==================== design 1
**Design 1: clock wiring as the flow saved it**

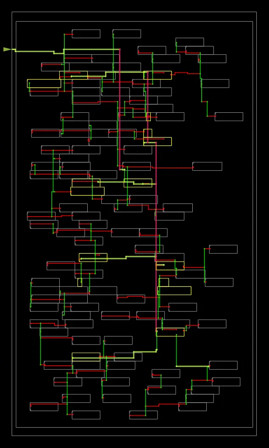

`src/rtl/riscv_pkg.sv`:
```
// rtl/riscv_pkg.sv - core memory geometry constants and boot image loader types
// Purpose: shared BRAM geometry (byte columns, data width, depth, startup address)
//          plus the boot loader state encoding and header length.
// Macro:   BRISKI_MEM_DEPTH overrides the default BRAM depth in words.
`ifndef BRISKI_MEM_DEPTH
`define BRISKI_MEM_DEPTH 4096
`endif

package riscv_pkg;

  localparam int NB_COL    = 4;
  localparam int COL_WIDTH = 8;
  localparam int DWIDTH    = NB_COL * COL_WIDTH;

  localparam int SIZE = `BRISKI_MEM_DEPTH;

  localparam int ADDR_WIDTH   = $clog2(SIZE);
  localparam int STARTUP_ADDR = 0;

  localparam int LOADER_HDR_BYTES = 4;

  typedef enum logic [2:0] {
    HDR  = 3'd0,
    DATA = 3'd1,
    CSUM = 3'd2,
    DONE = 3'd3,
    ERR  = 3'd4
  } loader_state_e;

endpackage

```
`src/rtl/byte_word_packer.sv`:
```
// rtl/byte_word_packer.sv - little-endian byte to 32-bit word assembler
// Purpose: counts accepted bytes and assembles them LSB first; word_valid pulses
//          combinationally on the beat carrying the fourth byte, with word showing
//          the completed value in that same cycle.
// Ports:   clk, rst_n (async active-low), clr (sync clear of partial word),
//          beat (byte accepted this cycle), rx_byte (byte value),
//          word_valid (fourth-byte beat), word (assembled word).
module byte_word_packer
  import riscv_pkg::*;
(
  input  logic              clk,
  input  logic              rst_n,
  input  logic              clr,
  input  logic              beat,
  input  logic [7:0]        rx_byte,
  output logic              word_valid,
  output logic [DWIDTH-1:0] word
);

  logic [1:0]  cnt;
  // Only the three lower bytes need storage; the top byte is taken straight
  // from the bus on the completing beat.
  logic [23:0] acc;

  always_ff @(posedge clk or negedge rst_n) begin
    if (!rst_n) begin
      cnt <= 2'd0;
      acc <= 24'd0;
    end else if (clr) begin
      cnt <= 2'd0;
      acc <= 24'd0;
    end else if (beat) begin
      case (cnt)
        2'd0:    acc[7:0]   <= rx_byte;
        2'd1:    acc[15:8]  <= rx_byte;
        2'd2:    acc[23:16] <= rx_byte;
        default: ;
      endcase
      cnt <= cnt + 2'd1;
    end
  end

  assign word_valid = beat && (cnt == 2'd3);
  assign word       = {rx_byte, acc};

endmodule

```
`src/rtl/bram_image_loader.sv`:
```
// rtl/bram_image_loader.sv - boot-time byte-stream writer for the unified BRAM
// Purpose: receives a header word N followed by N little-endian data words and
//          writes them to consecutive BRAM words from BASE_ADDR, holding the core
//          in reset until the image is complete.
// Macro:   LOADER_CHECKSUM_EN adds a trailing XOR checksum byte (CSUM state).
// Ports:   clk, rst_n (async active-low), start_i (re-arm from DONE/ERR),
//          rx_data_i/rx_valid_i/rx_ready_o (byte stream),
//          mem_en_o/mem_we_o/mem_addr_o/mem_wdata_o (BRAM write port),
//          core_rst_n_o, busy_o, done_o, err_o, words_o (status).
module bram_image_loader
  import riscv_pkg::*;
#(
  parameter int MEM_DEPTH  = SIZE,
  parameter int ADDR_WIDTH = $clog2(MEM_DEPTH),
  parameter int BASE_ADDR  = STARTUP_ADDR
) (
  input  logic                  clk,
  input  logic                  rst_n,
  input  logic                  start_i,
  input  logic [7:0]            rx_data_i,
  input  logic                  rx_valid_i,
  output logic                  rx_ready_o,
  output logic                  mem_en_o,
  output logic [NB_COL-1:0]     mem_we_o,
  output logic [ADDR_WIDTH-1:0] mem_addr_o,
  output logic [DWIDTH-1:0]     mem_wdata_o,
  output logic                  core_rst_n_o,
  output logic                  busy_o,
  output logic                  done_o,
  output logic                  err_o,
  output logic [ADDR_WIDTH:0]   words_o
);

  localparam logic [2:0] ST_HDR  = HDR;
  localparam logic [2:0] ST_DATA = DATA;
  localparam logic [2:0] ST_CSUM = CSUM;
  localparam logic [2:0] ST_DONE = DONE;
  localparam logic [2:0] ST_ERR  = ERR;

`ifdef LOADER_CHECKSUM_EN
  localparam logic [2:0] ST_FINAL = ST_CSUM;
`else
  localparam logic [2:0] ST_FINAL = ST_DONE;
`endif

  localparam logic [DWIDTH-1:0]   MAX_WORDS = DWIDTH'(MEM_DEPTH - BASE_ADDR);
  localparam logic [ADDR_WIDTH:0] ONE_W     = (ADDR_WIDTH + 1)'(1);

  logic [2:0]              state;
  logic [ADDR_WIDTH:0]     n_words;
  logic                    beat;
  logic                    last_wr;
  logic                    pk_beat;
  logic                    pk_clr;
  logic                    word_valid;
  logic [DWIDTH-1:0]       word;

  assign busy_o     = (state == ST_HDR) || (state == ST_DATA) || (state == ST_CSUM);
  assign done_o     = (state == ST_DONE);
  assign err_o      = (state == ST_ERR);
  assign rx_ready_o = busy_o;
  assign beat       = rx_valid_i && rx_ready_o;
  assign mem_we_o   = {NB_COL{mem_en_o}};

  // Write cycle of the final word: the image is complete at the end of it.
  assign last_wr = mem_en_o && (state == ST_DATA) && ((words_o + ONE_W) == n_words);

  // A byte arriving during the final write cycle already belongs to the
  // trailer, so it must not reach the packer or the running checksum.
  assign pk_beat = beat && ((state == ST_HDR) || ((state == ST_DATA) && !last_wr));
  assign pk_clr  = start_i && ((state == ST_DONE) || (state == ST_ERR));

  byte_word_packer u_packer (
    .clk        (clk),
    .rst_n      (rst_n),
    .clr        (pk_clr),
    .beat       (pk_beat),
    .rx_byte    (rx_data_i),
    .word_valid (word_valid),
    .word       (word)
  );

`ifdef LOADER_CHECKSUM_EN
  logic [7:0] csum;
  logic       csum_ok;
  assign csum_ok = (rx_data_i == csum);

  always_ff @(posedge clk or negedge rst_n) begin
    if (!rst_n) begin
      csum <= 8'd0;
    end else if (pk_clr) begin
      csum <= 8'd0;
    end else if (pk_beat) begin
      csum <= csum ^ rx_data_i;
    end
  end
`endif

  always_ff @(posedge clk or negedge rst_n) begin
    if (!rst_n) begin
      state        <= ST_HDR;
      n_words      <= '0;
      mem_en_o     <= 1'b0;
      mem_addr_o   <= ADDR_WIDTH'(BASE_ADDR);
      mem_wdata_o  <= '0;
      words_o      <= '0;
      core_rst_n_o <= 1'b0;
    end else begin
      mem_en_o     <= 1'b0;
      // Registered release; a re-arm pulse pulls the core back into reset at once.
      core_rst_n_o <= (state == ST_DONE) && !start_i;
      case (state)
        ST_HDR: begin
          if (word_valid) begin
            if (word == '0) begin
              state <= ST_FINAL;
            end else if (word > MAX_WORDS) begin
              state <= ST_ERR;
            end else begin
              state   <= ST_DATA;
              n_words <= word[ADDR_WIDTH:0];
            end
          end
        end
        ST_DATA: begin
          if (word_valid) begin
            mem_en_o    <= 1'b1;
            mem_wdata_o <= word;
          end
          if (mem_en_o) begin
            words_o <= words_o + ONE_W;
            if (last_wr) begin
`ifdef LOADER_CHECKSUM_EN
              if (beat) begin
                state <= csum_ok ? ST_DONE : ST_ERR;
              end else begin
                state <= ST_CSUM;
              end
`else
              state <= ST_DONE;
`endif
            end else begin
              // Held on the last word so the address never passes MEM_DEPTH-1.
              mem_addr_o <= mem_addr_o + ADDR_WIDTH'(1);
            end
          end
        end
`ifdef LOADER_CHECKSUM_EN
        ST_CSUM: begin
          if (beat) begin
            state <= csum_ok ? ST_DONE : ST_ERR;
          end
        end
`endif
        ST_DONE, ST_ERR: begin
          if (start_i) begin
            state      <= ST_HDR;
            n_words    <= '0;
            mem_addr_o <= ADDR_WIDTH'(BASE_ADDR);
            words_o    <= '0;
          end
        end
        default: state <= ST_ERR;
      endcase
    end
  end

endmodule

```
`config.mk`:
```
export PLATFORM = sky130hd
export DESIGN_NAME = bram_image_loader
export DESIGN_NICKNAME = d
export VERILOG_FILES = /design/src/rtl/riscv_pkg.sv /design/src/rtl/byte_word_packer.sv /design/src/rtl/bram_image_loader.sv
export SDC_FILE = /design/constraint.sdc
export NUM_CORES = 1
export LEC_CHECK = 0
export CORE_ASPECT_RATIO = 1.75
export CORE_UTILIZATION = 49
export CTS_CLUSTER_DIAMETER = 40
export DETAILED_ROUTE_END_ITERATION = 7
export HOLD_SLACK_MARGIN = 0.12
export MAX_ROUTING_LAYER = met4
export PLACE_DENSITY = 0.78
export RECOVER_POWER = 100
export SLEW_MARGIN = 20
export SYNTH_ARGS = -nofsm -noshare
export SYNTH_HDL_FRONTEND = slang
export SYNTH_SLANG_ARGS = --single-unit
```
`constraint.sdc`:
```
create_clock -name clk -period 2.4 [get_ports clk]
set_input_delay 0.24 -clock clk [delete_from_list [all_inputs] [get_ports clk]]
set_output_delay 0.24 -clock clk [all_outputs]
set_load 0.01 [all_outputs]
```
==================== design 2
**src/rtl/tqvp_dlmiles_i2c_engine.sv**
```systemverilog
// tqvp_dlmiles_i2c_engine: single-master I2C bit/byte engine between the I2C FIFO and open-drain SCL/SDA.
module tqvp_dlmiles_i2c_engine #(
   parameter int CLK_DIV = 160
) (
   input  logic       clk,
   input  logic       rst_i,
   input  logic [8:0] i2c_txd_data_i,
   input  logic       i2c_txd_valid_i,
   output logic       i2c_txd_ready_o,
   output logic [7:0] i2c_rxd_data_o,
   output logic       i2c_rxd_valid_o,
   input  logic       auto_stop_i,
   input  logic       nack_clr_i,
   input  logic       scl_i,
   input  logic       sda_i,
   output logic       scl_oe_o,
   output logic       sda_oe_o,
   output logic       st_busy_o,
   output logic       st_nack_o
);
   typedef enum logic [2:0] {IDLE, START, BIT, ACK, HOLD, STOP} state_t;
   localparam logic [9:0] RELOAD = 10'(CLK_DIV - 1);
   state_t     state;
   logic [9:0] tmr;
   logic [1:0] q;
   logic [2:0] bitc;
   logic [7:0] shift;
   logic       dir;
   logic       nak;
   logic       stall;
   logic       qend;
   logic       first;
   logic       new_sda;
   assign stall    = !scl_i && ((((state == BIT) || (state == ACK)) && (q == 2'd2)) || ((state == STOP) && (q == 2'd1)));
   assign qend     = (tmr == 10'd0) && !stall;
   assign first    = tmr == RELOAD;
   assign new_sda  = ~i2c_txd_data_i[8] & ~i2c_txd_data_i[7];
   assign st_busy_o = state != IDLE;
   always_ff @(posedge clk or posedge rst_i)
      if (rst_i) begin
         state           <= IDLE;
         tmr             <= RELOAD;
         q               <= 2'd0;
         bitc            <= 3'd0;
         shift           <= 8'd0;
         dir             <= 1'b0;
         nak             <= 1'b0;
         scl_oe_o        <= 1'b0;
         sda_oe_o        <= 1'b0;
         i2c_txd_ready_o <= 1'b0;
         i2c_rxd_valid_o <= 1'b0;
         i2c_rxd_data_o  <= 8'd0;
         st_nack_o       <= 1'b0;
      end else begin
         i2c_txd_ready_o <= 1'b0;
         i2c_rxd_valid_o <= 1'b0;
         if (nack_clr_i) st_nack_o <= 1'b0;
         if ((state == IDLE) || (state == HOLD)) tmr <= RELOAD;
         else if (!stall) tmr <= (tmr == 10'd0) ? RELOAD : tmr - 10'd1;
         if (qend) q <= q + 2'd1;
         case (state)
            IDLE: begin
               scl_oe_o <= 1'b0;
               sda_oe_o <= 1'b0;
               if (i2c_txd_valid_i) begin
                  i2c_txd_ready_o <= 1'b1;
                  shift           <= i2c_txd_data_i[7:0];
                  dir             <= i2c_txd_data_i[8];
                  state           <= START;
               end
            end
            START:
               if (qend) begin
                  if (q == 2'd1) sda_oe_o <= 1'b1;
                  if (q == 2'd2) scl_oe_o <= 1'b1;
                  if (q == 2'd3) begin
                     state    <= BIT;
                     bitc     <= 3'd7;
                     sda_oe_o <= ~dir & ~shift[7];
                  end
               end
            BIT: begin
               if ((q == 2'd3) && first) shift <= {shift[6:0], sda_i};
               if (qend && (q == 2'd1)) scl_oe_o <= 1'b0;
               if (qend && (q == 2'd3)) begin
                  scl_oe_o <= 1'b1;
                  bitc     <= bitc - 3'd1;
                  if (bitc == 3'd0) begin
                     state    <= ACK;
                     sda_oe_o <= dir & i2c_txd_valid_i & i2c_txd_data_i[8];
                  end else sda_oe_o <= ~dir & ~shift[7];
               end
            end
            ACK: begin
               if ((q == 2'd3) && first) begin
                  nak <= ~dir & sda_i;
                  if (~dir & sda_i) st_nack_o <= 1'b1;
               end
               // strobe lands on the final cycle of q3
               if ((q == 2'd3) && (tmr == 10'd1) && dir) begin
                  i2c_rxd_valid_o <= 1'b1;
                  i2c_rxd_data_o  <= shift;
               end
               if (qend && (q == 2'd1)) scl_oe_o <= 1'b0;
               if (qend && (q == 2'd3)) begin
                  scl_oe_o <= 1'b1;
                  if (nak) begin
                     state    <= STOP;
                     sda_oe_o <= 1'b1;
                  end else if (i2c_txd_valid_i) begin
                     i2c_txd_ready_o <= 1'b1;
                     shift           <= i2c_txd_data_i[7:0];
                     dir             <= i2c_txd_data_i[8];
                     bitc            <= 3'd7;
                     state           <= BIT;
                     sda_oe_o        <= new_sda;
                  end else if (auto_stop_i) begin
                     state    <= STOP;
                     sda_oe_o <= 1'b1;
                  end else begin
                     state    <= HOLD;
                     sda_oe_o <= 1'b0;
                  end
               end
            end
            HOLD:
               if (i2c_txd_valid_i) begin
                  i2c_txd_ready_o <= 1'b1;
                  shift           <= i2c_txd_data_i[7:0];
                  dir             <= i2c_txd_data_i[8];
                  bitc            <= 3'd7;
                  state           <= BIT;
                  sda_oe_o        <= new_sda;
               end else if (auto_stop_i) begin
                  state    <= STOP;
                  sda_oe_o <= 1'b1;
               end
            STOP:
               if (qend) begin
                  if (q == 2'd0) scl_oe_o <= 1'b0;
                  if (q == 2'd1) sda_oe_o <= 1'b0;
                  if (q == 2'd3) state <= IDLE;
               end
            default: state <= IDLE;
         endcase
      end
endmodule

```
**config.mk**
```make
export PLATFORM = sky130hd
export DESIGN_NAME = tqvp_dlmiles_i2c_engine
export DESIGN_NICKNAME = d
export VERILOG_FILES = /design/src/rtl/tqvp_dlmiles_i2c_engine.sv
export SDC_FILE = /design/constraint.sdc
export NUM_CORES = 1
export LEC_CHECK = 0
export CAP_MARGIN = 0
export CORE_ASPECT_RATIO = 0.75
export CORE_MARGIN = 4
export CORE_UTILIZATION = 55
export DETAILED_ROUTE_END_ITERATION = 10
export PLACE_DENSITY = 0.79
export SLEW_MARGIN = 15
export SYNTH_ARGS = -nofsm -noshare
export SYNTH_HDL_FRONTEND = slang
export SYNTH_SLANG_ARGS = --single-unit
```
**constraint.sdc**
```tcl
create_clock -name clk -period 2.7 [get_ports clk]
set_input_delay 0.675 -clock clk [delete_from_list [all_inputs] [get_ports clk]]
set_output_delay 0.675 -clock clk [all_outputs]
set_load 0.01 [all_outputs]
```
==================== design 3
`config.mk`:
```
export PLATFORM = sky130hd
export DESIGN_NAME = dpr_fifo_ctrl
export DESIGN_NICKNAME = d
export VERILOG_FILES = /design/src/rtl/dpr_pkg.sv /design/src/rtl/dpr_ptr.sv /design/src/rtl/dpr_fifo_ctrl.sv
export SDC_FILE = /design/constraint.sdc
export NUM_CORES = 1
export LEC_CHECK = 0
export CORE_UTILIZATION = 41
export CTS_CLUSTER_DIAMETER = 30
export DETAILED_ROUTE_END_ITERATION = 16
export HOLD_SLACK_MARGIN = 0.02
export PLACE_DENSITY = 0.88
export SLEW_MARGIN = 20
export SYNTH_ARGS = -nofsm -noshare
export SYNTH_HDL_FRONTEND = slang
export SYNTH_SLANG_ARGS = --single-unit
```
`constraint.sdc`:
```
create_clock -name clk -period 3.7 [get_ports clk]
set_input_delay 0.74 -clock clk [delete_from_list [all_inputs] [get_ports clk]]
set_output_delay 0.74 -clock clk [all_outputs]
set_load 0.05 [all_outputs]
```
`src/rtl/dpr_pkg.sv`:
```
// Shared defaults for the dual-port-RAM FIFO slice: data/address widths, depth and almost-full threshold.
package dpr_pkg;

    localparam int unsigned DEF_DATA_W    = 16;
    localparam int unsigned DEF_ADDR_W    = 10;
    localparam int unsigned DEPTH         = 2**DEF_ADDR_W;
    localparam int unsigned DEF_AFULL_THR = 1020;

endpackage

```
`src/rtl/dpr_ptr.sv`:
```
// Wrapping pointer: W-bit counter whose MSB acts as the wrap bit; advances by one when inc is high.
module dpr_ptr
    import dpr_pkg::*;
#(
    parameter int unsigned W = DEF_ADDR_W + 1
) (
    input  logic         clk,
    input  logic         rst,
    input  logic         inc,
    output logic [W-1:0] ptr
);

    always_ff @(posedge clk or negedge rst) begin
        if (!rst) begin
            ptr <= '0;
        end else if (inc) begin
            ptr <= ptr + W'(1);
        end
    end

endmodule

```
`src/rtl/dpr_fifo_ctrl.sv`:
```
// FIFO controller driving a synchronous dual-port RAM: turns push/pop into RAM strobes,
// tracks occupancy and flags, and returns read data aligned to the RAM's 1-cycle latency.
module dpr_fifo_ctrl
    import dpr_pkg::*;
#(
    parameter int unsigned DATA_W    = DEF_DATA_W,
    parameter int unsigned ADDR_W    = DEF_ADDR_W,
    parameter int unsigned AFULL_THR = DEF_AFULL_THR
) (
    input  logic              clk,
    input  logic              rst,
    input  logic              push,
    input  logic [DATA_W-1:0] push_data,
    input  logic              pop,
    output logic [DATA_W-1:0] pop_data,
    output logic              pop_valid,
    output logic              full,
    output logic              empty,
    output logic              almost_full,
    output logic [ADDR_W:0]   count,
    output logic              overflow,
    output logic              underflow,
    output logic              ram_wr_en,
    output logic              ram_rd_en,
    output logic              ram_blk_sel,
    output logic [ADDR_W-1:0] ram_addr_wr,
    output logic [ADDR_W-1:0] ram_addr_rd,
    output logic [DATA_W-1:0] ram_din,
    input  logic [DATA_W-1:0] ram_dout
);

    localparam int unsigned PTR_W      = ADDR_W + 1;
    localparam int unsigned FIFO_DEPTH = 2**ADDR_W;

    logic [PTR_W-1:0] wr_ptr;
    logic [PTR_W-1:0] rd_ptr;
    logic             acc_push_c;
    logic             acc_pop_c;
    logic             unused_wrap;

    // Acceptance; qualifying with rst keeps every RAM strobe low while reset is held.
    assign acc_push_c = rst & push & ~full;
    assign acc_pop_c  = rst & pop & ~empty;

    assign ram_wr_en   = acc_push_c;
    assign ram_rd_en   = acc_pop_c;
    assign ram_blk_sel = acc_push_c | acc_pop_c;
    assign ram_din     = push_data;
    assign pop_data    = ram_dout;

    dpr_ptr #(.W(PTR_W)) u_wr_ptr (
        .clk (clk),
        .rst (rst),
        .inc (acc_push_c),
        .ptr (wr_ptr)
    );

    dpr_ptr #(.W(PTR_W)) u_rd_ptr (
        .clk (clk),
        .rst (rst),
        .inc (acc_pop_c),
        .ptr (rd_ptr)
    );

    assign ram_addr_wr = wr_ptr[ADDR_W-1:0];
    assign ram_addr_rd = rd_ptr[ADDR_W-1:0];
    // Wrap bits are not needed for the flags (those come from count); kept for debug visibility.
    assign unused_wrap = wr_ptr[ADDR_W] ^ rd_ptr[ADDR_W];

    // Flags are decoded from the registered count.
    assign full        = (count == PTR_W'(FIFO_DEPTH));
    assign empty       = (count == '0);
    assign almost_full = (count >= PTR_W'(AFULL_THR));

    always_ff @(posedge clk or negedge rst) begin
        if (!rst) begin
            count <= '0;
        end else if (acc_push_c && !acc_pop_c) begin
            count <= count + PTR_W'(1);
        end else if (!acc_push_c && acc_pop_c) begin
            count <= count - PTR_W'(1);
        end
    end

    // Read-data valid tracks the RAM latency; the error flags are sticky until reset.
    always_ff @(posedge clk or negedge rst) begin
        if (!rst) begin
            pop_valid <= 1'b0;
            overflow  <= 1'b0;
            underflow <= 1'b0;
        end else begin
            pop_valid <= acc_pop_c;
            overflow  <= overflow | (push & full);
            underflow <= underflow | (pop & empty);
        end
    end

endmodule
```
**Design 3: port wiring**

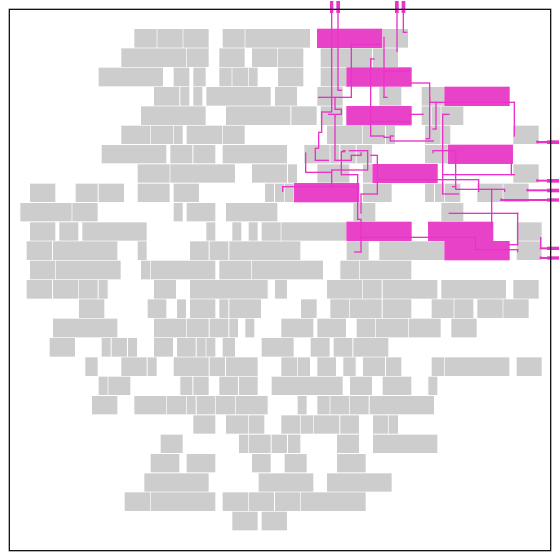
legend:
  `ram_addr_wr`:
    colour: magenta
    direction: output
    edge: 6 right, 4 top
    end_cells: 10
    buffers: 10
    wire: 334 um

**Design 3: clock wiring as the flow saved it**

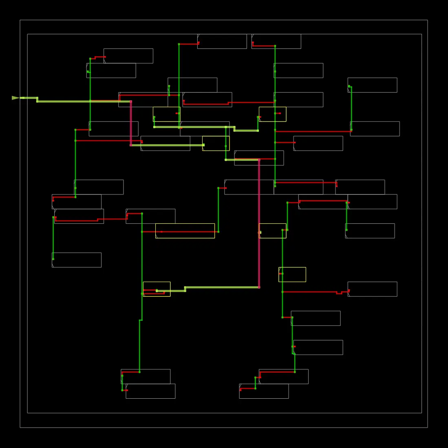
Clock Power: 353 uW
Max Clock Skew: 3.48 ps
CTS buffer count: 5

==> results.toml, design 3 <==
# synthesis and place-and-route metrics
[worst_setup_path]
critical_path_depth = 12
crit_family = "AND-OR/OR-AND gates"
cp.buffers_inverters = 3
cp_cell_sequence = "clkdlybuf4s50_1 -> nand2_1 -> a41oi_4 -> inv_1 -> ha_1 -> inv_1 -> ha_1 -> a21o_1 -> a21o_1 -> a2111oi_1 -> o311ai_0 -> nand3_1"

[layout]
flop_area_um2 = 851
top_register = "count"
clk_share_pct = 4.10
stdcell_count = 310
largest_reg_flops = 11
finalCoreUtilization_pct = 52.7
nClkBuffers = 6

[synthesis]
yosysTopAreaCell = "dfrtp_1"
synth-xor-area-share_pct = 9.73
synth_seq_share_pct = 37.8
area_leaders = "dfrtp_1 (38%), buf_4 (11%), ha_1 (7.2%)"
ys_types = 41

[power_and_ir_drop]
pwr-share-clk_pct = 13.7
p_leak_nw = 1.22
switching_share_pct = 48.5
p_int_mw = 1.33
pwr-share-seq_pct = 27.2
powerDensity_nw_per_um2 = 940

[drt]
viasPerCell = 5.14
wl_met2_um = 2070
vias = 1594
wl_um = 4530

[place]
placed_cells_incl_taps = 303
portBuffers = 43

[sta]
rsz0062_at_grt = "no"
setup_violations = 0

[grt]
grt.busiest_layer = "met2"
grt_first_pass_wirelength_um = 7620
track_usage_pct = 16.6
grt_max_degree = 31

[cts]
hold_buffers = 0
clock-sinks = 34
insertion_delay_ps = 290
postCtsResizedCells = 0
clkTransAtPathRegs_ps = 70

[outcome]
status = "finished, final reports clean"

[min_path]
hold_depth = 1

[die]
die-area_um2 = 5790

[job]
maxCapViolCount = 0
**Design 2: clock wiring as the flow saved it**

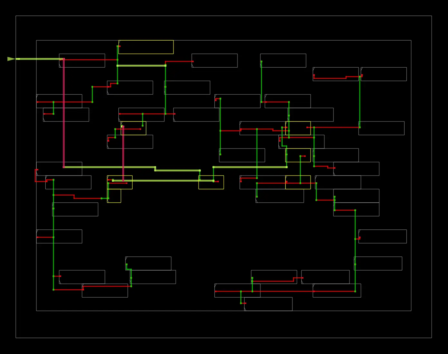
CTS buffer count: 5
flop count: 41
# clock sinks: 41
Worst-Skew Late Latency: 290 ps

==> results.toml, design 2 <==
# synthesis and place-and-route metrics
[synthesis]
yosys_warnings = 0
area_leaders = "dfrtp_1 (37%), mux2_2 (15%), dfstp_2 (6.7%)"
synth-xor-area-share_pct = 3.34
synth-compound-area-share_pct = 9.85

[min_path]
whs_endpoint = "st_nack_o$_DFF_PP0_"

[worst_setup_path]
crit_family = "flip-flops"
critical_path_class = "reg -> out"
rr_worst_depth = 6
regToRegStartpoint = "tmr[0]$_DFFE_PP1P_"
slowest_stage = "dfrtp_1"
critPathRequiredTime_ps = 2030
endpoint = "st_busy_o"
cp_cell_sequence = "or3_1 -> clkdlybuf4s50_1"
critical_path.max_stage_delay_ps = 570

[place]
dp_slack_ps = 73.4
gp_congestion = 0.890

[layout]
finish.instance_area_um2 = 2840
nClkBuffers = 6
drive_gt1_share_pct = 20.3
antenna_cells = 0
logic_gates = 166
buf_share_pct = 11.5

[power_and_ir_drop]
pwr-share-clk_pct = 18.2
p_int_mw = 1.75
powerDensity_nw_per_um2 = 992
pwr-share-seq_pct = 36.8
switching_share_pct = 37.7
powerComb_mw = 1.27
top_power_group = "combinational cells"

[grt]
grtUsageMet1_pct = 28.9
track_usage_pct = 20.2
grt_first_pass_wirelength_um = 8740

[cts]
clock_path_buffers = 2
clkTransAtPathRegs_ps = 80
ctsHtreeMaxLevel = 2

[sta]
maxSlewHeadroom_pct = 65.9
finalClockPeriodUsage_pct = 90.9
tns_ps = 0
finalHoldViolCount = 0

[drt]
final_antenna_net_count = 0
routedWlPerCell_um = 15.9

[job]
warnings = 31

[outcome]
status = "finished, final reports clean"
**Design 1: gate families picked out**

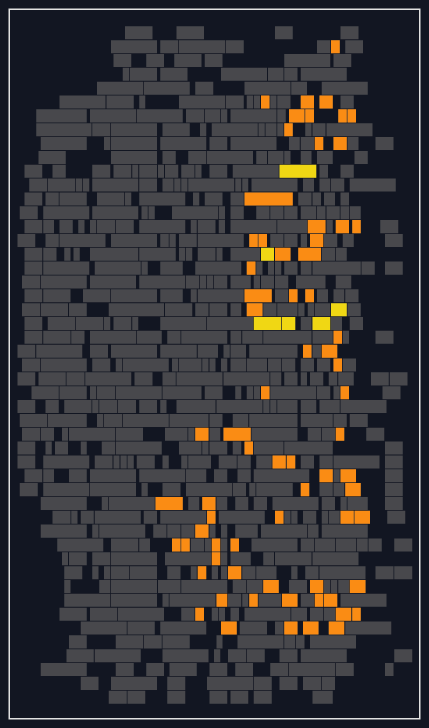
legend:
  aoi and oai cells:
    colour: orange
    cells: 70
  non-inverting ao/oa cells:
    colour: yellow
    cells: 6

Notes on 'clock wiring as the flow saved it' of design 1 above:
Clock Power: 1.69 mW
Worst-Skew Late Latency: 350 ps

==> results.toml, design 1 <==
# synthesis and place-and-route metrics
[grt]
grt_max_degree = 51

[sta]
setup_violations = 50
fmax_mhz = 382
worst_slack_ps = -221
tns_ps = -8240
finalHoldViolCount = 0

[layout]
stdcell_count = 768
final_net_count = 654
comb_area_share_pct = 36.2
buf_share_pct = 21.6
finish.instance_area_um2 = 7380
nClkBuffers = 11
reg.largest.list = "mem_wdata_o (32), u_packer.acc (24)"

[synthesis]
ys_top_logic_family = "simple AND/OR/NAND/NOR gates"
common_cells = "dfrtp_1 (101), nand2_1 (68), mux2i_1 (38)"
ys_sh_mux_pct = 16.6

[worst_setup_path]
critical_path_depth = 9
r2r_slack_ps = -220
rr_worst_depth = 9

[die]
taps = 127

[job]
warnings = 32

[cts]
cts_made_buffers = 9
clock-sinks = 101
cts_tree = "done"
ctsHtreeMaxLevel = 3

[outcome]
violations = "setup timing"
status = "finished, violations left"

[place]
hpwl_um = 10100

==================== design 4
**Design 4: gate families picked out**

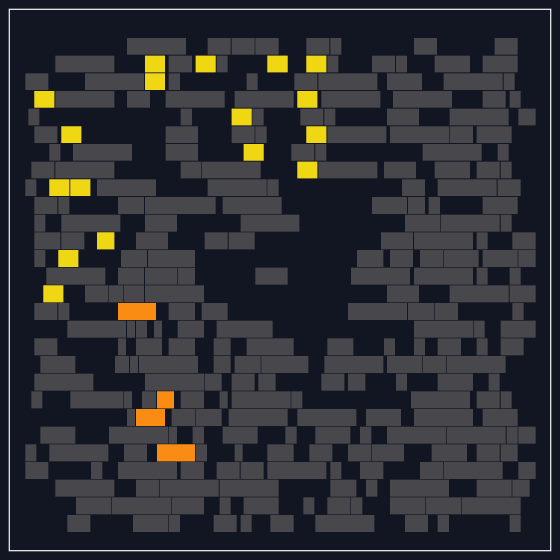

$ cat src/rtl/ram_access_ctrl_pkg.sv
// Shared types for the RAM access sequencer.
// Holds the FSM state encoding and the default bus widths.
package ram_access_ctrl_pkg;

  localparam int AW_DEF = 16;
  localparam int DW_DEF = 16;
  localparam int LW_DEF = 8;

  typedef enum logic [2:0] {
    ST_IDLE     = 3'd0,
    ST_STROBE   = 3'd1,
    ST_CAPTURE  = 3'd2,
    ST_WAIT_RSP = 3'd3,
    ST_RECOVER  = 3'd4
  } state_t;

endpackage

$ cat src/rtl/ram_access_ctrl_if.sv
// Command/response handshake bundle for ram_access_ctrl.
// master = command issuer / response consumer, slave = controller.
interface ram_access_ctrl_if
  import ram_access_ctrl_pkg::*;
#(
  parameter int AW = AW_DEF,
  parameter int DW = DW_DEF,
  parameter int LW = LW_DEF
);

  logic          cmd_valid;
  logic          cmd_ready;
  logic          cmd_wr;
  logic [AW-1:0] cmd_addr;
  logic [DW-1:0] cmd_wdata;
  logic [LW-1:0] cmd_len;
  logic          rsp_valid;
  logic          rsp_ready;
  logic [DW-1:0] rsp_data;
  logic          rsp_last;
  logic          wr_done;

  modport master (
    output cmd_valid, cmd_wr, cmd_addr,
    output cmd_wdata, cmd_len, rsp_ready,
    input  cmd_ready, rsp_valid, rsp_data,
    input  rsp_last, wr_done
  );

  modport slave (
    input  cmd_valid, cmd_wr, cmd_addr,
    input  cmd_wdata, cmd_len, rsp_ready,
    output cmd_ready, rsp_valid, rsp_data,
    output rsp_last, wr_done
  );

endinterface

$ cat src/rtl/ram_access_ctrl_rsp_reg.sv
// Read-response holding register: data + last flag + valid.
// load has priority over clear; otherwise contents hold.
module ram_access_ctrl_rsp_reg #(
  parameter int DW = 16
) (
  input  logic          clk,
  input  logic          rst_n,
  input  logic          load,
  input  logic          clear,
  input  logic [DW-1:0] d_data,
  input  logic          d_last,
  output logic [DW-1:0] q_data,
  output logic          q_last,
  output logic          q_valid
);

  always_ff @(posedge clk or negedge rst_n) begin
    if (!rst_n) begin
      q_data  <= '0;
      q_last  <= 1'b0;
      q_valid <= 1'b0;
    end else if (load) begin
      q_data  <= d_data;
      q_last  <= d_last;
      q_valid <= 1'b1;
    end else if (clear) begin
      q_data  <= '0;
      q_last  <= 1'b0;
      q_valid <= 1'b0;
    end
  end

endmodule

$ cat src/rtl/ram_access_ctrl.sv
// Single-port RAM command sequencer: strobe, capture, recover.
// RAM_ACC_BURST_EN enables multi-beat reads via cmd_len.
module ram_access_ctrl
  import ram_access_ctrl_pkg::*;
#(
  parameter int AW = AW_DEF,
  parameter int DW = DW_DEF,
  parameter int LW = LW_DEF
) (
  input  logic          clk,
  input  logic          rst_n,
  ram_access_ctrl_if.slave bus,
  output logic [AW-1:0] ram_addr,
  output logic [DW-1:0] ram_data_in,
  input  logic [DW-1:0] ram_data_out,
  output logic          ram_rd,
  output logic          ram_wr,
  output logic          ram_cs
);

  state_t state, state_n;
  logic   wr_q, wr_nx, accept;
  logic   load, clear, more, last;
  logic   cs_nx, wr_done_q;

  assign bus.cmd_ready = rst_n && (state == ST_IDLE);
  assign accept = bus.cmd_valid && bus.cmd_ready;
  assign wr_nx  = (state == ST_IDLE) ? bus.cmd_wr : wr_q;
  assign bus.wr_done = wr_done_q;

`ifdef RAM_ACC_BURST_EN
  logic [LW-1:0] beats_q;

  assign more = (beats_q != '0);

  always_ff @(posedge clk or negedge rst_n) begin
    if (!rst_n)
      beats_q <= '0;
    else if (accept)
      beats_q <= bus.cmd_len;
    else if (clear && more)
      beats_q <= beats_q - 1'b1;
  end
`else
  logic unused_len;

  assign unused_len = ^bus.cmd_len;
  assign more = 1'b0;
`endif

  assign last = !more;

  always_ff @(posedge clk or negedge rst_n) begin
    if (!rst_n)
      state <= ST_IDLE;
    else
      state <= state_n;
  end

  always_comb begin
    state_n = state;
    load    = 1'b0;
    clear   = 1'b0;
    unique case (state)
      ST_IDLE:
        if (accept) state_n = ST_STROBE;
      ST_STROBE:
        state_n = wr_q ? ST_RECOVER : ST_CAPTURE;
      ST_CAPTURE: begin
        load    = 1'b1;
        state_n = ST_WAIT_RSP;
      end
      ST_WAIT_RSP:
        if (bus.rsp_ready) begin
          clear   = 1'b1;
          state_n = more ? ST_STROBE : ST_RECOVER;
        end
      ST_RECOVER:
        state_n = ST_IDLE;
      default:
        state_n = ST_IDLE;
    endcase
  end

  // Address only moves on accept or between beats, both with CS low.
  always_ff @(posedge clk or negedge rst_n) begin
    if (!rst_n) begin
      wr_q        <= 1'b0;
      ram_addr    <= '0;
      ram_data_in <= '0;
    end else if (accept) begin
      wr_q        <= bus.cmd_wr;
      ram_addr    <= bus.cmd_addr;
      ram_data_in <= bus.cmd_wdata;
    end else if (clear && more) begin
      ram_addr    <= ram_addr + 1'b1;
    end
  end

  assign cs_nx = (state_n == ST_STROBE) ||
                 (state_n == ST_CAPTURE);

  always_ff @(posedge clk or negedge rst_n) begin
    if (!rst_n) begin
      ram_cs    <= 1'b0;
      ram_rd    <= 1'b0;
      ram_wr    <= 1'b0;
      wr_done_q <= 1'b0;
    end else begin
      ram_cs    <= cs_nx;
      ram_rd    <= cs_nx && !wr_nx;
      ram_wr    <= (state_n == ST_STROBE) && wr_nx;
      wr_done_q <= (state_n == ST_RECOVER) && wr_q;
    end
  end

  ram_access_ctrl_rsp_reg #(.DW(DW)) u_rsp (
    .clk     (clk),
    .rst_n   (rst_n),
    .load    (load),
    .clear   (clear),
    .d_data  (ram_data_out),
    .d_last  (last),
    .q_data  (bus.rsp_data),
    .q_last  (bus.rsp_last),
    .q_valid (bus.rsp_valid)
  );

endmodule

$ cat src/flat_wrapper.sv
// flat-port wrapper written by rule: the top's interface ports become plain ports
module ram_access_ctrl_flat import ram_access_ctrl_pkg::*;
#(
  parameter int AW = AW_DEF,
  parameter int DW = DW_DEF,
  parameter int LW = LW_DEF
)
  (clk, rst_n, ram_addr, ram_data_in, ram_data_out, ram_rd, ram_wr, ram_cs, bus_cmd_valid, bus_cmd_wr, bus_cmd_addr, bus_cmd_wdata, bus_cmd_len, bus_rsp_ready, bus_cmd_ready, bus_rsp_valid, bus_rsp_data, bus_rsp_last, bus_wr_done);
  ram_access_ctrl_if #(.AW(AW), .DW(DW), .LW(LW)) bus_i ();
  input  logic clk;
  input  logic rst_n;
  output logic [AW-1:0] ram_addr;
  output logic [DW-1:0] ram_data_in;
  input  logic [DW-1:0] ram_data_out;
  output logic ram_rd;
  output logic ram_wr;
  output logic ram_cs;
  input wire logic [$bits(bus_i.cmd_valid)-1:0] bus_cmd_valid;
  input wire logic [$bits(bus_i.cmd_wr)-1:0] bus_cmd_wr;
  input wire logic [$bits(bus_i.cmd_addr)-1:0] bus_cmd_addr;
  input wire logic [$bits(bus_i.cmd_wdata)-1:0] bus_cmd_wdata;
  input wire logic [$bits(bus_i.cmd_len)-1:0] bus_cmd_len;
  input wire logic [$bits(bus_i.rsp_ready)-1:0] bus_rsp_ready;
  output wire logic [$bits(bus_i.cmd_ready)-1:0] bus_cmd_ready;
  output wire logic [$bits(bus_i.rsp_valid)-1:0] bus_rsp_valid;
  output wire logic [$bits(bus_i.rsp_data)-1:0] bus_rsp_data;
  output wire logic [$bits(bus_i.rsp_last)-1:0] bus_rsp_last;
  output wire logic [$bits(bus_i.wr_done)-1:0] bus_wr_done;
  assign bus_i.cmd_valid = bus_cmd_valid;
  assign bus_i.cmd_wr = bus_cmd_wr;
  assign bus_i.cmd_addr = bus_cmd_addr;
  assign bus_i.cmd_wdata = bus_cmd_wdata;
  assign bus_i.cmd_len = bus_cmd_len;
  assign bus_i.rsp_ready = bus_rsp_ready;
  assign bus_cmd_ready = bus_i.cmd_ready;
  assign bus_rsp_valid = bus_i.rsp_valid;
  assign bus_rsp_data = bus_i.rsp_data;
  assign bus_rsp_last = bus_i.rsp_last;
  assign bus_wr_done = bus_i.wr_done;
  ram_access_ctrl #(.AW(AW), .DW(DW), .LW(LW)) u_core (.clk(clk), .rst_n(rst_n), .bus(bus_i), .ram_addr(ram_addr), .ram_data_in(ram_data_in), .ram_data_out(ram_data_out), .ram_rd(ram_rd), .ram_wr(ram_wr), .ram_cs(ram_cs));
endmodule
$ cat config.mk
export PLATFORM = sky130hd
export DESIGN_NAME = ram_access_ctrl_flat
export DESIGN_NICKNAME = d
export VERILOG_FILES = /design/src/rtl/ram_access_ctrl_pkg.sv /design/src/rtl/ram_access_ctrl_if.sv /design/src/rtl/ram_access_ctrl_rsp_reg.sv /design/src/rtl/ram_access_ctrl.sv /design/src/flat_wrapper.sv
export SDC_FILE = /design/constraint.sdc
export NUM_CORES = 1
export LEC_CHECK = 0
export CAP_MARGIN = 20
export CORE_MARGIN = 2
export CORE_UTILIZATION = 36
export CTS_CLUSTER_SIZE = 10
export DETAILED_ROUTE_END_ITERATION = 8
export GPL_ROUTABILITY_DRIVEN = 0
export PLACE_DENSITY = 0.73
export SETUP_SLACK_MARGIN = 0.4
export SYNTH_ARGS = -nofsm -noshare
export SYNTH_HDL_FRONTEND = slang
export SYNTH_SLANG_ARGS = --single-unit
$ cat constraint.sdc
create_clock -name clk -period 1.5 [get_ports clk]
set_input_delay 0.15 -clock clk [delete_from_list [all_inputs] [get_ports clk]]
set_output_delay 0.15 -clock clk [all_outputs]
set_load 0.01 [all_outputs]
==================== design 5
[config.mk]
export PLATFORM = sky130hd
export DESIGN_NAME = ps2_key_tx
export DESIGN_NICKNAME = d
export VERILOG_FILES = /design/src/rtl/ps2_key_tx.sv
export SDC_FILE = /design/constraint.sdc
export NUM_CORES = 1
export LEC_CHECK = 0
export CAP_MARGIN = 40
export CORE_MARGIN = 8
export CORE_UTILIZATION = 39
export CTS_CLUSTER_SIZE = 14
export DETAILED_ROUTE_END_ITERATION = 10
export GPL_TIMING_DRIVEN = 0
export PLACE_DENSITY_LB_ADDON = 0.3
export SYNTH_ARGS = -nofsm -noshare
export SYNTH_HDL_FRONTEND = slang
export SYNTH_SLANG_ARGS = --single-unit
[constraint.sdc]
create_clock -name clk -period 5.25 [get_ports clk]
set_clock_uncertainty 0.05 [all_clocks]
set_input_delay 1.3125 -clock clk [delete_from_list [all_inputs] [get_ports clk]]
set_output_delay 1.3125 -clock clk [all_outputs]
set_load 0.005 [all_outputs]
[src/rtl/ps2_key_tx.sv]
// Device-side PS/2 keyboard transmitter: one request sends make code, 0xF0, make code,
// generating the PS/2 clock and retransmitting a frame interrupted by host inhibit.
module ps2_key_tx #(
  parameter int unsigned HALF_PER = 1667,
  parameter int unsigned GAP      = 1667
) (
  input  logic       clk,
  input  logic       rst,
  input  logic       start_i,
  input  logic [7:0] make_code_i,
  input  logic       ps2c_i,
  output logic       ps2c_oe_o,
  output logic       ps2d_oe_o,
  output logic       busy_o,
  output logic       done_o,
  output logic       retry_o
);

  localparam int unsigned CNT_MAX = (HALF_PER > GAP) ? HALF_PER : GAP;
  localparam int unsigned CNT_W   = $clog2(CNT_MAX);
  localparam logic [CNT_W-1:0] HALF_LAST = CNT_W'(HALF_PER - 1);
  localparam logic [CNT_W-1:0] GAP_LAST  = CNT_W'(GAP - 1);
  // Released clock needs two sync flops plus rise time before sc is trustworthy
  localparam logic [CNT_W-1:0] INH_FIRST = CNT_W'(3);

  typedef enum logic [1:0] {
    IDLE,
    WAIT_BUS,
    HIGH,
    LOW
  } state_e;

  state_e           state_q;
  logic             sync1_q;
  logic             sc_q;
  logic [7:0]       code_q;
  logic [1:0]       byte_idx_q;
  logic [3:0]       bit_idx_q;
  logic [CNT_W-1:0] cnt_q;
  logic             ps2c_oe_q;
  logic             ps2d_oe_q;
  logic             busy_q;
  logic             done_q;
  logic             retry_q;

  logic [7:0]       data_c;
  logic [15:0]      frame_c;
  logic [3:0]       bit_idx_d;
  logic             inhibit_c;

  // Bits above the stop bit are padded with 1 so the trailing high phase releases data
  assign data_c    = (byte_idx_q == 2'd1) ? 8'hF0 : code_q;
  assign frame_c   = {5'h1F, 1'b1, ~^data_c, data_c, 1'b0};
  assign bit_idx_d = bit_idx_q + 4'd1;
  assign inhibit_c = !sc_q && (bit_idx_q <= 4'd10) && (cnt_q >= INH_FIRST);

  // Two-flop synchroniser for the bus clock line
  always_ff @(posedge clk) begin
    if (rst) begin
      sync1_q <= 1'b1;
      sc_q    <= 1'b1;
    end else begin
      sync1_q <= ps2c_i;
      sc_q    <= sync1_q;
    end
  end

  // Transmit FSM with registered line enables and status
  always_ff @(posedge clk) begin
    if (rst) begin
      state_q    <= IDLE;
      code_q     <= 8'h00;
      byte_idx_q <= 2'd0;
      bit_idx_q  <= 4'd0;
      cnt_q      <= '0;
      ps2c_oe_q  <= 1'b0;
      ps2d_oe_q  <= 1'b0;
      busy_q     <= 1'b0;
      done_q     <= 1'b0;
      retry_q    <= 1'b0;
    end else begin
      done_q  <= 1'b0;
      retry_q <= 1'b0;
      unique case (state_q)
        IDLE: begin
          // done_q high means busy is still considered asserted this cycle
          if (start_i && !done_q) begin
            code_q     <= make_code_i;
            byte_idx_q <= 2'd0;
            cnt_q      <= '0;
            busy_q     <= 1'b1;
            state_q    <= WAIT_BUS;
          end
        end
        WAIT_BUS: begin
          if (!sc_q) begin
            cnt_q <= '0;
          end else if (cnt_q == GAP_LAST) begin
            cnt_q     <= '0;
            bit_idx_q <= 4'd0;
            ps2d_oe_q <= 1'b1;
            state_q   <= HIGH;
          end else begin
            cnt_q <= cnt_q + CNT_W'(1);
          end
        end
        HIGH: begin
          if (inhibit_c) begin
            cnt_q     <= '0;
            ps2c_oe_q <= 1'b0;
            ps2d_oe_q <= 1'b0;
            retry_q   <= 1'b1;
            state_q   <= WAIT_BUS;
          end else if (cnt_q == HALF_LAST) begin
            cnt_q <= '0;
            if (bit_idx_q == 4'd11) begin
              if (byte_idx_q == 2'd2) begin
                done_q  <= 1'b1;
                busy_q  <= 1'b0;
                state_q <= IDLE;
              end else begin
                byte_idx_q <= byte_idx_q + 2'd1;
                state_q    <= WAIT_BUS;
              end
            end else begin
              ps2c_oe_q <= 1'b1;
              state_q   <= LOW;
            end
          end else begin
            cnt_q <= cnt_q + CNT_W'(1);
          end
        end
        LOW: begin
          if (cnt_q == HALF_LAST) begin
            cnt_q     <= '0;
            bit_idx_q <= bit_idx_d;
            ps2c_oe_q <= 1'b0;
            ps2d_oe_q <= ~frame_c[bit_idx_d];
            state_q   <= HIGH;
          end else begin
            cnt_q <= cnt_q + CNT_W'(1);
          end
        end
        default: state_q <= IDLE;
      endcase
    end
  end

  assign ps2c_oe_o = ps2c_oe_q;
  assign ps2d_oe_o = ps2d_oe_q;
  assign busy_o    = busy_q;
  assign done_o    = done_q;
  assign retry_o   = retry_q;

endmodule
==================== design 6
==> src/rtl/control_sequencer_if.sv <==
// Control bundle between control_sequencer and DataPath: the instruction and
// memory status the sequencer consumes, and every strobe it produces.
interface control_sequencer_if #(
    parameter int unsigned NREGS = 16
);
    // sequencer inputs
    logic             run;
    logic [31:0]      ir;
    logic             mem_ready;

    // bus drive enables
    logic             PCout;
    logic             Zlo_out;
    logic             MDRout;

    // register load enables
    logic             MARin;
    logic             PCin;
    logic             MDRin;
    logic             IRin;
    logic             Yin;
    logic             Zin;

    // ALU and memory controls
    logic             IncPC;
    logic             Read;
    logic [4:0]       opcode;

    // general-purpose register file select lines
    logic [NREGS-1:0] reg_out;
    logic [NREGS-1:0] reg_in;

    // status
    logic             halted;
    logic             illegal_op;
    logic             mem_timeout;

    modport master (
        input  run, ir, mem_ready,
        output PCout, Zlo_out, MDRout,
        output MARin, PCin, MDRin, IRin, Yin, Zin,
        output IncPC, Read, opcode,
        output reg_out, reg_in,
        output halted, illegal_op, mem_timeout
    );

    modport slave (
        output run, ir, mem_ready,
        input  PCout, Zlo_out, MDRout,
        input  MARin, PCin, MDRin, IRin, Yin, Zin,
        input  IncPC, Read, opcode,
        input  reg_out, reg_in,
        input  halted, illegal_op, mem_timeout
    );
endinterface

==> src/rtl/control_sequencer.sv <==
// Hardwired control unit for DataPath: fetch (T0-T2), then decode IR and run
// three-register ALU, two-register unary, nop and halt instructions.
// Strobes are Moore outputs of the step state, plus IR fields in T3-T5.
module control_sequencer #(
    parameter int unsigned FETCH_WAIT_MAX = 15,
    parameter int unsigned NREGS          = 16
) (
    input  logic                clock,
    input  logic                clear,
    control_sequencer_if.master bus
);

    localparam int unsigned CW = (FETCH_WAIT_MAX < 1) ? 1 : $clog2(FETCH_WAIT_MAX + 1);

    typedef enum logic [2:0] {
        S_IDLE,
        S_T0,
        S_T1,
        S_T2,
        S_T3,
        S_T4,
        S_T5,
        S_HALT
    } state_t;

    typedef enum logic [4:0] {
        OP_ADD  = 5'b00011,
        OP_SUB  = 5'b00100,
        OP_AND  = 5'b00101,
        OP_OR   = 5'b00110,
        OP_SHR  = 5'b00111,
        OP_SHRA = 5'b01000,
        OP_SHL  = 5'b01001,
        OP_ROR  = 5'b01010,
        OP_ROL  = 5'b01011,
        OP_NEG  = 5'b10001,
        OP_NOT  = 5'b10010,
        OP_NOP  = 5'b11010,
        OP_HALT = 5'b11011
    } op_t;

    state_t        state;
    state_t        state_next;
    logic [CW-1:0] wait_cnt;
    logic          timeout_flag;
    logic          timeout_hit;

    logic [4:0]    op;
    logic [3:0]    ra;
    logic [3:0]    rb;
    logic [3:0]    rc;
    logic          unused_ir;

    logic          is_alu3;
    logic          is_unary;
    logic          is_nop;
    logic          is_halt;
    logic          is_illegal;

    logic             pc_out;
    logic             zlo_out;
    logic             mdr_out;
    logic             mar_in;
    logic             pc_in;
    logic             mdr_in;
    logic             ir_in;
    logic             y_in;
    logic             z_in;
    logic             inc_pc;
    logic             mem_read;
    logic [4:0]       alu_op;
    logic [NREGS-1:0] gpr_out;
    logic [NREGS-1:0] gpr_in;
    logic             illegal;

    assign op        = bus.ir[31:27];
    assign ra        = bus.ir[26:23];
    assign rb        = bus.ir[22:19];
    assign rc        = bus.ir[18:15];
    assign unused_ir = ^bus.ir[14:0];

    // the last T1 wait cycle that may still see mem_ready before giving up
    assign timeout_hit = (state == S_T1) && !bus.mem_ready
                         && (wait_cnt == CW'(FETCH_WAIT_MAX - 1));

    // one-hot register select; indices beyond NREGS select nothing
    function automatic logic [NREGS-1:0] reg_sel(input logic [3:0] idx);
        logic [NREGS-1:0] v;
        v = '0;
        for (int unsigned i = 0; i < NREGS; i++) begin
            v[i] = (32'(idx) == i);
        end
        return v;
    endfunction

    // classify the current IR opcode into the instruction families
    always_comb begin
        is_alu3  = 1'b0;
        is_unary = 1'b0;
        is_nop   = 1'b0;
        is_halt  = 1'b0;
        case (op)
            OP_ADD, OP_SUB, OP_AND, OP_OR, OP_SHR,
            OP_SHRA, OP_SHL, OP_ROR, OP_ROL: is_alu3  = 1'b1;
            OP_NEG, OP_NOT:                  is_unary = 1'b1;
            OP_NOP:                          is_nop   = 1'b1;
            OP_HALT:                         is_halt  = 1'b1;
            default:                         ;
        endcase
        is_illegal = !(is_alu3 || is_unary || is_nop || is_halt);
    end

    // step state register
    always_ff @(posedge clock) begin
        if (clear) begin
            state <= S_IDLE;
        end else begin
            state <= state_next;
        end
    end

    // T1 wait counter (zero outside T1, so its zero value marks the first T1 cycle) and sticky timeout
    always_ff @(posedge clock) begin
        if (clear) begin
            wait_cnt     <= '0;
            timeout_flag <= 1'b0;
        end else begin
            if (state == S_T1 && !bus.mem_ready) begin
                wait_cnt <= wait_cnt + 1'b1;
            end else begin
                wait_cnt <= '0;
            end
            if (timeout_hit) begin
                timeout_flag <= 1'b1;
            end
        end
    end

    // next-step selection
    always_comb begin
        state_next = state;
        case (state)
            S_IDLE: if (bus.run) state_next = S_T0;
            S_T0:   state_next = S_T1;
            S_T1: begin
                if (bus.mem_ready) begin
                    state_next = S_T2;
                end else if (timeout_hit) begin
                    state_next = S_HALT;
                end
            end
            S_T2:   state_next = S_T3;
            S_T3: begin
                if (is_alu3 || is_unary) begin
                    state_next = S_T4;
                end else if (is_halt) begin
                    state_next = S_HALT;
                end else begin
                    state_next = bus.run ? S_T0 : S_IDLE;
                end
            end
            S_T4: begin
                if (is_alu3) begin
                    state_next = S_T5;
                end else begin
                    state_next = bus.run ? S_T0 : S_IDLE;
                end
            end
            S_T5:   state_next = bus.run ? S_T0 : S_IDLE;
            S_HALT: state_next = S_HALT;
            default: state_next = S_IDLE;
        endcase
    end

    // strobe decode from the current step and IR fields
    always_comb begin
        pc_out   = 1'b0;
        zlo_out  = 1'b0;
        mdr_out  = 1'b0;
        mar_in   = 1'b0;
        pc_in    = 1'b0;
        mdr_in   = 1'b0;
        ir_in    = 1'b0;
        y_in     = 1'b0;
        z_in     = 1'b0;
        inc_pc   = 1'b0;
        mem_read = 1'b0;
        alu_op   = '0;
        gpr_out  = '0;
        gpr_in   = '0;
        illegal  = 1'b0;
        case (state)
            S_T0: begin
                pc_out = 1'b1;
                mar_in = 1'b1;
                inc_pc = 1'b1;
                z_in   = 1'b1;
            end
            S_T1: begin
                zlo_out  = 1'b1;
                pc_in    = (wait_cnt == '0);
                mem_read = 1'b1;
                mdr_in   = 1'b1;
            end
            S_T2: begin
                mdr_out = 1'b1;
                ir_in   = 1'b1;
            end
            S_T3: begin
                if (is_alu3) begin
                    gpr_out = reg_sel(rb);
                    y_in    = 1'b1;
                end else if (is_unary) begin
                    gpr_out = reg_sel(rb);
                    alu_op  = op;
                    z_in    = 1'b1;
                end else if (is_illegal) begin
                    illegal = 1'b1;
                end
            end
            S_T4: begin
                if (is_alu3) begin
                    gpr_out = reg_sel(rc);
                    alu_op  = op;
                    z_in    = 1'b1;
                end else if (is_unary) begin
                    zlo_out = 1'b1;
                    gpr_in  = reg_sel(ra);
                end
            end
            S_T5: begin
                if (is_alu3) begin
                    zlo_out = 1'b1;
                    gpr_in  = reg_sel(ra);
                end
            end
            default: ;
        endcase
    end

    assign bus.PCout       = pc_out;
    assign bus.Zlo_out     = zlo_out;
    assign bus.MDRout      = mdr_out;
    assign bus.MARin       = mar_in;
    assign bus.PCin        = pc_in;
    assign bus.MDRin       = mdr_in;
    assign bus.IRin        = ir_in;
    assign bus.Yin         = y_in;
    assign bus.Zin         = z_in;
    assign bus.IncPC       = inc_pc;
    assign bus.Read        = mem_read;
    assign bus.opcode      = alu_op;
    assign bus.reg_out     = gpr_out;
    assign bus.reg_in      = gpr_in;
    assign bus.halted      = (state == S_HALT);
    assign bus.illegal_op  = illegal;
    assign bus.mem_timeout = timeout_flag;

endmodule
==> src/flat_wrapper.sv <==
// flat-port wrapper written by rule: the top's interface ports become plain ports
module control_sequencer_flat 
#(
    parameter int unsigned FETCH_WAIT_MAX = 15,
    parameter int unsigned NREGS          = 16
)
  (clock, clear, bus_run, bus_ir, bus_mem_ready, bus_PCout, bus_Zlo_out, bus_MDRout, bus_MARin, bus_PCin, bus_MDRin, bus_IRin, bus_Yin, bus_Zin, bus_IncPC, bus_Read, bus_opcode, bus_reg_out, bus_reg_in, bus_halted, bus_illegal_op, bus_mem_timeout);
  control_sequencer_if #(.NREGS(NREGS)) bus_i ();
  input  logic clock;
  input  logic clear;
  input wire logic [$bits(bus_i.run)-1:0] bus_run;
  input wire logic [$bits(bus_i.ir)-1:0] bus_ir;
  input wire logic [$bits(bus_i.mem_ready)-1:0] bus_mem_ready;
  output wire logic [$bits(bus_i.PCout)-1:0] bus_PCout;
  output wire logic [$bits(bus_i.Zlo_out)-1:0] bus_Zlo_out;
  output wire logic [$bits(bus_i.MDRout)-1:0] bus_MDRout;
  output wire logic [$bits(bus_i.MARin)-1:0] bus_MARin;
  output wire logic [$bits(bus_i.PCin)-1:0] bus_PCin;
  output wire logic [$bits(bus_i.MDRin)-1:0] bus_MDRin;
  output wire logic [$bits(bus_i.IRin)-1:0] bus_IRin;
  output wire logic [$bits(bus_i.Yin)-1:0] bus_Yin;
  output wire logic [$bits(bus_i.Zin)-1:0] bus_Zin;
  output wire logic [$bits(bus_i.IncPC)-1:0] bus_IncPC;
  output wire logic [$bits(bus_i.Read)-1:0] bus_Read;
  output wire logic [$bits(bus_i.opcode)-1:0] bus_opcode;
  output wire logic [$bits(bus_i.reg_out)-1:0] bus_reg_out;
  output wire logic [$bits(bus_i.reg_in)-1:0] bus_reg_in;
  output wire logic [$bits(bus_i.halted)-1:0] bus_halted;
  output wire logic [$bits(bus_i.illegal_op)-1:0] bus_illegal_op;
  output wire logic [$bits(bus_i.mem_timeout)-1:0] bus_mem_timeout;
  assign bus_i.run = bus_run;
  assign bus_i.ir = bus_ir;
  assign bus_i.mem_ready = bus_mem_ready;
  assign bus_PCout = bus_i.PCout;
  assign bus_Zlo_out = bus_i.Zlo_out;
  assign bus_MDRout = bus_i.MDRout;
  assign bus_MARin = bus_i.MARin;
  assign bus_PCin = bus_i.PCin;
  assign bus_MDRin = bus_i.MDRin;
  assign bus_IRin = bus_i.IRin;
  assign bus_Yin = bus_i.Yin;
  assign bus_Zin = bus_i.Zin;
  assign bus_IncPC = bus_i.IncPC;
  assign bus_Read = bus_i.Read;
  assign bus_opcode = bus_i.opcode;
  assign bus_reg_out = bus_i.reg_out;
  assign bus_reg_in = bus_i.reg_in;
  assign bus_halted = bus_i.halted;
  assign bus_illegal_op = bus_i.illegal_op;
  assign bus_mem_timeout = bus_i.mem_timeout;
  control_sequencer #(.FETCH_WAIT_MAX(FETCH_WAIT_MAX), .NREGS(NREGS)) u_core (.clock(clock), .clear(clear), .bus(bus_i));
endmodule
==> config.mk <==
export PLATFORM = sky130hd
export DESIGN_NAME = control_sequencer_flat
export DESIGN_NICKNAME = d
export VERILOG_FILES = /design/src/rtl/control_sequencer_if.sv /design/src/rtl/control_sequencer.sv /design/src/flat_wrapper.sv
export SDC_FILE = /design/constraint.sdc
export NUM_CORES = 1
export LEC_CHECK = 0
export CAP_MARGIN = 20
export CORE_ASPECT_RATIO = 1.5
export CORE_MARGIN = 2
export CORE_UTILIZATION = 38
export DETAILED_ROUTE_END_ITERATION = 10
export PLACE_DENSITY = 0.86
export RECOVER_POWER = 100
export SLEW_MARGIN = 20
export SYNTH_ARGS = -nofsm -noshare
export SYNTH_HDL_FRONTEND = slang
export SYNTH_SLANG_ARGS = --single-unit
==> constraint.sdc <==
create_clock -name clock -period 4.05 [get_ports clock]
set_clock_uncertainty 0.2 [all_clocks]
set_input_delay 0.405 -clock clock [delete_from_list [all_inputs] [get_ports clock]]
set_output_delay 0.405 -clock clock [all_outputs]
set_load 0.1 [all_outputs]
==================== design 7
==> src/rtl/spi_cmd_sequencer.sv <==
// spi_cmd_sequencer: system-clock sequencer for SPI register-access frames.
// A frame is a command byte (rw + start address), a length byte N and N data
// bytes. Writes go to the register-file write port with an echo on tx. Reads
// prefetch register data into the transmitter two cycles after each trigger
// byte. Sticky error flags and a completed-frame counter are kept for status.
// Optional build macro: SPI_SEQ_TIMEOUT_EN adds an inter-byte timeout in
// LEN/DATA that raises err_timeout and forces the frame into DONE.
module spi_cmd_sequencer #(
  parameter int WIDTH       = 8,
  parameter int ADDR_W      = 4,
  parameter int TIMEOUT_CYC = 1024
) (
  input  logic              clk,
  input  logic              rst,
  input  logic              cs_n,
  input  logic              rx_valid,
  input  logic [WIDTH-1:0]  rx_byte,
  input  logic [WIDTH-1:0]  reg_rd_data,
  output logic [WIDTH-1:0]  tx_byte,
  output logic              tx_load,
  output logic              reg_wr_en,
  output logic [ADDR_W-1:0] reg_addr,
  output logic [WIDTH-1:0]  reg_wr_data,
  input  logic              err_clr,
  output logic              err_short,
  output logic              err_overrun,
  output logic              err_timeout,
  output logic [7:0]        frame_count,
  output logic              busy
);

  typedef enum logic [2:0] {
    S_IDLE,
    S_CMD,
    S_LEN,
    S_DATA,
    S_DONE
  } state_t;

  state_t           state;
  state_t           byte_state;
  logic             rw;
  logic [WIDTH-1:0] remaining;
  logic             fetch_p1;
  logic             timeout_hit;

  assign busy = (state != S_IDLE);

  // Stage 0: state the frame would be in once the current byte is consumed
  always_comb begin
    byte_state = state;
    if (rx_valid) begin
      case (state)
        S_CMD:   byte_state = S_LEN;
        S_LEN:   byte_state = (rx_byte == '0) ? S_DONE : S_DATA;
        S_DATA:  byte_state = (remaining == WIDTH'(1)) ? S_DONE : S_DATA;
        default: byte_state = state;
      endcase
    end
  end

`ifdef SPI_SEQ_TIMEOUT_EN
  localparam int TMO_W = $clog2(TIMEOUT_CYC + 1);

  logic [TMO_W-1:0] tmo_cnt;

  assign timeout_hit = ((state == S_LEN) || (state == S_DATA)) && !rx_valid && !cs_n &&
                       (tmo_cnt == TMO_W'(TIMEOUT_CYC - 1));

  // Stage 0: idle-cycle counter between bytes, plus the sticky timeout flag
  always_ff @(posedge clk or posedge rst) begin
    if (rst) begin
      tmo_cnt     <= '0;
      err_timeout <= 1'b0;
    end else begin
      if (((state == S_LEN) || (state == S_DATA)) && !rx_valid) begin
        tmo_cnt <= tmo_cnt + 1'b1;
      end else begin
        tmo_cnt <= '0;
      end
      if (err_clr) begin
        err_timeout <= 1'b0;
      end
      if (timeout_hit) begin
        err_timeout <= 1'b1;
      end
    end
  end
`else
  assign timeout_hit = 1'b0;
  assign err_timeout = 1'b0;
`endif

  // Stage 1: frame FSM, register port, tx path, errors and frame counter
  always_ff @(posedge clk or posedge rst) begin
    if (rst) begin
      state       <= S_IDLE;
      rw          <= 1'b0;
      remaining   <= '0;
      fetch_p1    <= 1'b0;
      tx_byte     <= '0;
      tx_load     <= 1'b0;
      reg_wr_en   <= 1'b0;
      reg_addr    <= '0;
      reg_wr_data <= '0;
      err_short   <= 1'b0;
      err_overrun <= 1'b0;
      frame_count <= '0;
    end else begin
      tx_load   <= 1'b0;
      reg_wr_en <= 1'b0;
      fetch_p1  <= 1'b0;

      // Address advances only after the write strobe has presented it
      if (reg_wr_en) begin
        reg_addr <= reg_addr + 1'b1;
      end

      // Prefetched read data goes out unless the frame has just ended
      if (fetch_p1 && !cs_n) begin
        tx_byte <= reg_rd_data;
        tx_load <= 1'b1;
      end

      if (err_clr) begin
        err_short   <= 1'b0;
        err_overrun <= 1'b0;
      end

      if (rx_valid) begin
        case (state)
          S_CMD: begin
            rw       <= rx_byte[WIDTH-1];
            reg_addr <= rx_byte[ADDR_W-1:0];
            tx_byte  <= rx_byte;
            tx_load  <= 1'b1;
          end
          S_LEN: begin
            remaining <= rx_byte;
            if (rw && (rx_byte != '0) && !cs_n) begin
              fetch_p1 <= 1'b1;
            end
          end
          S_DATA: begin
            remaining <= remaining - 1'b1;
            if (rw) begin
              reg_addr <= reg_addr + 1'b1;
              if ((remaining > WIDTH'(1)) && !cs_n) begin
                fetch_p1 <= 1'b1;
              end
            end else begin
              reg_wr_en   <= 1'b1;
              reg_wr_data <= rx_byte;
              tx_byte     <= rx_byte;
              tx_load     <= 1'b1;
            end
          end
          S_DONE: begin
            err_overrun <= 1'b1;
          end
          default: begin
          end
        endcase
      end

      if (state == S_IDLE) begin
        if (!cs_n) begin
          state <= S_CMD;
        end
      end else if (cs_n) begin
        state <= S_IDLE;
        if (byte_state == S_DONE) begin
          frame_count <= frame_count + 1'b1;
        end else if ((byte_state == S_LEN) || (byte_state == S_DATA)) begin
          err_short <= 1'b1;
        end
      end else if (timeout_hit) begin
        state <= S_DONE;
      end else begin
        state <= byte_state;
      end
    end
  end

endmodule

==> config.mk <==
export PLATFORM = sky130hd
export DESIGN_NAME = spi_cmd_sequencer
export DESIGN_NICKNAME = d
export VERILOG_FILES = /design/src/rtl/spi_cmd_sequencer.sv
export SDC_FILE = /design/constraint.sdc
export NUM_CORES = 1
export LEC_CHECK = 0
export CELL_PAD_IN_SITES_DETAIL_PLACEMENT = 0
export CELL_PAD_IN_SITES_GLOBAL_PLACEMENT = 1
export CORE_MARGIN = 2
export CORE_UTILIZATION = 43
export CTS_BUF_LIST = sky130_fd_sc_hd__clkbuf_8
export DETAILED_ROUTE_END_ITERATION = 10
export PLACE_DENSITY = 0.86
export RECOVER_POWER = 25
export SLEW_MARGIN = 20
export SYNTH_ARGS = -nofsm -noshare
export SYNTH_HDL_FRONTEND = slang
export SYNTH_SLANG_ARGS = --single-unit
==> constraint.sdc <==
create_clock -name clk -period 4.5 [get_ports clk]
set_input_delay 0.675 -clock clk [delete_from_list [all_inputs] [get_ports clk]]
set_output_delay 0.675 -clock clk [all_outputs]
set_load 0.05 [all_outputs]
**Design 5: port wiring**

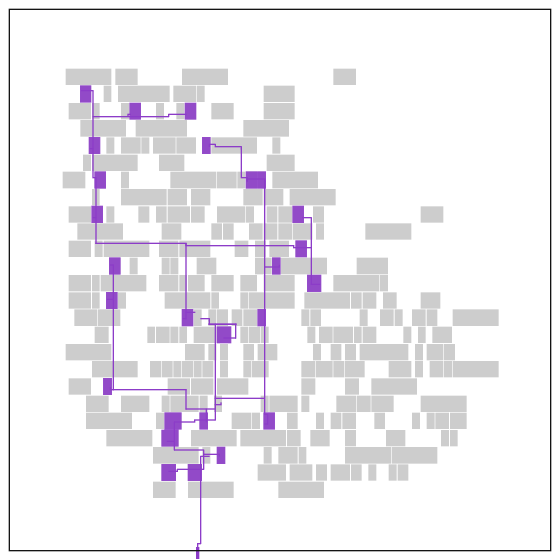
legend:
  `rst`:
    colour: purple
    direction: input
    edge: bottom
    end_cells: 26
    buffers: 3
    wire: 285 um
IO buf count: 15
Ports: 17

==> results.toml, design 5 <==
# synthesis and place-and-route metrics
[power_and_ir_drop]
powerComb_uw = 58.5
power_switching_uw = 127
top_power_group = "sequential cells"
pwr-share-clk_pct = 36.8
p_int_uw = 394

[grt]
met2_usage_pct = 20.8
grtUsageMet1_pct = 15.9
grt_first_pass_wirelength_um = 7670

[sta]
fmax_mhz = 342
maxSlewViolCount = 0
tightest_slew_ps = 935
worst_slack_ps = 2330

[place]
placed_cells_incl_taps = 301
postPlaceCellArea_um2 = 2100

[layout]
final_net_count = 272
comb_area_share_pct = 50.7
seqAreaFraction_pct = 31.2
nClkBuffers = 6

[synthesis]
simple_gate_share_pct = 30.1
top_area_share_pct = 36.3
yosys_warnings = 0
synth_seq_share_pct = 36.3
ys_sh_mux_pct = 2.74
postSynthCellCount = 231
edf_count = 0
ys_sh_adder_pct = 4.00
ys_types = 48

[die]
taps = 54
core_um2 = 4690

[drt]
first_pass_iters = 4
highest_layer = "met4"

[cts]
clock-sinks = 34
postCtsResizedCells = 0

[worst_setup_path]
cp_max_fo = 5
slowest_stage = "nor4_1"

[outcome]
status = "finished, final reports clean"

[job]
maxCapViolCount = 0
**Design 6: gate families picked out**

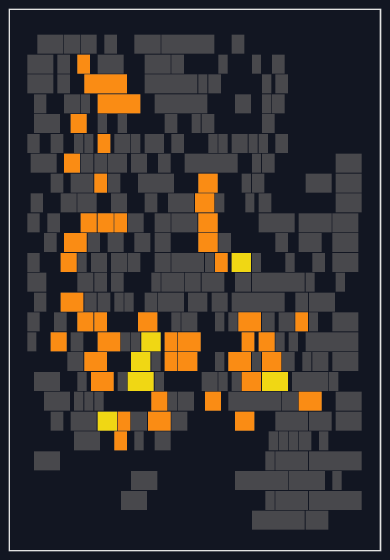
legend:
  aoi and oai cells:
    colour: orange
    cells: 43
  non-inverting ao/oa cells:
    colour: yellow
    cells: 6

**Design 6: clock wires, drivers and flops**

Scale bar: 20 um.
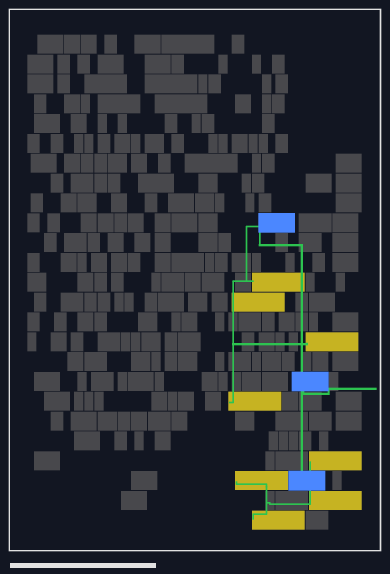
legend:
  clock-net drivers:
    colour: blue
    count: 3
  clock wires:
    colour: green
    length: 128 um
  flip-flops:
    colour: yellow
    count: 8
routed clock nets: 4
Worst-Skew Late Latency: 230 ps
Clock Power: 96.9 uW
share of total power in the clock network: 21.2%

==> results.toml, design 6 <==
# synthesis and place-and-route metrics
[synthesis]
synthesis.area_per_instance_um2 = 6.48
synth-xor-area-share_pct = 2.11
synthArstFlopShare_pct = 0
common_cells = "nor2_1 (37), nand2b_1 (12), inv_1 (11)"

[drt]
met3_length_um = 319
viasPerCell = 5.59

[power_and_ir_drop]
powerComb_uw = 262
top_power_group = "combinational cells"

[layout]
fill_cells = 316
nClkBuffers = 3
drive_gt1_share_pct = 19.4
largest_reg_flops = 4
inv_count = 11
flop_area_um2 = 160

[min_path]
hold_depth = 1

[cts]
cts_setup_buffers = 0

[worst_setup_path]
slowest_stage = "dlygate4sd3_1"
regToRegStartpoint = "u_core.state[0]$_SDFFE_PP0P_"
critical_path_class = "in -> out"
critPathRequiredTime_ps = 3440

[outcome]
status = "finished, final reports clean"

[die]
std_cell_rows = 25

[sta]
maxSlewViolCount = 0

[grt]
grt-ovfl-total = 0

[place]
portBuffers = 71
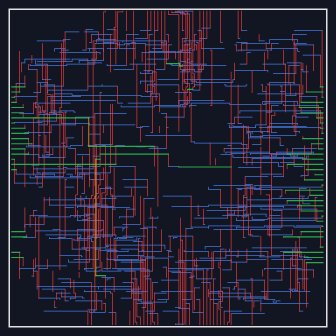
**Above:** design 4 (wiring by layer).
legend:
  M1:
    colour: blue
    wire_length: 2,500 um
  M3:
    colour: green
    wire_length: 305 um
  M4:
    colour: orange
    wire_length: 38.1 um
  M2:
    colour: red
    wire_length: 2,750 um

Notes on 'gate families picked out' of design 4 above:
legend:
  aoi and oai cells:
    colour: orange
    cells: 4
    where: bottom left
  non-inverting ao/oa cells:
    colour: yellow
    cells: 17
Comb/total area: 22.7%
most numerous logic cell after layout: dfrtp_1
post-route insts no fill: 353

==> results.toml, design 4 <==
# synthesis and place-and-route metrics
[synthesis]
yosys_warnings = 0
ys_sh_adder_pct = 0
synth-xor-area-share_pct = 0
edf_count = 0
ys_sh_mux_pct = 21.2
syn-cell-area_um2 = 2250
synthArstFlopShare_pct = 100

[sta]
setup_violations = 22
finalHoldViolCount = 23
tns_ps = -244
worst_slack_ps = -23.4
finalClockPeriodUsage_pct = 102
whs_ps = -6.21

[worst_setup_path]
r2r_slack_ps = -20
critical_path_class = "reg -> reg"
slowest_stage = "dfrtp_1"
rr_worst_depth = 4
cp_cell_sequence = "nor4b_4 -> nand2_4 -> buf_12 -> mux2_4"

[layout]
buf_share_pct = 29.8
reg.largest.list = "u_core.ram_addr (16), u_core.ram_data_in (16), u_core.u_rsp.q_data (16)"
nClkBuffers = 12
finalCoreUtilization_pct = 60.7
logic_gates = 71
fill_cells = 492
finish.instance_area_um2 = 3630

[drt]
drc = 0
wl_um = 5590

[power_and_ir_drop]
power_switching_mw = 2.40
irDropWorstVdd_mv = 1.03
p_leak_nw = 1.84
comb_power_share_pct = 46.2

[outcome]
status = "finished, violations left"
violations = "hold timing, setup timing"

[cts]
cts_tree = "done"
cts-root-buf = "clkbuf_8"

[die]
core_um2 = 5990
die_x_um = 83.1
die-area_um2 = 6910

[place]
portBuffers = 107
dp_slack_ps = -75.3

[grt]
grt_max_degree = 58
antenna_found_initial = 0
**Design 7: port wiring**

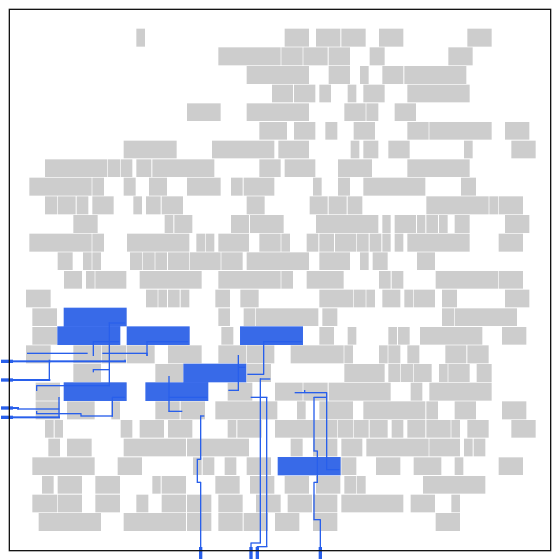
legend:
  `reg_wr_data`:
    colour: blue
    direction: output
    edge: 4 bottom, 4 left
    end_cells: 8
    buffers: 8
    wire: 262 um
Ports: 55
IO buf count: 53

==> results.toml, design 7 <==
# synthesis and place-and-route metrics
[outcome]
status = "finished, violations left"
violations = "capacitance limit, slew limit"

[drt]
wl_um = 5230
routedWlPerCell_um = 14.7
drt_iter0_markers = 94

[worst_setup_path]
critPathLaunch = "rst"
critical_path_class = "in -> async"

[power_and_ir_drop]
switching_share_pct = 44.9

[layout]
flop_area_um2 = 1130
nClkBuffers = 7
lay_top_cells = "clkdlybuf4s50_1 (53), dfrtp_1 (45), o21ai_0 (21)"

[sta]
maxSlewViolCount = 46
maxSlewHeadroom_pct = -62.6

[job]
maxCapViolCount = 1

[cts]
cts_made_buffers = 5
cts_tree = "done"
cts-root-buf = "clkbuf_8"
ctsHtreeMaxLevel = 2

[synthesis]
common_cells = "dfrtp_1 (45), o21ai_0 (21), nand2_1 (18)"

[grt]
grt_max_degree = 46

[die]
initial_core_util_pct = 44.0


==> screenshots <==
Clock wires, drivers and flops.
Scale bar: 20 um.
Plate I
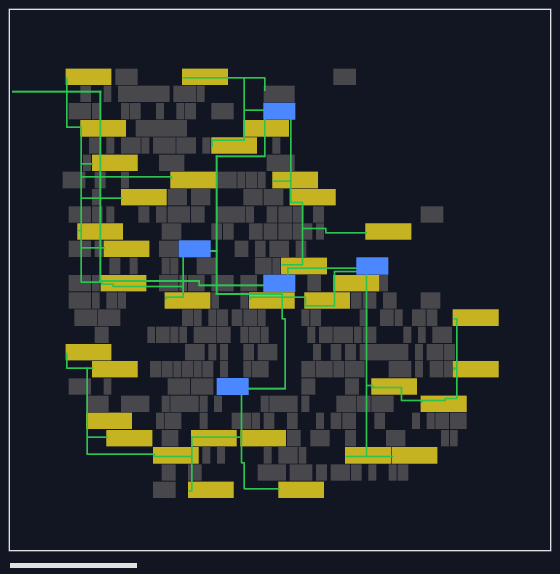
Plate II
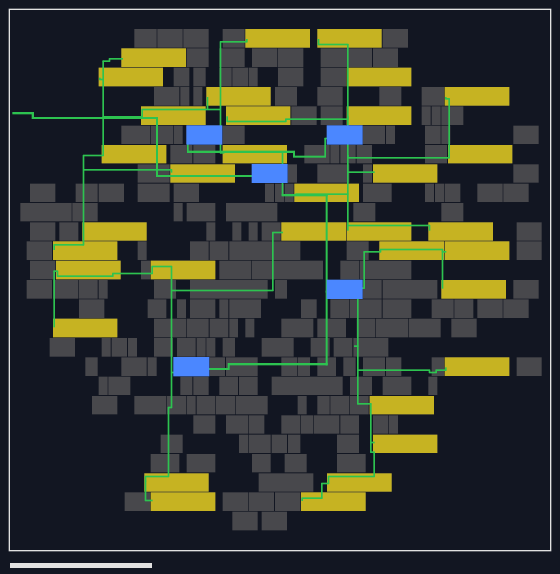
Plate III
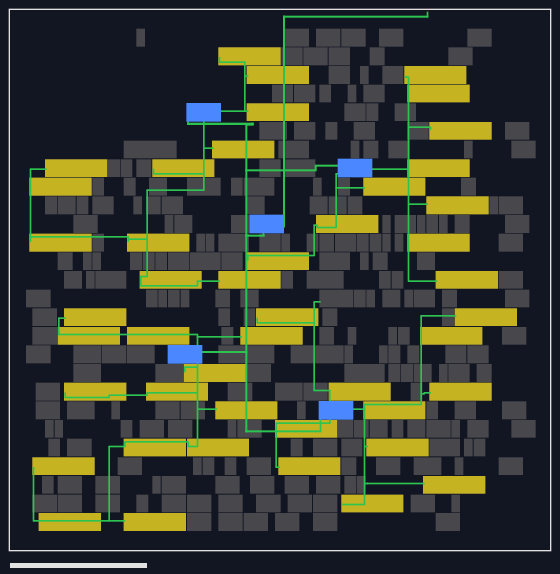
Plate IV
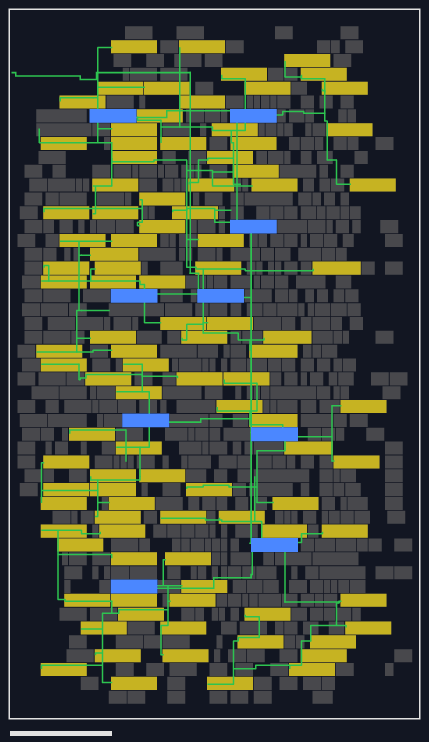
Plate V
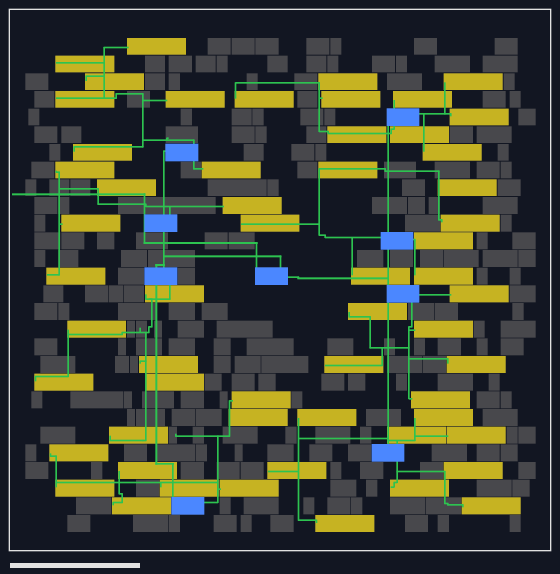
Plate VI
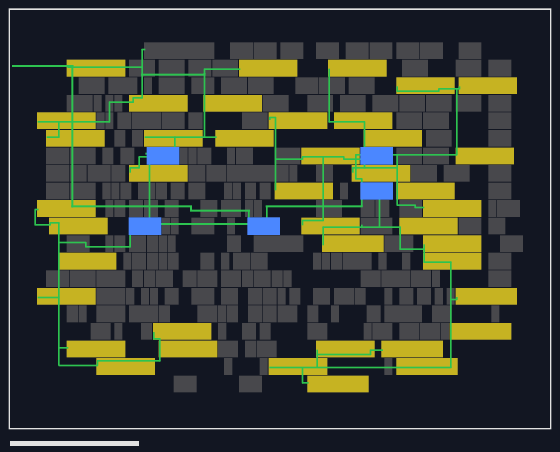
The one with the largest die is Plate IV.
The one with the most sequential cells is Plate IV.
Plate V is design 4.
Plate II is design 3.
Plate IV is design 1.
Plate VI is design 2.
Plate III is design 7.
Plate I is design 5.


==> gallery <==
Clock wiring as the flow saved it.
shot_01.png
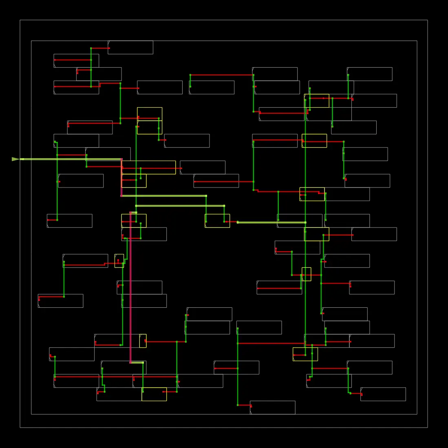
shot_02.png
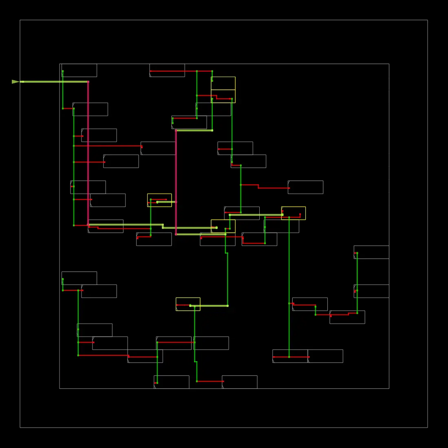
shot_03.png
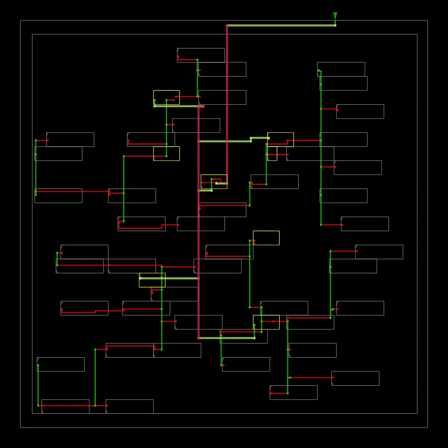
shot_04.png
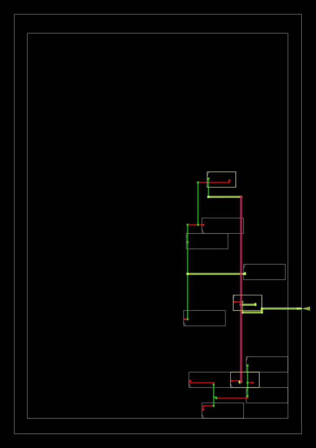
shot_02.png: design 5
shot_04.png: design 6
shot_01.png: design 4
shot_03.png: design 7
- fewest clock buffers: shot_04.png
- fewest sequential cells: shot_04.png

No activity file was given, so power comes from the tool's default toggle rates.
